######## design 1 ########
design_1/final_congestion.png
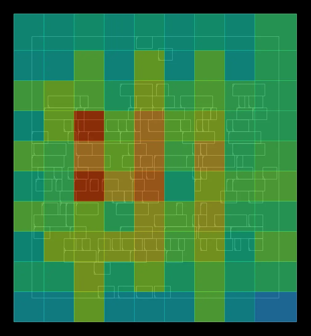

`config.mk`:
```
export PLATFORM = sky130hd
export DESIGN_NAME = serial_full_subtractor
export DESIGN_NICKNAME = d
export VERILOG_FILES = /design/src/rtl/serial_full_subtractor_pkg.sv /design/src/rtl/full_subtractor_cell.sv /design/src/rtl/serial_full_subtractor.sv
export SDC_FILE = /design/constraint.sdc
export NUM_CORES = 1
export LEC_CHECK = 0
export CORE_ASPECT_RATIO = 1.1
export CORE_MARGIN = 4
export CORE_UTILIZATION = 29
export CTS_CLUSTER_SIZE = 14
export DETAILED_ROUTE_END_ITERATION = 10
export PLACE_DENSITY = 0.5
export SLEW_MARGIN = 30
export SYNTH_ARGS = -nofsm -noshare
export SYNTH_HDL_FRONTEND = slang
export SYNTH_SLANG_ARGS = --single-unit
```
`constraint.sdc`:
```
create_clock -name clk -period 1.7 [get_ports clk]
set_clock_uncertainty 0.1 [all_clocks]
set_input_delay 0.51 -clock clk [delete_from_list [all_inputs] [get_ports clk]]
set_output_delay 0.51 -clock clk [all_outputs]
set_load 0.01 [all_outputs]
```
`src/rtl/serial_full_subtractor_pkg.sv`:
```
// Shared types for the bit-serial subtractor: the 2-bit FSM state encoding.
package serial_full_subtractor_pkg;

    typedef enum logic [1:0] {
        IDLE  = 2'd0,
        SHIFT = 2'd1,
        DONE  = 2'd2
    } state_e;

endpackage : serial_full_subtractor_pkg

```
`src/rtl/full_subtractor_cell.sv`:
```
// One-bit full subtractor: diff = x - y - bi, borrow out when the result goes negative.
module full_subtractor_cell (
    input  logic x_i,
    input  logic y_i,
    input  logic bi_i,
    output logic diff_o,
    output logic bo_o
);

    // Difference bit and borrow out of a single bit position.
    always_comb begin
        diff_o = x_i ^ y_i ^ bi_i;
        bo_o   = (~x_i & y_i) | (~(x_i ^ y_i) & bi_i);
    end

endmodule : full_subtractor_cell

```
`src/rtl/serial_full_subtractor.sv`:
```
// Bit-serial N-bit subtractor: D = A - B - Bin, LSB first, one bit per clock
// through a single full_subtractor_cell and a registered borrow.
// Optional build macro SERIAL_SUB_OVF_EN adds the signed-overflow output ovf.
module serial_full_subtractor
    import serial_full_subtractor_pkg::*;
#(
    parameter int N = 4
) (
    input  logic         clk,
    input  logic         rst,
    input  logic         start,
    input  logic [N-1:0] a,
    input  logic [N-1:0] b,
    input  logic         bin,
    output logic         busy,
    output logic         done,
    output logic [N-1:0] d,
    output logic         bout
`ifdef SERIAL_SUB_OVF_EN
    ,
    output logic         ovf
`endif
);

    localparam int CW = $clog2(N + 1);
    localparam logic [CW-1:0] CNT_ONE  = CW'(1);
    localparam logic [CW-1:0] CNT_LAST = CW'(N - 1);

    state_e        state_q;
    logic [N-1:0]  sa_q;
    logic [N-1:0]  sb_q;
    logic [N-1:0]  d_sh_q;
    logic          br_q;
    logic [CW-1:0] count_q;
    logic          diff_s;
    logic          bo_s;
    logic [N-1:0]  d_sh_d;
`ifdef SERIAL_SUB_OVF_EN
    logic          a_msb_q;
    logic          b_msb_q;
`endif

    full_subtractor_cell u_cell (
        .x_i    (sa_q[0]),
        .y_i    (sb_q[0]),
        .bi_i   (br_q),
        .diff_o (diff_s),
        .bo_o   (bo_s)
    );

    // Next value of the internal difference shifter: new bit enters at the MSB.
    always_comb begin
        d_sh_d        = d_sh_q >> 1'b1;
        d_sh_d[N-1]   = diff_s;
    end

    // Control FSM with operand/borrow shifters and registered handshake outputs.
    always_ff @(posedge clk) begin
        if (rst) begin
            state_q <= IDLE;
            sa_q    <= {N{1'b0}};
            sb_q    <= {N{1'b0}};
            d_sh_q  <= {N{1'b0}};
            br_q    <= 1'b0;
            count_q <= {CW{1'b0}};
            busy    <= 1'b0;
            done    <= 1'b0;
            d       <= {N{1'b0}};
            bout    <= 1'b0;
`ifdef SERIAL_SUB_OVF_EN
            a_msb_q <= 1'b0;
            b_msb_q <= 1'b0;
            ovf     <= 1'b0;
`endif
        end else begin
            done <= 1'b0;
            case (state_q)
                IDLE: begin
                    if (start) begin
                        sa_q    <= a;
                        sb_q    <= b;
                        br_q    <= bin;
                        count_q <= {CW{1'b0}};
`ifdef SERIAL_SUB_OVF_EN
                        a_msb_q <= a[N-1];
                        b_msb_q <= b[N-1];
`endif
                        state_q <= SHIFT;
                        busy    <= 1'b1;
                    end else begin
                        state_q <= IDLE;
                        busy    <= 1'b0;
                    end
                end
                SHIFT: begin
                    // start is deliberately ignored here: the running operation owns the datapath.
                    sa_q    <= sa_q >> 1'b1;
                    sb_q    <= sb_q >> 1'b1;
                    br_q    <= bo_s;
                    d_sh_q  <= d_sh_d;
                    count_q <= count_q + CNT_ONE;
                    if (count_q == CNT_LAST) begin
                        state_q <= DONE;
                        busy    <= 1'b0;
                    end else begin
                        state_q <= SHIFT;
                        busy    <= 1'b1;
                    end
                end
                DONE: begin
                    // Publish the finished result; outputs stay put through the next SHIFT.
                    done <= 1'b1;
                    d    <= d_sh_q;
                    bout <= br_q;
`ifdef SERIAL_SUB_OVF_EN
                    ovf  <= (a_msb_q ^ b_msb_q) & (d_sh_q[N-1] ^ a_msb_q);
`endif
                    if (start) begin
                        sa_q    <= a;
                        sb_q    <= b;
                        br_q    <= bin;
                        count_q <= {CW{1'b0}};
`ifdef SERIAL_SUB_OVF_EN
                        a_msb_q <= a[N-1];
                        b_msb_q <= b[N-1];
`endif
                        state_q <= SHIFT;
                        busy    <= 1'b1;
                    end else begin
                        state_q <= IDLE;
                        busy    <= 1'b0;
                    end
                end
                default: begin
                    state_q <= IDLE;
                    busy    <= 1'b0;
                end
            endcase
        end
    end

endmodule : serial_full_subtractor

```
######## design 2 ########
==> src/rtl/aes_arb_pkg.sv <==
// Shared types and defaults for the AES keystream arbiter.
//   state_e : arbiter FSM states
//   side_e  : requester identity (jawny = plain side, tajny = secret side)
//   *_DEF   : default widths and watchdog limit used by the top module
package aes_arb_pkg;

    localparam int NONCE_W_DEF = 96;
    localparam int SEL_W_DEF   = 2;
    localparam int BLOCK_W_DEF = 128;
    localparam int TIMEOUT_DEF = 255;
    localparam int CNT_W       = 8;

    typedef enum logic [2:0] {
        IDLE    = 3'd0,
        GRANT   = 3'd1,
        START   = 3'd2,
        WAIT    = 3'd3,
        DELIVER = 3'd4
    } state_e;

    typedef enum logic {
        JAWNY = 1'b0,
        TAJNY = 1'b1
    } side_e;

endpackage

==> src/rtl/rr_arb2.sv <==
// Two-way round-robin arbiter, purely combinational.
//   req[1:0] : request bits, index = side_e encoding (0 = jawny, 1 = tajny)
//   last     : side that was served most recently
//   winner   : one-hot grant, all-zero when nobody requests
module rr_arb2
    import aes_arb_pkg::*;
(
    input  logic [1:0] req,
    input  side_e      last,
    output logic [1:0] winner
);

    always_comb begin
        winner = req;
        // On a tie the side that did not go last wins.
        if (req == 2'b11) begin
            winner = (last == TAJNY) ? 2'b01 : 2'b10;
        end
    end

endmodule

==> src/rtl/aes_keystream_arbiter.sv <==
// Shares one AES-CTR encrypter between the jawny and tajny datapaths.
// Each side requests a keystream block for its nonce/key slot; the winner
// gets the encrypter sequenced (reset, start, wait for take) and receives
// the block over a valid/ready handshake. A watchdog aborts a hung encrypter.
// Ports:
//   clk, reset_n                 : clock, asynchronous active-low reset
//   req_*/nonce_*/sel_*          : per-side request, nonce and key slot
//   ks_ready_*/ks_valid_*        : per-side block handshake, data on ks_data
//   gnt_*                        : side owns the encrypter (grant..delivery)
//   err_*                        : one-cycle pulse, request aborted by timeout
//   aes_reset/aes_start          : one-cycle control pulses to the encrypter
//   aes_nonce/aes_sel            : nonce and key slot to the encrypter
//   aes_take/aes_stream          : ciphertext-valid pulse and ciphertext
//   busy                         : FSM not idle
module aes_keystream_arbiter
    import aes_arb_pkg::*;
#(
    parameter int NONCE_W = NONCE_W_DEF,
    parameter int SEL_W   = SEL_W_DEF,
    parameter int BLOCK_W = BLOCK_W_DEF,
    parameter int TIMEOUT = TIMEOUT_DEF
) (
    input  logic               clk,
    input  logic               reset_n,
    input  logic               req_j,
    input  logic [NONCE_W-1:0] nonce_j,
    input  logic [SEL_W-1:0]   sel_j,
    input  logic               ks_ready_j,
    output logic               gnt_j,
    output logic               ks_valid_j,
    output logic               err_j,
    input  logic               req_t,
    input  logic [NONCE_W-1:0] nonce_t,
    input  logic [SEL_W-1:0]   sel_t,
    input  logic               ks_ready_t,
    output logic               gnt_t,
    output logic               ks_valid_t,
    output logic               err_t,
    output logic [BLOCK_W-1:0] ks_data,
    output logic               aes_reset,
    output logic               aes_start,
    output logic [NONCE_W-1:0] aes_nonce,
    output logic [SEL_W-1:0]   aes_sel,
    input  logic               aes_take,
    input  logic [BLOCK_W-1:0] aes_stream,
    output logic               busy
);

    localparam logic [CNT_W-1:0] TIMEOUT_CNT = CNT_W'(TIMEOUT);

    state_e             state_q, state_d;
    side_e              win_q, win_d;
    side_e              last_q, last_d;
    logic [NONCE_W-1:0] nonce_q, nonce_d;
    logic [SEL_W-1:0]   sel_q, sel_d;
    logic [BLOCK_W-1:0] ks_data_q, ks_data_d;
    logic [CNT_W-1:0]   cnt_q, cnt_d;
    logic               withdrawn_q, withdrawn_d;

    logic [1:0]       arb_win;
    logic             req_win;
    logic             ready_win;
    logic [CNT_W-1:0] cnt_inc;
    logic             timeout_hit;

    rr_arb2 u_rr_arb2 (
        .req    ({req_t, req_j}),
        .last   (last_q),
        .winner (arb_win)
    );

    assign req_win   = (win_q == TAJNY) ? req_t : req_j;
    assign ready_win = (win_q == TAJNY) ? ks_ready_t : ks_ready_j;
    assign cnt_inc   = cnt_q + 1'b1;
    // Abort on the WAIT cycle whose post-increment count reaches TIMEOUT,
    // i.e. the TIMEOUT-th WAIT cycle; a take on that same cycle still wins.
    assign timeout_hit = (state_q == WAIT) && !aes_take && (cnt_inc == TIMEOUT_CNT);

    // State register
    always_ff @(posedge clk or negedge reset_n) begin
        if (!reset_n) begin
            state_q     <= IDLE;
            win_q       <= JAWNY;
            last_q      <= TAJNY;
            nonce_q     <= '0;
            sel_q       <= '0;
            ks_data_q   <= '0;
            cnt_q       <= '0;
            withdrawn_q <= 1'b0;
        end else begin
            state_q     <= state_d;
            win_q       <= win_d;
            last_q      <= last_d;
            nonce_q     <= nonce_d;
            sel_q       <= sel_d;
            ks_data_q   <= ks_data_d;
            cnt_q       <= cnt_d;
            withdrawn_q <= withdrawn_d;
        end
    end

    // Next-state logic
    always_comb begin
        state_d     = state_q;
        win_d       = win_q;
        last_d      = last_q;
        nonce_d     = nonce_q;
        sel_d       = sel_q;
        ks_data_d   = ks_data_q;
        cnt_d       = cnt_q;
        withdrawn_d = withdrawn_q;

        // A request dropped at any point before delivery marks the block
        // for discard; the encrypter sequence still runs to completion.
        if ((state_q == GRANT || state_q == START || state_q == WAIT) && !req_win) begin
            withdrawn_d = 1'b1;
        end

        case (state_q)
            IDLE: begin
                if (|arb_win) begin
                    state_d     = GRANT;
                    win_d       = arb_win[1] ? TAJNY : JAWNY;
                    nonce_d     = arb_win[1] ? nonce_t : nonce_j;
                    sel_d       = arb_win[1] ? sel_t : sel_j;
                    withdrawn_d = 1'b0;
                end
            end
            GRANT: state_d = START;
            START: begin
                state_d = WAIT;
                cnt_d   = '0;
            end
            WAIT: begin
                cnt_d = cnt_inc;
                if (aes_take) begin
                    if (withdrawn_q || !req_win) begin
                        state_d = IDLE;
                        last_d  = win_q;
                    end else begin
                        state_d   = DELIVER;
                        ks_data_d = aes_stream;
                    end
                end else if (timeout_hit) begin
                    state_d = IDLE;
                    last_d  = win_q;
                end
            end
            DELIVER: begin
                if (ready_win) begin
                    state_d = IDLE;
                    last_d  = win_q;
                end
            end
            default: state_d = IDLE;
        endcase
    end

    // Output logic
    always_comb begin
        busy       = (state_q != IDLE);
        gnt_j      = busy && (win_q == JAWNY);
        gnt_t      = busy && (win_q == TAJNY);
        ks_valid_j = (state_q == DELIVER) && (win_q == JAWNY);
        ks_valid_t = (state_q == DELIVER) && (win_q == TAJNY);
        err_j      = timeout_hit && (win_q == JAWNY);
        err_t      = timeout_hit && (win_q == TAJNY);
        // The abort also resets the encrypter so it is clean for the next user.
        aes_reset  = (state_q == GRANT) || timeout_hit;
        aes_start  = (state_q == START);
    end

    assign aes_nonce = nonce_q;
    assign aes_sel   = sel_q;
    assign ks_data   = ks_data_q;

endmodule

==> config.mk <==
export PLATFORM = sky130hd
export DESIGN_NAME = aes_keystream_arbiter
export DESIGN_NICKNAME = d
export VERILOG_FILES = /design/src/rtl/aes_arb_pkg.sv /design/src/rtl/rr_arb2.sv /design/src/rtl/aes_keystream_arbiter.sv
export SDC_FILE = /design/constraint.sdc
export NUM_CORES = 1
export LEC_CHECK = 0
export CAP_MARGIN = 20
export CORE_ASPECT_RATIO = 1.25
export CORE_MARGIN = 8
export CORE_UTILIZATION = 25
export CTS_CLUSTER_DIAMETER = 100
export CTS_CLUSTER_SIZE = 30
export DETAILED_ROUTE_END_ITERATION = 16
export PLACE_DENSITY = 0.61
export SYNTH_ARGS = -nofsm -noshare
export SYNTH_HDL_FRONTEND = slang
export SYNTH_SLANG_ARGS = --single-unit
==> constraint.sdc <==
create_clock -name clk -period 2 [get_ports clk]
set_input_delay 0.4 -clock clk [delete_from_list [all_inputs] [get_ports clk]]
set_output_delay 0.4 -clock clk [all_outputs]
set_load 0.02 [all_outputs]
######## design 3 ########
## src/rtl/shreg_mc.sv

```systemverilog
// Multi-channel, lane-unrolled tapped shift register with variable shift count,
// valid qualifier, synchronous clear and fill counter. Macro SHREG_MC_OUTREG_EN adds an output register stage.
module shreg_mc #(
  parameter int DWIDTH = 14,
  parameter int UNR    = 4,
  parameter int BUFLEN = 40,
  parameter int NCH    = 2,
  localparam int CW    = $clog2(BUFLEN + 1),
  localparam int NW    = $clog2(UNR + 1)
) (
  input  logic                                   CLK,
  input  logic                                   RST_N,
  input  logic                                   clr,
  input  logic                                   din_valid,
  input  logic [NW-1:0]                          nlanes,
  input  logic [NCH-1:0][UNR-1:0][DWIDTH-1:0]    din,
  output logic [NCH-1:0][BUFLEN-1:0][DWIDTH-1:0] dout,
  output logic [CW-1:0]                          fill_cnt,
  output logic                                   full,
  output logic                                   dout_upd
);

  logic [NCH-1:0][BUFLEN-1:0][DWIDTH-1:0]        win;
  logic [UNR:0][NCH-1:0][BUFLEN-1:0][DWIDTH-1:0] cand;
  logic [CW-1:0]                                 fill_r;
  logic [CW-1:0]                                 fill_nxt;
  logic [CW:0]                                   fill_sum;
  logic                                          full_r;
  logic                                          upd_r;
  logic [NW-1:0]                                 n;

  always_comb begin
    n = '0;
    if (din_valid && !clr) begin
      n = (nlanes > NW'(UNR)) ? NW'(UNR) : nlanes;
    end
  end

  // One precomputed window per possible shift count; n then selects among them.
  assign cand[0] = win;
  for (genvar k = 1; k <= UNR; k++) begin : g_shift
    for (genvar c = 0; c < NCH; c++) begin : g_ch
      for (genvar j = 0; j < BUFLEN; j++) begin : g_tap
        if (j < k) begin : g_new
          assign cand[k][c][j] = din[c][k-1-j];
        end else begin : g_old
          assign cand[k][c][j] = win[c][j-k];
        end
      end
    end
  end

  always_comb begin
    fill_sum = {1'b0, fill_r} + (CW+1)'(n);
    fill_nxt = fill_sum[CW-1:0];
    if (fill_sum >= (CW+1)'(BUFLEN)) begin
      fill_nxt = CW'(BUFLEN);
    end
    if (clr) begin
      fill_nxt = '0;
    end
  end

  always_ff @(posedge CLK or negedge RST_N) begin
    if (!RST_N) begin
      win    <= '0;
      fill_r <= '0;
      full_r <= 1'b0;
      upd_r  <= 1'b0;
    end else begin
      win    <= clr ? '0 : cand[n];
      fill_r <= fill_nxt;
      full_r <= (fill_nxt == CW'(BUFLEN));
      upd_r  <= clr || (n != '0);
    end
  end

`ifdef SHREG_MC_OUTREG_EN
  logic [NCH-1:0][BUFLEN-1:0][DWIDTH-1:0] dout_q;
  logic [CW-1:0]                          fill_q;
  logic                                   full_q;
  logic                                   upd_q;

  always_ff @(posedge CLK or negedge RST_N) begin
    if (!RST_N) begin
      dout_q <= '0;
      fill_q <= '0;
      full_q <= 1'b0;
      upd_q  <= 1'b0;
    end else begin
      dout_q <= win;
      fill_q <= fill_r;
      full_q <= full_r;
      upd_q  <= upd_r;
    end
  end

  assign dout     = dout_q;
  assign fill_cnt = fill_q;
  assign full     = full_q;
  assign dout_upd = upd_q;
`else
  assign dout     = win;
  assign fill_cnt = fill_r;
  assign full     = full_r;
  assign dout_upd = upd_r;
`endif

endmodule

```

## config.mk

```make
export PLATFORM = sky130hd
export DESIGN_NAME = shreg_mc
export DESIGN_NICKNAME = d
export VERILOG_FILES = /design/src/rtl/shreg_mc.sv
export SDC_FILE = /design/constraint.sdc
export NUM_CORES = 2
export LEC_CHECK = 0
export CORE_AREA = 3 3 483 485
export CTS_BUF_LIST = sky130_fd_sc_hd__clkbuf_8
export CTS_CLUSTER_DIAMETER = 150
export DETAILED_ROUTE_END_ITERATION = 6
export DIE_AREA = 0 0 486 488
export GPL_TIMING_DRIVEN = 0
export HOLD_SLACK_MARGIN = 0.15
export PLACE_DENSITY_LB_ADDON = 0.1
export REMOVE_ABC_BUFFERS = 1
export SYNTH_ARGS = -nofsm -noshare
export SYNTH_HDL_FRONTEND = slang
export SYNTH_SLANG_ARGS = --single-unit
```

## constraint.sdc

```tcl
create_clock -name CLK -period 2.4 [get_ports CLK]
set_clock_uncertainty 0.2 [all_clocks]
set_input_delay 0.72 -clock CLK [delete_from_list [all_inputs] [get_ports CLK]]
set_output_delay 0.72 -clock CLK [all_outputs]
set_load 0.05 [all_outputs]
```

######## design 4 ########
--- src/rtl/arith_pkg.sv ---
`default_nettype none
// ============================================================================
// Module   : arith_pkg
// Brief    : Shared FSM state type and frame constants for the result
//            serializer. ARITH_SER_PARITY_EN adds the PAR state.
// Revision : 1.0
// ============================================================================
package arith_pkg;

`ifdef ARITH_SER_PARITY_EN
    typedef enum logic [1:0] {
        ST_IDLE = 2'd0,
        ST_HDR  = 2'd1,
        ST_DATA = 2'd2,
        ST_PAR  = 2'd3
    } state_t;
    localparam int c_PAR_BYTES = 1;
`else
    typedef enum logic [1:0] {
        ST_IDLE = 2'd0,
        ST_HDR  = 2'd1,
        ST_DATA = 2'd2
    } state_t;
    localparam int c_PAR_BYTES = 0;
`endif

    localparam logic [6:0] c_HDR_PATTERN = 7'h55;
    localparam int         c_HDR_BYTES   = 1;

    function automatic int data_bytes(input int width);
        return width / 8;
    endfunction

endpackage
`default_nettype wire

--- src/rtl/arith_result_fifo.sv ---
`default_nettype none
// ============================================================================
// Module   : arith_result_fifo
// Brief    : Synchronous FIFO; a push while full is accepted only together
//            with a pop in the same cycle.
// Revision : 1.0
// ============================================================================
module arith_result_fifo #(
    parameter int WIDTH = 33,
    parameter int DEPTH = 4
) (
    input  logic             CLK,
    input  logic             RST,
    input  logic             push,
    input  logic             pop,
    input  logic [WIDTH-1:0] wr_data,
    output logic [WIDTH-1:0] rd_data,
    output logic             full,
    output logic             empty
);

    localparam int           c_AW    = (DEPTH > 1) ? $clog2(DEPTH) : 1;
    localparam logic [c_AW:0] c_FULL = (c_AW + 1)'(DEPTH);

    logic [WIDTH-1:0] r_mem [DEPTH];
    logic [c_AW-1:0]  r_wr_ptr;
    logic [c_AW-1:0]  r_rd_ptr;
    logic [c_AW:0]    r_count;
    logic             w_do_push;
    logic             w_do_pop;

    assign full      = (r_count == c_FULL);
    assign empty     = (r_count == '0);
    assign w_do_pop  = pop && !empty;
    assign w_do_push = push && (!full || w_do_pop);
    assign rd_data   = r_mem[r_rd_ptr];

    always_ff @(posedge CLK) begin
        if (w_do_push) begin
            r_mem[r_wr_ptr] <= wr_data;
        end
    end

    // Power-of-two depth lets the pointers wrap naturally.
    always_ff @(posedge CLK or posedge RST) begin
        if (RST) begin
            r_wr_ptr <= '0;
            r_rd_ptr <= '0;
            r_count  <= '0;
        end else begin
            if (w_do_push) r_wr_ptr <= r_wr_ptr + 1'b1;
            if (w_do_pop)  r_rd_ptr <= r_rd_ptr + 1'b1;
            case ({w_do_push, w_do_pop})
                2'b10:   r_count <= r_count + 1'b1;
                2'b01:   r_count <= r_count - 1'b1;
                default: r_count <= r_count;
            endcase
        end
    end

endmodule
`default_nettype wire

--- src/rtl/arith_result_serializer.sv ---
`default_nettype none
// ============================================================================
// Module   : arith_result_serializer
// Brief    : Buffers {carry, result} words and streams them as byte frames
//            (header, data MSB first, optional parity via ARITH_SER_PARITY_EN).
// Revision : 1.0
// ============================================================================
module arith_result_serializer
    import arith_pkg::*;
#(
    parameter int IN_DATA_WIDTH  = 16,
    parameter int OUT_DATA_WIDTH = 2 * IN_DATA_WIDTH,
    parameter int FIFO_DEPTH     = 4
) (
    input  logic                      CLK,
    input  logic                      RST,
    input  logic [OUT_DATA_WIDTH-1:0] Arith_OUT,
    input  logic                      Arith_Flag,
    input  logic                      Carry_OUT,
    output logic [7:0]                TX_DATA,
    output logic                      TX_VALID,
    input  logic                      TX_READY,
    output logic                      Busy,
    output logic                      Drop_ERR
);

    localparam int                c_DATA_BYTES = data_bytes(OUT_DATA_WIDTH);
    localparam int                c_IDX_W      = $clog2(c_DATA_BYTES + 1);
    localparam logic [c_IDX_W-1:0] c_LAST_IDX  = c_IDX_W'(c_DATA_BYTES - 1);

    if (((OUT_DATA_WIDTH % 8) != 0) || (OUT_DATA_WIDTH < IN_DATA_WIDTH)) begin : g_bad_width
        $error("arith_result_serializer: OUT_DATA_WIDTH must be a multiple of 8 and >= IN_DATA_WIDTH");
    end

    state_t                    r_state;
    state_t                    w_next;
    logic                      w_pop;
    logic                      w_full;
    logic                      w_empty;
    logic                      w_frame_done;
    logic [OUT_DATA_WIDTH:0]   w_rd_entry;
    logic                      r_carry;
    logic [OUT_DATA_WIDTH-1:0] r_shift;
    logic [c_IDX_W-1:0]        r_idx;
    logic                      r_drop;
`ifdef ARITH_SER_PARITY_EN
    logic [7:0]                r_parity;
`endif

    arith_result_fifo #(
        .WIDTH (OUT_DATA_WIDTH + 1),
        .DEPTH (FIFO_DEPTH)
    ) u_fifo (
        .CLK     (CLK),
        .RST     (RST),
        .push    (Arith_Flag),
        .pop     (w_pop),
        .wr_data ({Carry_OUT, Arith_OUT}),
        .rd_data (w_rd_entry),
        .full    (w_full),
        .empty   (w_empty)
    );

    always_ff @(posedge CLK or posedge RST) begin
        if (RST) r_state <= ST_IDLE;
        else     r_state <= w_next;
    end

    always_comb begin
        w_next       = r_state;
        w_pop        = 1'b0;
        w_frame_done = 1'b0;
        TX_VALID     = 1'b0;
        TX_DATA      = 8'h00;
        case (r_state)
            ST_IDLE: begin
                if (!w_empty) begin
                    w_next = ST_HDR;
                    w_pop  = 1'b1;
                end
            end
            ST_HDR: begin
                TX_VALID = 1'b1;
                TX_DATA  = {r_carry, c_HDR_PATTERN};
                if (TX_READY) w_next = ST_DATA;
            end
            ST_DATA: begin
                TX_VALID = 1'b1;
                TX_DATA  = r_shift[OUT_DATA_WIDTH-1 -: 8];
                if (TX_READY && (r_idx == c_LAST_IDX)) begin
`ifdef ARITH_SER_PARITY_EN
                    w_next = ST_PAR;
`else
                    w_frame_done = 1'b1;
`endif
                end
            end
`ifdef ARITH_SER_PARITY_EN
            ST_PAR: begin
                TX_VALID = 1'b1;
                TX_DATA  = r_parity;
                if (TX_READY) w_frame_done = 1'b1;
            end
`endif
            default: w_next = ST_IDLE;
        endcase
        // Chaining straight into the next header keeps back-to-back frames gapless.
        if (w_frame_done) begin
            if (!w_empty) begin
                w_next = ST_HDR;
                w_pop  = 1'b1;
            end else begin
                w_next = ST_IDLE;
            end
        end
    end

    always_ff @(posedge CLK or posedge RST) begin
        if (RST) begin
            r_carry  <= 1'b0;
            r_shift  <= '0;
            r_idx    <= '0;
            r_drop   <= 1'b0;
`ifdef ARITH_SER_PARITY_EN
            r_parity <= 8'h00;
`endif
        end else begin
            r_drop <= Arith_Flag && w_full && !w_pop;
            if (w_pop) begin
                r_carry  <= w_rd_entry[OUT_DATA_WIDTH];
                r_shift  <= w_rd_entry[OUT_DATA_WIDTH-1:0];
                r_idx    <= '0;
`ifdef ARITH_SER_PARITY_EN
                r_parity <= {w_rd_entry[OUT_DATA_WIDTH], c_HDR_PATTERN};
`endif
            end else if ((r_state == ST_DATA) && TX_READY) begin
                r_shift  <= r_shift << 8;
                r_idx    <= r_idx + 1'b1;
`ifdef ARITH_SER_PARITY_EN
                r_parity <= r_parity ^ r_shift[OUT_DATA_WIDTH-1 -: 8];
`endif
            end
        end
    end

    assign Busy     = (r_state != ST_IDLE) || !w_empty;
    assign Drop_ERR = r_drop;

endmodule
`default_nettype wire

--- config.mk ---
export PLATFORM = sky130hd
export DESIGN_NAME = arith_result_serializer
export DESIGN_NICKNAME = d
export VERILOG_FILES = /design/src/rtl/arith_pkg.sv /design/src/rtl/arith_result_fifo.sv /design/src/rtl/arith_result_serializer.sv
export SDC_FILE = /design/constraint.sdc
export NUM_CORES = 1
export LEC_CHECK = 0
export CAP_MARGIN = 20
export CELL_PAD_IN_SITES_DETAIL_PLACEMENT = 1
export CELL_PAD_IN_SITES_GLOBAL_PLACEMENT = 1
export CORE_MARGIN = 2
export CORE_UTILIZATION = 50
export DETAILED_ROUTE_END_ITERATION = 16
export PLACE_DENSITY = 0.83
export SLEW_MARGIN = 20
export SYNTH_ARGS = -nofsm -noshare
export SYNTH_HDL_FRONTEND = slang
export SYNTH_SLANG_ARGS = --single-unit
--- constraint.sdc ---
create_clock -name CLK -period 3.5 [get_ports CLK]
set_input_delay 0.7 -clock CLK [delete_from_list [all_inputs] [get_ports CLK]]
set_output_delay 0.7 -clock CLK [all_outputs]
set_load 0.1 [all_outputs]
design_3/gate_families.png
Bar = 100 um.
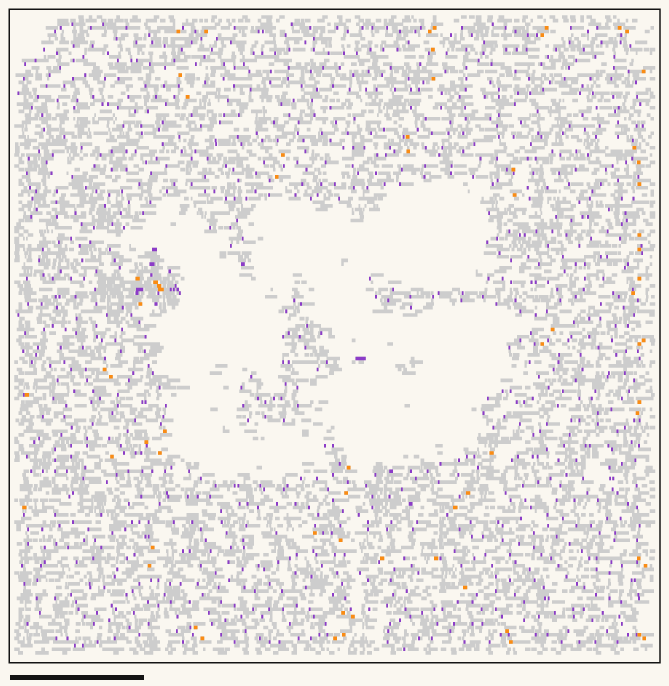
legend:
  AND-OR and OR-AND gates:
    color: orange
    cells: 69
    most_used: a21o_1
    where: spread over the die
  NOR gates:
    color: purple
    cells: 1061
    most_used: nor2_1
    where: spread over the die

design_3/final_congestion.png
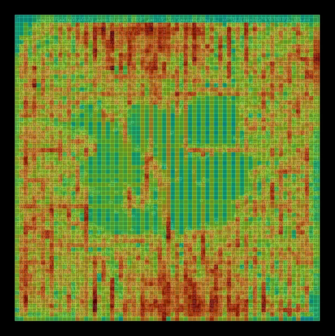
global-route total usage across every layer: 24.0%
routing usage on met2: 37.8%
met1 GRT Util: 30.1%

==> out/qor.tcl, design 3 <==
set qor(io_buffer_count) 1246
set qor(buffer_depth_of_the_longest_clock_path) 3
set qor(register_share_of_total_power_pct) 43.1
set qor(path_delay_family) {flip-flops}
set qor(holdCritPathClass) {primary input to async pin}
set qor(floorplan.core_util_pct) 26.4
set qor(critical_path.cell_chain) {buf_4}
set qor(first_global_vias) 58969
set qor(switching_portion_of_total_power_pct) 29.8
set qor(finalSetupViolations) 1186
set qor(synthCells) 6515
set qor(cts_setup_buffers) 23
set qor(diodes) 13
set qor(result_of_the_run) {complete, but fails checks}
set qor(setup_ws_ns) -0.162
set qor(power.clock.total_mw) 20.3
set qor(hold_viol) 128
set qor(post-synth-top-count-cell) {sky130_fd_sc_hd__dfrtp_1}
set qor(worst_setup_path_end_kind) {output pin}
set qor(largest_reg_flops) 1120
set qor(power.share.combinational_pct) 12.4
set qor(rr_startpoint) {fill_cnt[1]$_DFF_PN0_}
set qor(gp_routability_congestion) 0.823
set qor(comb_cell_power_mw) 5.63
set qor(grt.overflow.total) 0
set qor(bufAreaShareNonClock_pct) 24.7
set qor(cp_max_fo) 5
set qor(violated_checks) {hold timing, setup timing}
set qor(h_tree_level_count) 4
set qor(area_share_of_the_largest_cell_type_after_synthesis_pct) 46.5
set qor(hold_ws_ns) -0.556
set qor(routed-via-count) 59940
set qor(yosysWarningCount) 0
set qor(grt_max_degree) 151
set qor(initial_antenna_violation_count) 20
set qor(synth-compound-area-share_pct) 21.6
set qor(synth_xor_xnor_area_share_pct) 0.0577
design_2/final_congestion.png
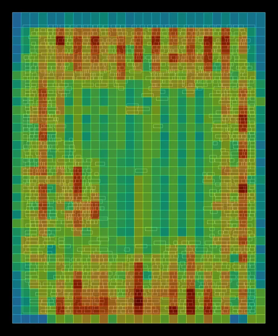
routing usage on met2: 25.9%
final core occ: 45.9%

design_2/gate_families.png
Bar = 50 um.
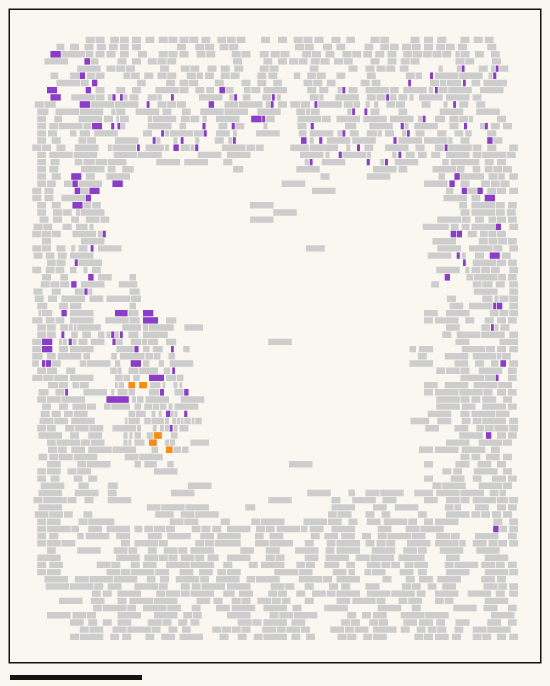
legend:
  AND-OR and OR-AND gates:
    color: orange
    cells: 5
    most_used: o21a_1
  NOR gates:
    color: purple
    cells: 120
    most_used: nor2_1
non-filler cells in the finished layout: 2026
combinational share of cell area: 24.1%

==> out/qor.tcl, design 2 <==
set qor(result_of_the_run) {complete, but fails checks}
set qor(violated_checks) {setup timing}
set qor(drt-pass1-iter-count) 4
set qor(final_cell_area_um2) 19300
set qor(criticalPathCategory) {flop to output pin}
set qor(leakagePower_nw) 8.20
set qor(gp_routability_congestion) 0.835
set qor(finalSetupViolations) 127
set qor(nFlopsAndLatches) 240
set qor(relSlewSlack_pct) 71.1
set qor(drt_drc_violations_left) 0
set qor(layout-drive-gt1-share_pct) 26.5
set qor(synth-adder-area-share_pct) 0.235
set qor(dp_worst_slack_ns) -0.479
set qor(synth.top_cells.by_area) {sky130_fd_sc_hd__dfrtp_1 (56%), sky130_fd_sc_hd__mux2_4 (14%), sky130_fd_sc_hd__mux2i_1 (9.4%)}
set qor(slew_at_the_pin_closest_to_its_max_slew_limit_ns) 0.433
set qor(setup_ws_ns) -0.773
set qor(holdCritPathClass) {primary input to async pin}
set qor(detail_route.iter0.violations) 308
set qor(boundaryPins) 566
set qor(initial_antenna_violation_count) 1
set qor(netlist_top_cells_count) {sky130_fd_sc_hd__dfrtp_1 (239), sky130_fd_sc_hd__nor2_1 (112), sky130_fd_sc_hd__mux2_4 (101)}
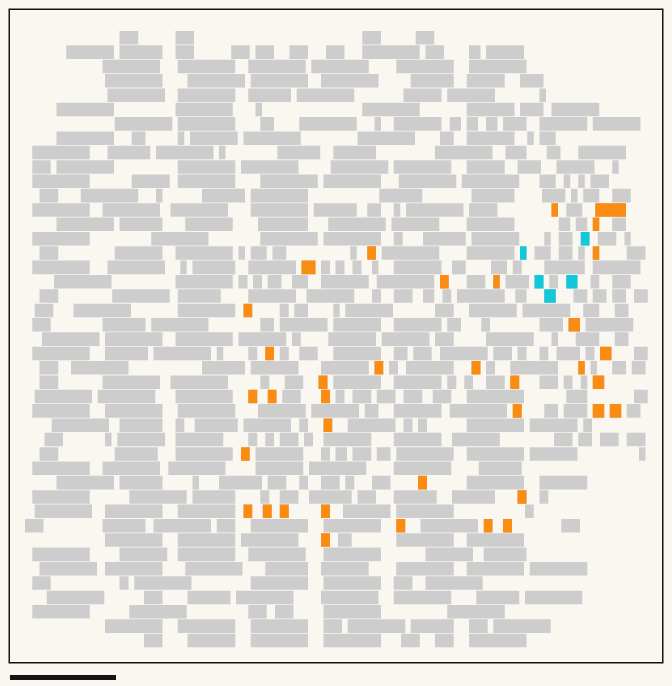
design_4/gate_families.png
Bar = 20 um.
legend:
  NAND gates:
    color: cyan
    cells: 5
    most_used: nand3_1
    where: middle right
  NOR gates:
    color: orange
    cells: 36
    most_used: nor3_1
non-filler cells in the finished layout: 652
Commonest Layout Cell: sky130_fd_sc_hd__edfxtp_1
combinational share of cell area: 21.8%

design_4/final_congestion.png
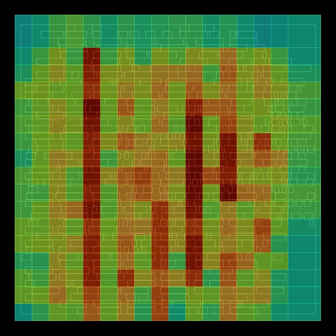
routing usage on met2: 34.5%
Routed wire per std cell: 21.5 um
final core occ: 60.5%
met1 GRT Util: 27.2%

==> out/qor.tcl, design 4 <==
set qor(buffer_depth_of_the_longest_clock_path) 2
set qor(clkTransAtPathRegs_ns) 0.06
set qor(layout-drive-gt1-share_pct) 18.9
set qor(max_cap_violations) 0
set qor(dominant_cells) {sequential cells}
set qor(reg_top3) {u_fifo.r_mem: 132 flops, r_shift: 32 flops}
set qor(finalCriticalPeriod_ns) 2.62
set qor(power_top_consumer) {sequential cells}
set qor(io_buffer_count) 47
set qor(slew_at_the_pin_closest_to_its_max_slew_limit_ns) 0.961
set qor(fp_nets) 453
set qor(boundaryPins) 48
set qor(warnings) 31
set qor(clock.latency.late_pin_ns) 0.43
set qor(result_of_the_run) {finished clean}
set qor(power.clock.total_mw) 1.86
set qor(finalSetupViolations) 0
set qor(area_of_all_sequential_standard_cells_um2) 5120
set qor(finalNetCount) 507
set qor(synth_logic_family) {multiplexers}
set qor(place_area_um2) 7850
set qor(h_tree_level_count) 4
set qor(post-synth-top-count-cell) {sky130_fd_sc_hd__edfxtp_1}
set qor(critPathLaunchType) {flop}
set qor(multi_input_comb_area_um2) 1840
set qor(fp.coreArea_um2) 13900
set qor(grt_max_degree) 47
set qor(dpl.cell_count) 620
set qor(yosysWarningCount) 0
set qor(relSlewSlack_pct) 35.7
set qor(switching_portion_of_total_power_pct) 35.6
set qor(multi_input_comb_cells) 183
set qor(postRouteAntennaNets) 0
set qor(final_cell_area_um2) 8430
set qor(dp_worst_slack_ns) 0.470
set qor(die_area_um2) 15300
set qor(syn_to_final_growth_pct) 17.9
set qor(whs_endpoint) {r_state[0]$_DFFE_PP0P_}
set qor(area_share_clock_buf_inv_pct) 6.86
set qor(detail_route.vias_per_cell) 5.72
design_1/clock_map.png
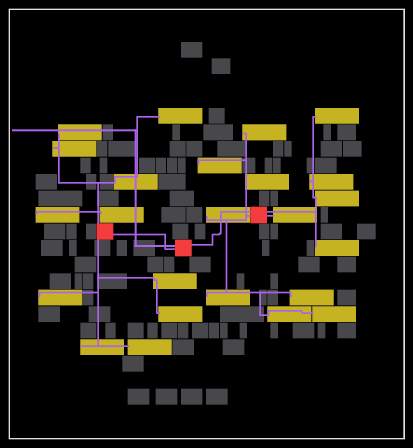
legend:
  clock wires:
    color: purple
    length: 296 um
  cells driving clock nets:
    color: red
    count: 3
  flip-flops:
    color: yellow
    count: 24
routed clock nets: 4
reported clock group power: 0.299 mW
Clock Latency Late Sink: 0.31 ns
proportion of power drawn by the clock network: 27.9%

## Picture notes: design_1/final_congestion.png
routing usage on met2: 14.1%
met3 routing resource usage after global routing: 3.38%

==> out/qor.tcl, design 1 <==
set qor(drt-wirelength-per-cell_um) 11.0
set qor(finalSetupViolations) 0
set qor(postSynthAreaPerCell_um2) 9.70
set qor(tritoncts.num_buffers) 3
set qor(critical_path.endpoint) {d[3]}
set qor(met3WireLength_um) 87
set qor(seq-power_mw) 0.609
set qor(timing.reg2reg.setup_slack_ns) 0.21
set qor(crit_path_top_delay_cell) {sky130_fd_sc_hd__dfxtp_1}
set qor(boundaryPins) 19
set qor(ys_seq_elements) 24
set qor(arrival_ns) 0.93
set qor(final.fill_count) 356
set qor(result_of_the_run) {finished clean}
set qor(rr_startpoint) {state_q[0]$_SDFF_PP0_}
set qor(path_delay_family) {flip-flops}
set qor(hold-path-cell-count) 2
set qor(synth-adder-area-share_pct) 4.38

==> notes/layouts.md <==
Pictures saved along the way, in no particular order.

Local utilization.
image #1
6 x 7 tiles, from dark blue (low) to red (high), 0 to 100% covered.
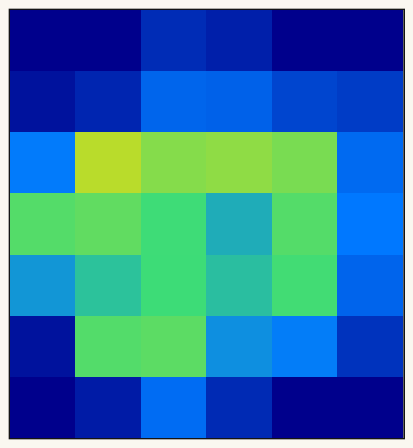
image #2
20 x 25 tiles, from dark blue (low) to red (high), 0 to 100% covered.
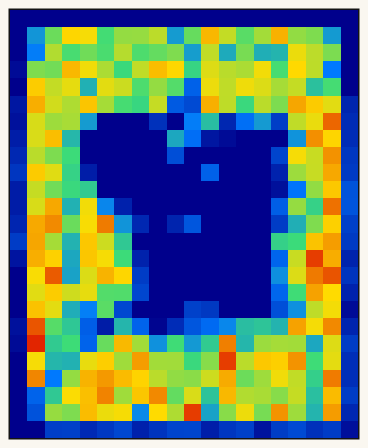
image #3
12 x 12 tiles, from dark blue (low) to red (high), 0 to 100% covered.
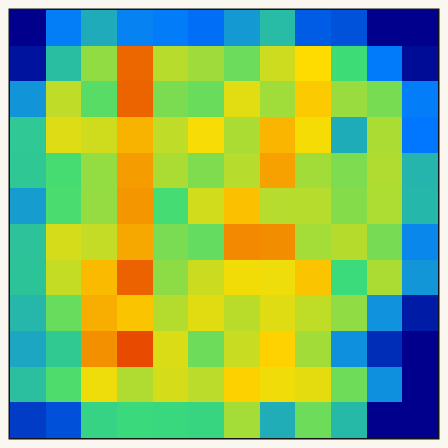
image #4
24 x 24 tiles, from dark blue (low) to red (high), 0 to 100% covered.
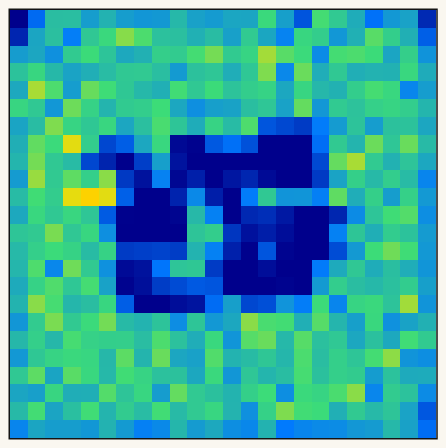
| from | picture |
|---|---|
| design 3 | image #4 |
| design 4 | image #3 |
| design 1 | image #1 |
| design 2 | image #2 |

Key to image #4:
tiles over 75% full: 0.20%
nearly empty tiles: 8.7%
mean over tiles: 36%


######## design 5 ########
design_5/gate_families.png
Bar = 50 um.
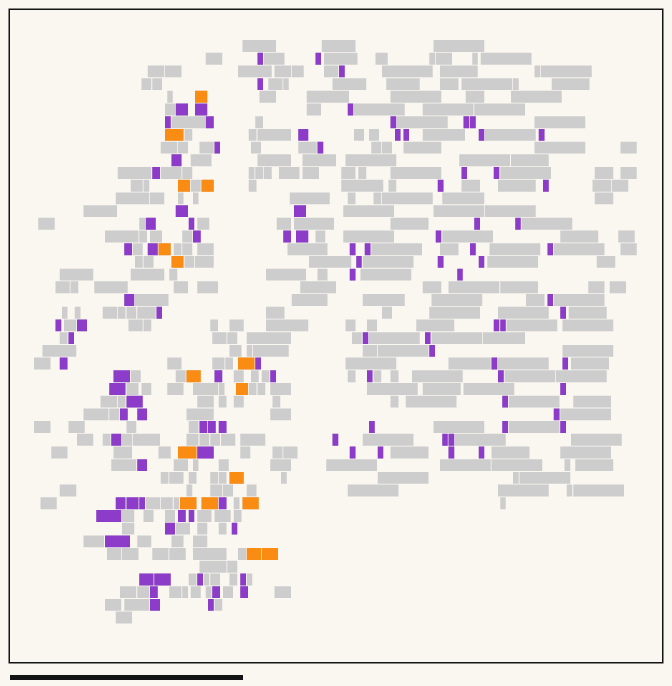

--- config.mk ---
export PLATFORM = sky130hd
export DESIGN_NAME = ps2_ascii_decoder
export DESIGN_NICKNAME = d
export VERILOG_FILES = /design/src/rtl/ps2_ascii_decoder.sv
export SDC_FILE = /design/constraint.sdc
export NUM_CORES = 1
export LEC_CHECK = 0
export CAP_MARGIN = 40
export CELL_PAD_IN_SITES_DETAIL_PLACEMENT = 0
export CELL_PAD_IN_SITES_GLOBAL_PLACEMENT = 1
export CORE_MARGIN = 5
export CORE_UTILIZATION = 30
export CTS_CLUSTER_DIAMETER = 100
export CTS_CLUSTER_SIZE = 40
export DETAILED_ROUTE_END_ITERATION = 7
export HOLD_SLACK_MARGIN = 0.12
export PLACE_DENSITY = 0.54
export SLEW_MARGIN = 20
export SYNTH_ARGS = -nofsm -noshare
export SYNTH_HDL_FRONTEND = slang
export SYNTH_SLANG_ARGS = --single-unit
export TNS_END_PERCENT = 30
--- constraint.sdc ---
create_clock -name clk -period 9 [get_ports clk]
set_clock_uncertainty 0.1 [all_clocks]
set_input_delay 2.25 -clock clk [delete_from_list [all_inputs] [get_ports clk]]
set_output_delay 2.25 -clock clk [all_outputs]
set_load 0.05 [all_outputs]
--- src/rtl/ps2_ascii_decoder.sv ---
// PS/2 set-2 scancode to ASCII translator with a show-ahead character FIFO; optional CAPS_LOCK_EN adds a caps-lock toggle on 58h.
// Latency: a mapped make code sampled at edge N is visible on ascii/ascii_valid after edge N.
// Backpressure: ascii_valid/ascii_ready drain; a character arriving at a full FIFO with no pop is dropped and overflow pulses.

module ps2_fifo #(
  parameter int WIDTH = 8,
  parameter int DEPTH = 8,
  parameter int AW    = $clog2(DEPTH)
) (
  input  logic             clk,
  input  logic             rst,
  input  logic             in_vld,
  input  logic [WIDTH-1:0] in_dat,
  output logic             out_vld,
  output logic [WIDTH-1:0] out_dat,
  input  logic             out_rdy,
  output logic             full,
  output logic             drop
);
  logic [WIDTH-1:0] mem_q [DEPTH];
  logic [AW-1:0]    wr_ptr_q, wr_ptr_d, rd_ptr_q, rd_ptr_d;
  logic [AW:0]      count_q, count_d;
  logic             push, pop;

  assign out_vld = (count_q != '0);
  assign full    = (count_q == DEPTH[AW:0]);
  assign out_dat = mem_q[rd_ptr_q];

  // A full FIFO still accepts a push when the head leaves on the same edge.
  always_comb begin
    pop      = out_vld && out_rdy;
    push     = in_vld && (!full || pop);
    drop     = in_vld && !push;
    wr_ptr_d = push ? wr_ptr_q + 1'b1 : wr_ptr_q;
    rd_ptr_d = pop  ? rd_ptr_q + 1'b1 : rd_ptr_q;
    count_d  = count_q;
    if (push && !pop) count_d = count_q + 1'b1;
    if (pop && !push) count_d = count_q - 1'b1;
  end

  always_ff @(posedge clk) begin
    if (rst) begin
      wr_ptr_q <= '0;
      rd_ptr_q <= '0;
      count_q  <= '0;
      for (int i = 0; i < DEPTH; i++) mem_q[i] <= '0;
    end else begin
      wr_ptr_q <= wr_ptr_d;
      rd_ptr_q <= rd_ptr_d;
      count_q  <= count_d;
      if (push) mem_q[wr_ptr_q] <= in_dat;
    end
  end
endmodule

module ps2_ascii_decoder #(
  parameter int FIFO_DEPTH = 8
) (
  input  logic       clk,
  input  logic       rst,
  input  logic       code_valid,
  input  logic [7:0] code,
  output logic       ascii_valid,
  output logic [7:0] ascii,
  input  logic       ascii_ready,
  output logic       fifo_full,
  output logic       overflow,
  output logic       shift_active
);
  localparam int ADDR_W = $clog2(FIFO_DEPTH);

  typedef enum logic [1:0] {IDLE, BRK, EXT, EXT_BRK} state_t;

  state_t     state_q, state_d;
  logic       shl_q, shl_d, shr_q, shr_d;
  logic       overflow_q;
  logic       upper, push_vld, drop;
  logic [7:0] push_dat;
  logic       letter_hit, digit_hit, map_hit;
  logic [4:0] letter_idx;
  logic [3:0] digit_idx;
  logic [7:0] map_chr;

  assign shift_active = shl_q | shr_q;
  assign overflow     = overflow_q;

`ifdef CAPS_LOCK_EN
  logic caps_q, caps_d;
  assign upper = shift_active ^ caps_q;
`else
  assign upper = shift_active;
`endif

  always_comb begin
    letter_hit = 1'b1;
    letter_idx = 5'd0;
    case (code)
      8'h1C: letter_idx = 5'd0;   8'h32: letter_idx = 5'd1;
      8'h21: letter_idx = 5'd2;   8'h23: letter_idx = 5'd3;
      8'h24: letter_idx = 5'd4;   8'h2B: letter_idx = 5'd5;
      8'h34: letter_idx = 5'd6;   8'h33: letter_idx = 5'd7;
      8'h43: letter_idx = 5'd8;   8'h3B: letter_idx = 5'd9;
      8'h42: letter_idx = 5'd10;  8'h4B: letter_idx = 5'd11;
      8'h3A: letter_idx = 5'd12;  8'h31: letter_idx = 5'd13;
      8'h44: letter_idx = 5'd14;  8'h4D: letter_idx = 5'd15;
      8'h15: letter_idx = 5'd16;  8'h2D: letter_idx = 5'd17;
      8'h1B: letter_idx = 5'd18;  8'h2C: letter_idx = 5'd19;
      8'h3C: letter_idx = 5'd20;  8'h2A: letter_idx = 5'd21;
      8'h1D: letter_idx = 5'd22;  8'h22: letter_idx = 5'd23;
      8'h35: letter_idx = 5'd24;  8'h1A: letter_idx = 5'd25;
      default: letter_hit = 1'b0;
    endcase

    digit_hit = 1'b1;
    digit_idx = 4'd0;
    case (code)
      8'h45: digit_idx = 4'd0;  8'h16: digit_idx = 4'd1;
      8'h1E: digit_idx = 4'd2;  8'h26: digit_idx = 4'd3;
      8'h25: digit_idx = 4'd4;  8'h2E: digit_idx = 4'd5;
      8'h36: digit_idx = 4'd6;  8'h3D: digit_idx = 4'd7;
      8'h3E: digit_idx = 4'd8;  8'h46: digit_idx = 4'd9;
      default: digit_hit = 1'b0;
    endcase
  end

  always_comb begin
    map_hit = 1'b1;
    map_chr = 8'h00;
    if (letter_hit) begin
      map_chr = (upper ? 8'h41 : 8'h61) + {3'b000, letter_idx};
    end else if (digit_hit && !shift_active) begin
      map_chr = 8'h30 + {4'b0000, digit_idx};
    end else if (digit_hit) begin
      case (digit_idx)
        4'd0:    map_chr = 8'h29;
        4'd1:    map_chr = 8'h21;
        4'd2:    map_chr = 8'h40;
        4'd3:    map_chr = 8'h23;
        4'd4:    map_chr = 8'h24;
        4'd5:    map_chr = 8'h25;
        4'd6:    map_chr = 8'h5E;
        4'd7:    map_chr = 8'h26;
        4'd8:    map_chr = 8'h2A;
        default: map_chr = 8'h28;
      endcase
    end else begin
      case (code)
        8'h29:   map_chr = 8'h20;
        8'h5A:   map_chr = 8'h0D;
        8'h66:   map_chr = 8'h08;
        default: map_hit = 1'b0;
      endcase
    end
  end

  always_comb begin
    state_d  = state_q;
    shl_d    = shl_q;
    shr_d    = shr_q;
    push_vld = 1'b0;
    push_dat = map_chr;
`ifdef CAPS_LOCK_EN
    caps_d   = caps_q;
`endif
    if (code_valid) begin
      case (state_q)
        IDLE: begin
          if (code == 8'hF0)      state_d = BRK;
          else if (code == 8'hE0) state_d = EXT;
          else if (code == 8'h12) shl_d   = 1'b1;
          else if (code == 8'h59) shr_d   = 1'b1;
`ifdef CAPS_LOCK_EN
          else if (code == 8'h58) caps_d  = ~caps_q;
`endif
          else                    push_vld = map_hit;
        end
        BRK: begin
          if (code == 8'h12) shl_d = 1'b0;
          if (code == 8'h59) shr_d = 1'b0;
          state_d = IDLE;
        end
        EXT:     state_d = (code == 8'hF0) ? EXT_BRK : IDLE;
        default: state_d = IDLE;
      endcase
    end
  end

  always_ff @(posedge clk) begin
    if (rst) begin
      state_q    <= IDLE;
      shl_q      <= 1'b0;
      shr_q      <= 1'b0;
      overflow_q <= 1'b0;
`ifdef CAPS_LOCK_EN
      caps_q     <= 1'b0;
`endif
    end else begin
      state_q    <= state_d;
      shl_q      <= shl_d;
      shr_q      <= shr_d;
      overflow_q <= drop;
`ifdef CAPS_LOCK_EN
      caps_q     <= caps_d;
`endif
    end
  end

  ps2_fifo #(
    .WIDTH (8),
    .DEPTH (FIFO_DEPTH),
    .AW    (ADDR_W)
  ) u_fifo (
    .clk     (clk),
    .rst     (rst),
    .in_vld  (push_vld),
    .in_dat  (push_dat),
    .out_vld (ascii_valid),
    .out_dat (ascii),
    .out_rdy (ascii_ready),
    .full    (fifo_full),
    .drop    (drop)
  );
endmodule

######## design 6 ########
File: config.mk
export PLATFORM = sky130hd
export DESIGN_NAME = asm_count_ctrl_flat
export DESIGN_NICKNAME = d
export VERILOG_FILES = /design/src/rtl/asm_count_ctrl_if.sv /design/src/rtl/asm_count_ctrl.sv /design/src/flat_wrapper.sv
export SDC_FILE = /design/constraint.sdc
export NUM_CORES = 1
export LEC_CHECK = 0
export CORE_AREA = 2 2 39 41
export DETAILED_ROUTE_END_ITERATION = 10
export DIE_AREA = 0 0 41 43
export GPL_TIMING_DRIVEN = 0
export PLACE_DENSITY = 0.74
export SLEW_MARGIN = 15
export SYNTH_ARGS = -nofsm -noshare
export SYNTH_HDL_FRONTEND = slang
export SYNTH_SLANG_ARGS = --single-unit
File: constraint.sdc
create_clock -name clock -period 2.8 [get_ports clock]
set_input_delay 0.42 -clock clock [delete_from_list [all_inputs] [get_ports clock]]
set_output_delay 0.42 -clock clock [all_outputs]
set_load 0.03 [all_outputs]
File: src/rtl/asm_count_ctrl_if.sv
// Control/observation bundle for asm_count_ctrl: run request and qualifiers in,
// counter and FSM status out.
interface asm_count_ctrl_if #(
  parameter int unsigned WIDTH = 4
);
  logic             start;
  logic             x;
  logic             abort;
  logic [WIDTH-1:0] limit;
  logic [WIDTH-1:0] count;
  logic [1:0]       state;
  logic             busy;
  logic             done;

  modport master (
    output start, x, abort, limit,
    input  count, state, busy, done
  );

  modport slave (
    input  start, x, abort, limit,
    output count, state, busy, done
  );
endinterface

File: src/rtl/asm_count_ctrl.sv
// Three-state run controller: IDLE -> WAIT -> COUNT, counting x-qualified cycles
// up to a limit captured at start, with abort and a one-cycle done pulse.
module asm_count_ctrl #(
  parameter  int unsigned WIDTH       = 4,
  localparam int unsigned STATE_ENC_W = 2
) (
  input  logic               clock,
  input  logic               clear_n,
  asm_count_ctrl_if.slave    bus
);

  typedef enum logic [STATE_ENC_W-1:0] {
    S_IDLE  = 2'b00,
    S_WAIT  = 2'b01,
    S_COUNT = 2'b10
  } state_e;

  state_e           state_q;
  logic [WIDTH-1:0] count_q;
  logic [WIDTH-1:0] limit_q;
  logic             done_q;

  // Abort outranks the terminal check, which in turn outranks x.
  always_ff @(posedge clock or negedge clear_n) begin
    if (!clear_n) begin
      state_q <= S_IDLE;
      count_q <= '0;
      limit_q <= '0;
      done_q  <= 1'b0;
    end else begin
      done_q <= 1'b0;
      case (state_q)
        S_IDLE: begin
          if (bus.start) begin
            state_q <= S_WAIT;
            count_q <= '0;
            limit_q <= bus.limit;
          end
        end
        S_WAIT: begin
          if (bus.abort) begin
            state_q <= S_IDLE;
          end else if (bus.x) begin
            state_q <= S_COUNT;
          end
        end
        S_COUNT: begin
          if (bus.abort) begin
            state_q <= S_IDLE;
          end else if (count_q == limit_q) begin
            state_q <= S_IDLE;
            done_q  <= 1'b1;
          end else begin
            count_q <= count_q + WIDTH'(1);
            state_q <= bus.x ? S_COUNT : S_WAIT;
          end
        end
        default: state_q <= S_IDLE;
      endcase
    end
  end

  assign bus.count = count_q;
  assign bus.state = STATE_ENC_W'(state_q);
  assign bus.done  = done_q;
  assign bus.busy  = (state_q != S_IDLE);

endmodule

File: src/flat_wrapper.sv
// flat-port wrapper written by rule: the top's interface ports become plain ports
module asm_count_ctrl_flat 
#(
  parameter  int unsigned WIDTH       = 4,
  localparam int unsigned STATE_ENC_W = 2
)
  (clock, clear_n, bus_start, bus_x, bus_abort, bus_limit, bus_count, bus_state, bus_busy, bus_done);
  asm_count_ctrl_if #(.WIDTH(WIDTH)) bus_i ();
  input  logic clock;
  input  logic clear_n;
  input wire logic [$bits(bus_i.start)-1:0] bus_start;
  input wire logic [$bits(bus_i.x)-1:0] bus_x;
  input wire logic [$bits(bus_i.abort)-1:0] bus_abort;
  input wire logic [$bits(bus_i.limit)-1:0] bus_limit;
  output wire logic [$bits(bus_i.count)-1:0] bus_count;
  output wire logic [$bits(bus_i.state)-1:0] bus_state;
  output wire logic [$bits(bus_i.busy)-1:0] bus_busy;
  output wire logic [$bits(bus_i.done)-1:0] bus_done;
  assign bus_i.start = bus_start;
  assign bus_i.x = bus_x;
  assign bus_i.abort = bus_abort;
  assign bus_i.limit = bus_limit;
  assign bus_count = bus_i.count;
  assign bus_state = bus_i.state;
  assign bus_busy = bus_i.busy;
  assign bus_done = bus_i.done;
  asm_count_ctrl #(.WIDTH(WIDTH)) u_core (.clock(clock), .clear_n(clear_n), .bus(bus_i));
endmodule
######## design 7 ########
<file path="src/rtl/ew_light_sequencer.sv">
// rtl/ew_light_sequencer.sv - east-west counter consumer and intersection light sequencer
// Optional macro EW_FAULT_FLASH_EN: flash both yellows while in FAULT instead of steady all-red.
module ew_light_sequencer #(
  parameter int GREEN_TICKS  = 6,
  parameter int YELLOW_TICKS = 2,
  parameter int ALLRED_TICKS = 1
) (
  input  logic       clk,
  input  logic       rst_n,
  input  logic [3:0] count,
  output logic       ew_red,
  output logic       ew_yellow,
  output logic       ew_green,
  output logic       ns_red,
  output logic       ns_yellow,
  output logic       ns_green,
  output logic [2:0] phase,
  output logic       tick,
  output logic       fault
);

  typedef enum logic [2:0] {
    EW_GREEN  = 3'd0,
    EW_YELLOW = 3'd1,
    ALLRED_A  = 3'd2,
    NS_GREEN  = 3'd3,
    NS_YELLOW = 3'd4,
    ALLRED_B  = 3'd5,
    ILLEGAL6  = 3'd6,
    FAULT     = 3'd7
  } state_t;

  localparam logic [3:0] LEN_G = 4'(GREEN_TICKS);
  localparam logic [3:0] LEN_Y = 4'(YELLOW_TICKS);
  localparam logic [3:0] LEN_R = 4'(ALLRED_TICKS);

  logic [3:0] cnt_q;
  logic [3:0] prev_q;
  logic [1:0] arm_sr;
  logic       armed;
  logic       fault_q;
  logic       step_err;
  logic [3:0] dwell;
  logic [3:0] len;
  state_t     state;
  state_t     nxt;

  assign armed    = arm_sr[1];
  assign tick     = armed && (prev_q == 4'hF) && (cnt_q == 4'h0);
  assign step_err = armed && (cnt_q != prev_q + 4'd1);
  assign fault    = fault_q;
  assign phase    = state;

  // Sample the counter twice so both cnt_q and prev_q hold real values before checks arm.
  always_ff @(posedge clk or negedge rst_n) begin
    if (!rst_n) begin
      cnt_q   <= 4'd0;
      prev_q  <= 4'd0;
      arm_sr  <= 2'b00;
      fault_q <= 1'b0;
    end else begin
      cnt_q   <= count;
      prev_q  <= cnt_q;
      arm_sr  <= {arm_sr[0], 1'b1};
      fault_q <= fault_q | step_err;
    end
  end

  // Dwell length and successor of the current phase.
  always_comb begin
    len = LEN_R;
    nxt = FAULT;
    case (state)
      EW_GREEN:  begin len = LEN_G; nxt = EW_YELLOW; end
      EW_YELLOW: begin len = LEN_Y; nxt = ALLRED_A;  end
      ALLRED_A:  begin len = LEN_R; nxt = NS_GREEN;  end
      NS_GREEN:  begin len = LEN_G; nxt = NS_YELLOW; end
      NS_YELLOW: begin len = LEN_Y; nxt = ALLRED_B;  end
      ALLRED_B:  begin len = LEN_R; nxt = EW_GREEN;  end
      default:   begin len = LEN_R; nxt = FAULT;     end
    endcase
  end

  // Phase FSM: fault (or a corrupt encoding) overrides any tick-driven advance.
  always_ff @(posedge clk or negedge rst_n) begin
    if (!rst_n) begin
      state <= ALLRED_B;
      dwell <= 4'd0;
    end else if (fault_q || step_err || state == ILLEGAL6 || state == FAULT) begin
      state <= FAULT;
      dwell <= 4'd0;
    end else if (tick) begin
      if (dwell == len - 4'd1) begin
        state <= nxt;
        dwell <= 4'd0;
      end else begin
        dwell <= dwell + 4'd1;
      end
    end
  end

`ifdef EW_FAULT_FLASH_EN
  logic [2:0] flash_div;
  logic       flash;

  // Flash divider restarts on FAULT entry so yellow always begins lit for 8 clk.
  always_ff @(posedge clk or negedge rst_n) begin
    if (!rst_n) begin
      flash_div <= 3'd0;
      flash     <= 1'b0;
    end else if (state != FAULT) begin
      flash_div <= 3'd0;
      flash     <= 1'b1;
    end else begin
      flash_div <= flash_div + 3'd1;
      if (flash_div == 3'd7) flash <= ~flash;
    end
  end
`endif

  // Moore lamp decode; every non-running phase shows red both ways.
  always_comb begin
    ew_red    = 1'b1;
    ew_yellow = 1'b0;
    ew_green  = 1'b0;
    ns_red    = 1'b1;
    ns_yellow = 1'b0;
    ns_green  = 1'b0;
    case (state)
      EW_GREEN:  begin ew_red = 1'b0; ew_green  = 1'b1; end
      EW_YELLOW: begin ew_red = 1'b0; ew_yellow = 1'b1; end
      NS_GREEN:  begin ns_red = 1'b0; ns_green  = 1'b1; end
      NS_YELLOW: begin ns_red = 1'b0; ns_yellow = 1'b1; end
`ifdef EW_FAULT_FLASH_EN
      FAULT: begin
        ew_red    = 1'b0;
        ns_red    = 1'b0;
        ew_yellow = flash;
        ns_yellow = flash;
      end
`endif
      default: begin
        ew_red = 1'b1;
        ns_red = 1'b1;
      end
    endcase
  end

endmodule

</file>
<file path="config.mk">
export PLATFORM = sky130hd
export DESIGN_NAME = ew_light_sequencer
export DESIGN_NICKNAME = d
export VERILOG_FILES = /design/src/rtl/ew_light_sequencer.sv
export SDC_FILE = /design/constraint.sdc
export NUM_CORES = 1
export LEC_CHECK = 0
export CAP_MARGIN = 20
export CORE_MARGIN = 1.5
export CORE_UTILIZATION = 50
export CTS_CLUSTER_DIAMETER = 60
export DETAILED_ROUTE_END_ITERATION = 10
export PLACE_DENSITY_LB_ADDON = 0.1
export SYNTH_ARGS = -nofsm -noshare
export SYNTH_HDL_FRONTEND = slang
export SYNTH_SLANG_ARGS = --single-unit
</file>
<file path="constraint.sdc">
create_clock -name clk -period 2.52 [get_ports clk]
set_input_delay 0.504 -clock clk [delete_from_list [all_inputs] [get_ports clk]]
set_output_delay 0.504 -clock clk [all_outputs]
set_load 0.01 [all_outputs]
</file>
######## design 8 ########
[src/rtl/fridge_pkg.sv]
// ============================================================================
// fridge_pkg : shared tags, selector codes, frame size and FSM states
// Revision   : 1.0
// ============================================================================
`default_nettype none

package fridge_pkg;

    localparam logic [2:0] TAG_FGT = 3'd0;
    localparam logic [2:0] TAG_FRT = 3'd1;
    localparam logic [2:0] TAG_FGC = 3'd2;
    localparam logic [2:0] TAG_FRC = 3'd3;
    localparam logic [2:0] TAG_ICE = 3'd4;

    localparam logic [1:0] SEL_TEMP = 2'b00;
    localparam logic [1:0] SEL_CAP  = 2'b01;
    localparam logic [1:0] SEL_ICE  = 2'b10;

    localparam int FRAME_BITS = 11;
    localparam int TAG_BITS   = 3;

    typedef enum logic [2:0] {
        ST_IDLE   = 3'd0,
        ST_START  = 3'd1,
        ST_TAG    = 3'd2,
        ST_DATA   = 3'd3,
        ST_PARITY = 3'd4,
        ST_STOP   = 3'd5,
        ST_LOAD   = 3'd6
    } state_t;

endpackage

`default_nettype wire

[src/rtl/fridge_item_mux.sv]
// ============================================================================
// fridge_item_mux : maps selectors or a scan tag to (tag, data, valid)
// Revision        : 1.0
// ============================================================================
`default_nettype none

module fridge_item_mux #(
    parameter int DATA_W = 5
) (
    input  logic              scan_mode,
    input  logic [2:0]        scan_tag,
    input  logic              s0,
    input  logic              s1,
    input  logic              s2,
    input  logic [DATA_W-1:0] fgt,
    input  logic [DATA_W-1:0] frt,
    input  logic [DATA_W-1:0] fgc,
    input  logic [DATA_W-1:0] frc,
    input  logic              ice,
    output logic [2:0]        tag,
    output logic [DATA_W-1:0] data,
    output logic              valid
);
    import fridge_pkg::*;

    always_comb begin
        tag   = TAG_FGT;
        valid = 1'b1;
        if (scan_mode) begin
            tag   = scan_tag;
            valid = (scan_tag <= TAG_ICE);
        end else begin
            case ({s1, s0})
                SEL_TEMP: tag = s2 ? TAG_FRT : TAG_FGT;
                SEL_CAP:  tag = s2 ? TAG_FRC : TAG_FGC;
                SEL_ICE:  tag = TAG_ICE;
                default:  valid = 1'b0;
            endcase
        end
    end

    always_comb begin
        data = '0;
        case (tag)
            TAG_FGT: data = fgt;
            TAG_FRT: data = frt;
            TAG_FGC: data = fgc;
            TAG_FRC: data = frc;
            TAG_ICE: data = {{(DATA_W-1){1'b0}}, ice};
            default: data = '0;
        endcase
    end

endmodule

`default_nettype wire

[src/rtl/fridge_readback.sv]
// ============================================================================
// fridge_readback : serialises stored fridge settings as framed words on tx
// Revision        : 1.0
// ============================================================================
`default_nettype none

module fridge_readback #(
    parameter int BIT_CYCLES = 4,
    parameter int DATA_W     = 5
) (
    input  logic              clk,
    input  logic              rst,
    input  logic              i,
    input  logic              s0,
    input  logic              s1,
    input  logic              s2,
    input  logic              req,
    input  logic              scan,
    input  logic [DATA_W-1:0] fgt,
    input  logic [DATA_W-1:0] frt,
    input  logic [DATA_W-1:0] fgc,
    input  logic [DATA_W-1:0] frc,
    input  logic              ice,
    output logic              tx,
    output logic              busy,
    output logic              done,
    output logic              err
);
    import fridge_pkg::*;

    localparam int CW        = (BIT_CYCLES > 1) ? $clog2(BIT_CYCLES) : 1;
    localparam int DATA_BITS = FRAME_BITS - TAG_BITS - 3;
    localparam int BW        = ($clog2(DATA_BITS) > 2) ? $clog2(DATA_BITS) : 2;

    state_t            state;
    state_t            next_state;
    logic [CW-1:0]     cyc_cnt;
    logic [BW-1:0]     bit_cnt;
    logic [2:0]        shift_tag;
    logic [DATA_W-1:0] shift_data;
    logic              scan_mode;

    logic              mux_scan;
    logic [2:0]        mux_scan_tag;
    logic [2:0]        mux_tag;
    logic [DATA_W-1:0] mux_data;
    logic              mux_valid;

    logic              bit_end;
    logic              load_en;
    logic              done_set;
    logic              err_set;

    // In IDLE the selectors (or scan tag 0) choose the item; in LOAD the next scan tag does.
    assign mux_scan     = (state == ST_IDLE) ? scan : 1'b1;
    assign mux_scan_tag = (state == ST_IDLE) ? TAG_FGT : shift_tag + 3'd1;
    assign bit_end      = (cyc_cnt == CW'(BIT_CYCLES - 1));

    fridge_item_mux #(
        .DATA_W (DATA_W)
    ) u_item_mux (
        .scan_mode (mux_scan),
        .scan_tag  (mux_scan_tag),
        .s0        (s0),
        .s1        (s1),
        .s2        (s2),
        .fgt       (fgt),
        .frt       (frt),
        .fgc       (fgc),
        .frc       (frc),
        .ice       (ice),
        .tag       (mux_tag),
        .data      (mux_data),
        .valid     (mux_valid)
    );

    always_comb begin
        next_state = state;
        load_en    = 1'b0;
        done_set   = 1'b0;
        err_set    = 1'b0;
        case (state)
            ST_IDLE: begin
                if (scan || (req && mux_valid)) begin
                    next_state = ST_START;
                    load_en    = 1'b1;
                end else if (req) begin
                    err_set = 1'b1;
                end
            end
            ST_START:  if (bit_end) next_state = ST_TAG;
            ST_TAG:    if (bit_end && bit_cnt == BW'(TAG_BITS - 1)) next_state = ST_DATA;
            ST_DATA:   if (bit_end && bit_cnt == BW'(DATA_BITS - 1)) next_state = ST_PARITY;
            ST_PARITY: if (bit_end) next_state = ST_STOP;
            ST_STOP: begin
                if (bit_end) begin
                    if (scan_mode && shift_tag < TAG_ICE) begin
                        next_state = ST_LOAD;
                    end else begin
                        next_state = ST_IDLE;
                        done_set   = 1'b1;
                    end
                end
            end
            ST_LOAD: begin
                next_state = ST_START;
                load_en    = 1'b1;
            end
            default: next_state = ST_IDLE;
        endcase
        // Loss of power aborts silently: no done, no err, nothing captured.
        if (!i) begin
            next_state = ST_IDLE;
            load_en    = 1'b0;
            done_set   = 1'b0;
            err_set    = 1'b0;
        end
    end

    always_comb begin
        tx   = 1'b1;
        busy = (state != ST_IDLE);
        case (state)
            ST_START:  tx = 1'b0;
            ST_TAG:    tx = shift_tag[bit_cnt[1:0]];
            ST_DATA:   tx = shift_data[bit_cnt];
            ST_PARITY: tx = ^{shift_tag, shift_data};
            default:   tx = 1'b1;
        endcase
    end

    always_ff @(posedge clk) begin
        if (rst) begin
            state      <= ST_IDLE;
            cyc_cnt    <= '0;
            bit_cnt    <= '0;
            shift_tag  <= '0;
            shift_data <= '0;
            scan_mode  <= 1'b0;
            done       <= 1'b0;
            err        <= 1'b0;
        end else begin
            state <= next_state;
            done  <= done_set;
            err   <= err_set;

            if (state == ST_IDLE || state == ST_LOAD || next_state == ST_IDLE || bit_end) begin
                cyc_cnt <= '0;
            end else begin
                cyc_cnt <= cyc_cnt + CW'(1);
            end

            if ((state == ST_TAG || state == ST_DATA) && next_state == state) begin
                if (bit_end) begin
                    bit_cnt <= bit_cnt + BW'(1);
                end
            end else begin
                bit_cnt <= '0;
            end

            if (load_en) begin
                shift_tag  <= mux_tag;
                shift_data <= mux_data;
                if (state == ST_IDLE) begin
                    scan_mode <= scan;
                end
            end
        end
    end

endmodule

`default_nettype wire

[config.mk]
export PLATFORM = sky130hd
export DESIGN_NAME = fridge_readback
export DESIGN_NICKNAME = d
export VERILOG_FILES = /design/src/rtl/fridge_pkg.sv /design/src/rtl/fridge_item_mux.sv /design/src/rtl/fridge_readback.sv
export SDC_FILE = /design/constraint.sdc
export NUM_CORES = 1
export LEC_CHECK = 0
export CORE_MARGIN = 4
export CORE_UTILIZATION = 40
export CTS_CLUSTER_DIAMETER = 200
export CTS_CLUSTER_SIZE = 28
export DETAILED_ROUTE_END_ITERATION = 8
export PLACE_DENSITY = 0.69
export SLEW_MARGIN = 10
export SYNTH_ARGS = -nofsm -noshare
export SYNTH_HDL_FRONTEND = slang
export SYNTH_SLANG_ARGS = --single-unit
[constraint.sdc]
create_clock -name clk -period 1.9 [get_ports clk]
set_input_delay 0.57 -clock clk [delete_from_list [all_inputs] [get_ports clk]]
set_output_delay 0.57 -clock clk [all_outputs]
set_load 0.02 [all_outputs]
design_6/clock_map.png
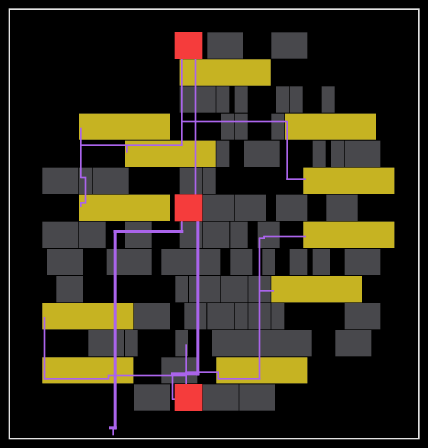
legend:
  clock wires:
    color: purple
    length: 172 um
  flip-flops:
    color: yellow
    count: 11
  cells driving clock nets:
    color: red
    count: 3
routed clock nets: 4

==> out/qor.tcl, design 6 <==
set qor(fp_nets) 66
set qor(worstRegToRegCells) 4
set qor(critPathLaunchType) {flop}
set qor(yosysWarningCount) 0
set qor(result_of_the_run) {finished clean}
set qor(timing.rr.end) {u_core.bus.count[1]$_DFFE_PN0P_}
set qor(hold_fix_buffers_cts) 0
set qor(summed_negative_setup_slack_over_all_endpoints_ns) 0
set qor(grt_max_degree) 12
set qor(cts_resized) 0
set qor(routed-via-count) 476
set qor(detail_route.vias_per_cell) 5.17
set qor(drt-pass1-iter-count) 2
set qor(vdd_drop_max_uv) 334
set qor(layout-drive-gt1-share_pct) 7.89
set qor(core.rowCount) 14
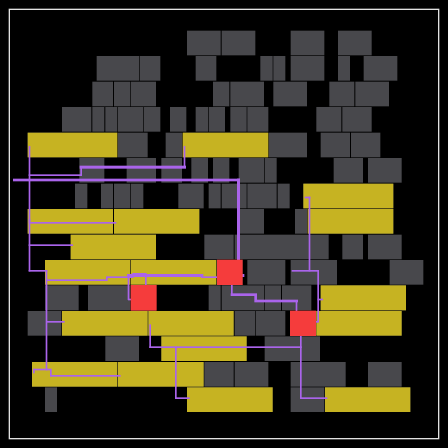
design_7/clock_map.png
legend:
  cells driving clock nets:
    color: red
    count: 3
  flip-flops:
    color: yellow
    count: 18
  clock wires:
    color: purple
    length: 200 um
routed clock nets: 4

design_7/final_congestion.png
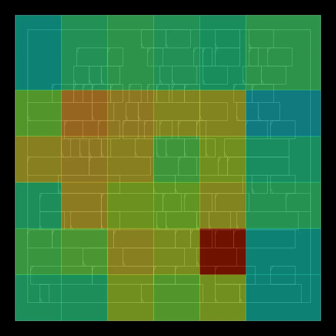
met1 GRT Util: 22.8%
final core occ: 66.5%
Routed wire per std cell: 12.2 um
Most Crowded Layer GR: met2
routing usage on met2: 28.5%

==> out/qor.tcl, design 7 <==
set qor(syn_to_final_growth_pct) 26.1
set qor(clkTransAtPathRegs_ns) 0.10
set qor(power_density_nw_per_um2) 442
set qor(warnings) 26
set qor(critPathLaunchType) {flop}
set qor(netlist_top_cells_count) {sky130_fd_sc_hd__dfrtp_1 (16), sky130_fd_sc_hd__nor2_1 (9), sky130_fd_sc_hd__nand3_1 (4), sky130_fd_sc_hd__nor3_1 (4), sky130_fd_sc_hd__xnor2_1 (4)}
set qor(cts_root_buffer) {sky130_fd_sc_hd__clkbuf_4}
set qor(yosys.cell_types.count) 36
set qor(synth_xor_xnor_area_share_pct) 10.3
set qor(final-max-slew-violation-count) 0
set qor(worst-path-stages) 4
set qor(final.fill_count) 141
set qor(boundaryPins) 17
set qor(buffers) 19
set qor(fp_nets) 89
set qor(bufAreaShareNonClock_pct) 15.9
set qor(detail_route.iter0.violations) 12
set qor(power.clock.total_mw) 0.171
set qor(dp_worst_slack_ns) 0.402
set qor(detail_route.vias_per_cell) 5.37
set qor(mostFrequentLayoutCells) {sky130_fd_sc_hd__dfrtp_1 (16), sky130_fd_sc_hd__clkdlybuf4s50_1 (16), sky130_fd_sc_hd__nor2_1 (9)}
set qor(top_layer) {met4}
set qor(max_freq_mhz) 426
set qor(postRouteAntennaNets) 0
set qor(nFlopsAndLatches) 18
set qor(timing.rr.end) {dwell[1]$_DFFE_PN0P_}
set qor(detailed_place_hpwl_mm) 1.21
set qor(grt.overflow.total) 0
set qor(intPower_mw) 0.403
set qor(result_of_the_run) {finished clean}
set qor(tap_cells) 25
set qor(routed-via-count) 682
set qor(yosysWarningCount) 0
design_8/metal_stack.png
Bar = 20 um.
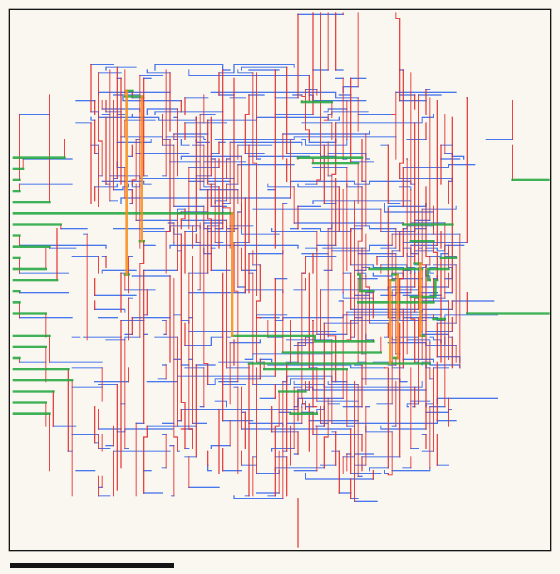
legend:
  met4:
    color: orange
    wire_length: 84.3 um
  met1:
    color: blue
    wire_length: 1640 um
  met2:
    color: red
    wire_length: 2350 um
  met3:
    color: green
    wire_length: 248 um
Routed wire per std cell: 15.8 um
global-route total usage across every layer: 20.7%
Post-Route WL: 4.32 mm
via count: 1524

==> out/qor.tcl, design 8 <==
set qor(result_of_the_run) {complete, but fails checks}
set qor(violated_checks) {setup timing}
set qor(largest_register) {shift_data}
set qor(yosysCellCount) 151
set qor(clock_power_share_pct) 22.4
set qor(sh_comb_area_pct) 46.7
set qor(finalSetupViolations) 5
set qor(routing_usage_on_met2_pct) 39.5
set qor(synth-adder-area-share_pct) 4.65
set qor(holdCritPathClass) {flop to flop}
set qor(area_share_of_the_largest_cell_type_after_synthesis_pct) 28.3
set qor(hold_viol) 0
set qor(detail_route.iter0.violations) 142
set qor(bufAreaShareNonClock_pct) 31.3
set qor(syn_to_final_growth_pct) 68.7
set qor(warnings) 30
set qor(critical_path.cell_chain) {mux4_2 -> nand2b_1 -> nand4b_1 -> o311ai_2 -> nor2_1 -> buf_4}
set qor(setup_ws_ns) -0.363
set qor(floorplan.core_util_pct) 43.0
set qor(finalCriticalPeriod_ns) 2.26
set qor(total_power_mw) 0.981
design_5/density.png
14 x 14 tiles, from dark blue (low) to red (high), 0 to 100% covered.
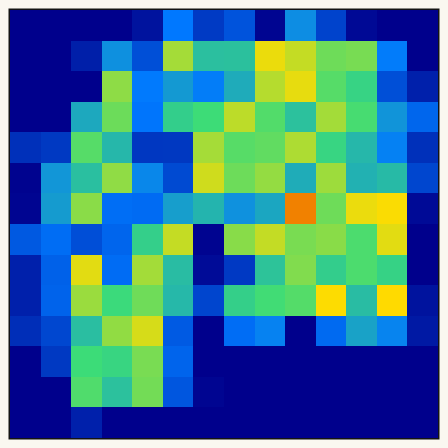
mean over tiles: 28%
fullest tile: 85%
emptiest ninth of the die: lower right
densest ninth of the die: middle right
final core occ: 35.3%
Core ar.: 16500 um2
pre-placement core utilization: 30.5%

## Picture notes: design_5/gate_families.png
legend:
  NOR gates:
    color: purple
    cells: 109
    most_used: nor2_1
  AND-OR and OR-AND gates:
    color: orange
    cells: 16
    most_used: a21o_1

==> out/qor.tcl, design 5 <==
set qor(routed-via-count) 3634
set qor(relSlewSlack_pct) 42.6
set qor(switching_portion_of_total_power_pct) 31.2
set qor(critPathLaunchType) {primary input}
set qor(hold_viol) 0
set qor(rsz0062_at_grt) {false}
set qor(clock_power_share_pct) 35.2
set qor(result_of_the_run) {finished clean}
set qor(dominant_cells) {combinational gates}
set qor(critPathBufInv) 1
set qor(reg_top3) {u_fifo.mem_q: 64 flops, u_fifo.count_q: 4 flops}
set qor(tritoncts.num_buffers) 9
set qor(drt-wirelength-per-cell_um) 18.0
set qor(whs_endpoint) {shl_q$_SDFFE_PP0P_}
set qor(die_area_um2) 19500
set qor(postSynthAreaPerCell_um2) 11.3


==> gallery <==
Clock network drawn from the DEF.
Plate I
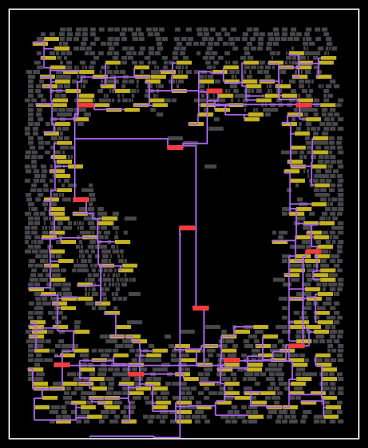
Plate II
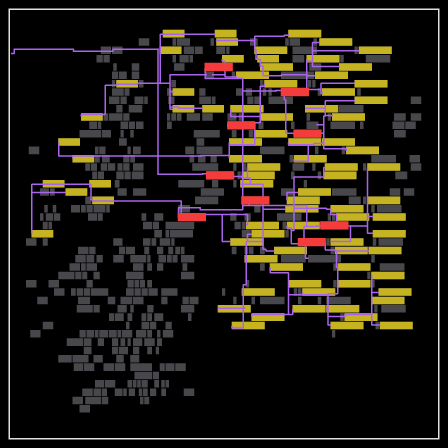
Plate III
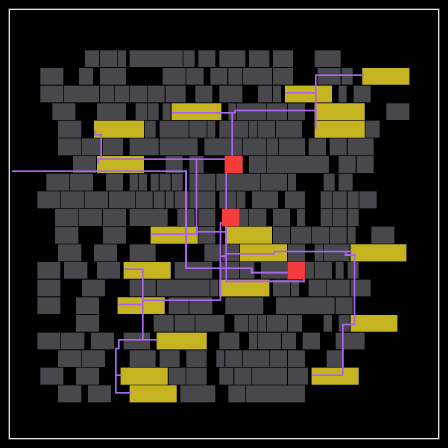
Plate IV
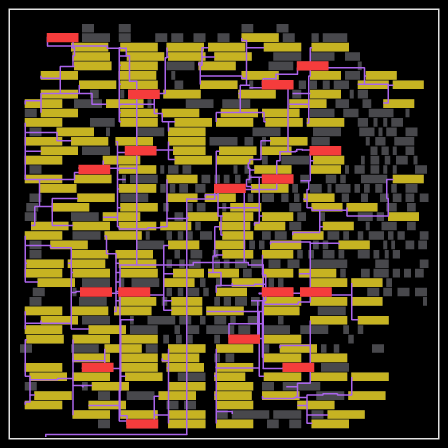
Plate V
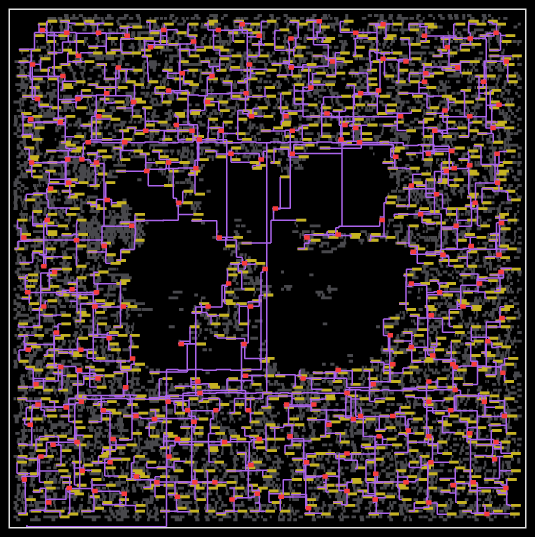
Plate IV comes from design 4.
Plate II comes from design 5.
Plate III comes from design 8.
Plate V comes from design 3.
Plate I comes from design 2.
- most sequential cells: Plate V
- fewest sequential cells: Plate III

Key to Plate III:
legend:
  clock wires:
    color: purple
    length: 302 um
  flip-flops:
    color: yellow
    count: 19
  cells driving clock nets:
    color: red
    count: 3
routed clock nets: 4


==> layout pictures side by side <==
Local utilization.
(a)
8 x 9 tiles, from dark blue (low) to red (high), 0 to 100% covered.
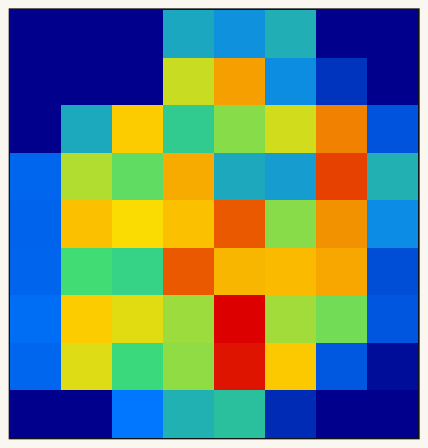
(b)
9 x 9 tiles, from dark blue (low) to red (high), 0 to 100% covered.
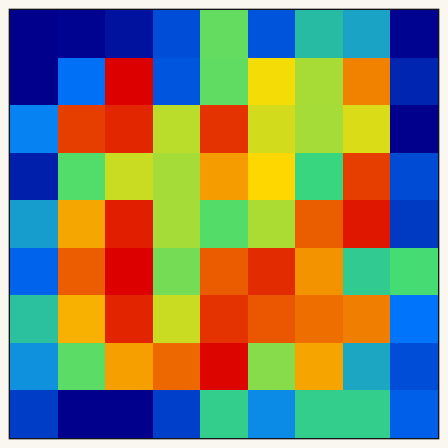
(c)
7 x 7 tiles, from dark blue (low) to red (high), 0 to 100% covered.
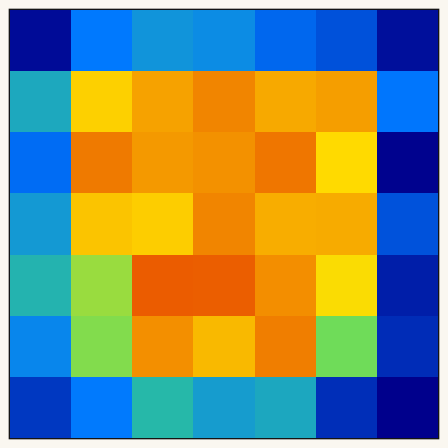
(b) is design 7.
(a) is design 6.
(c) is design 8.
The one with the lowest utilization is (a).

Power is estimated from default activity; no workload was simulated.
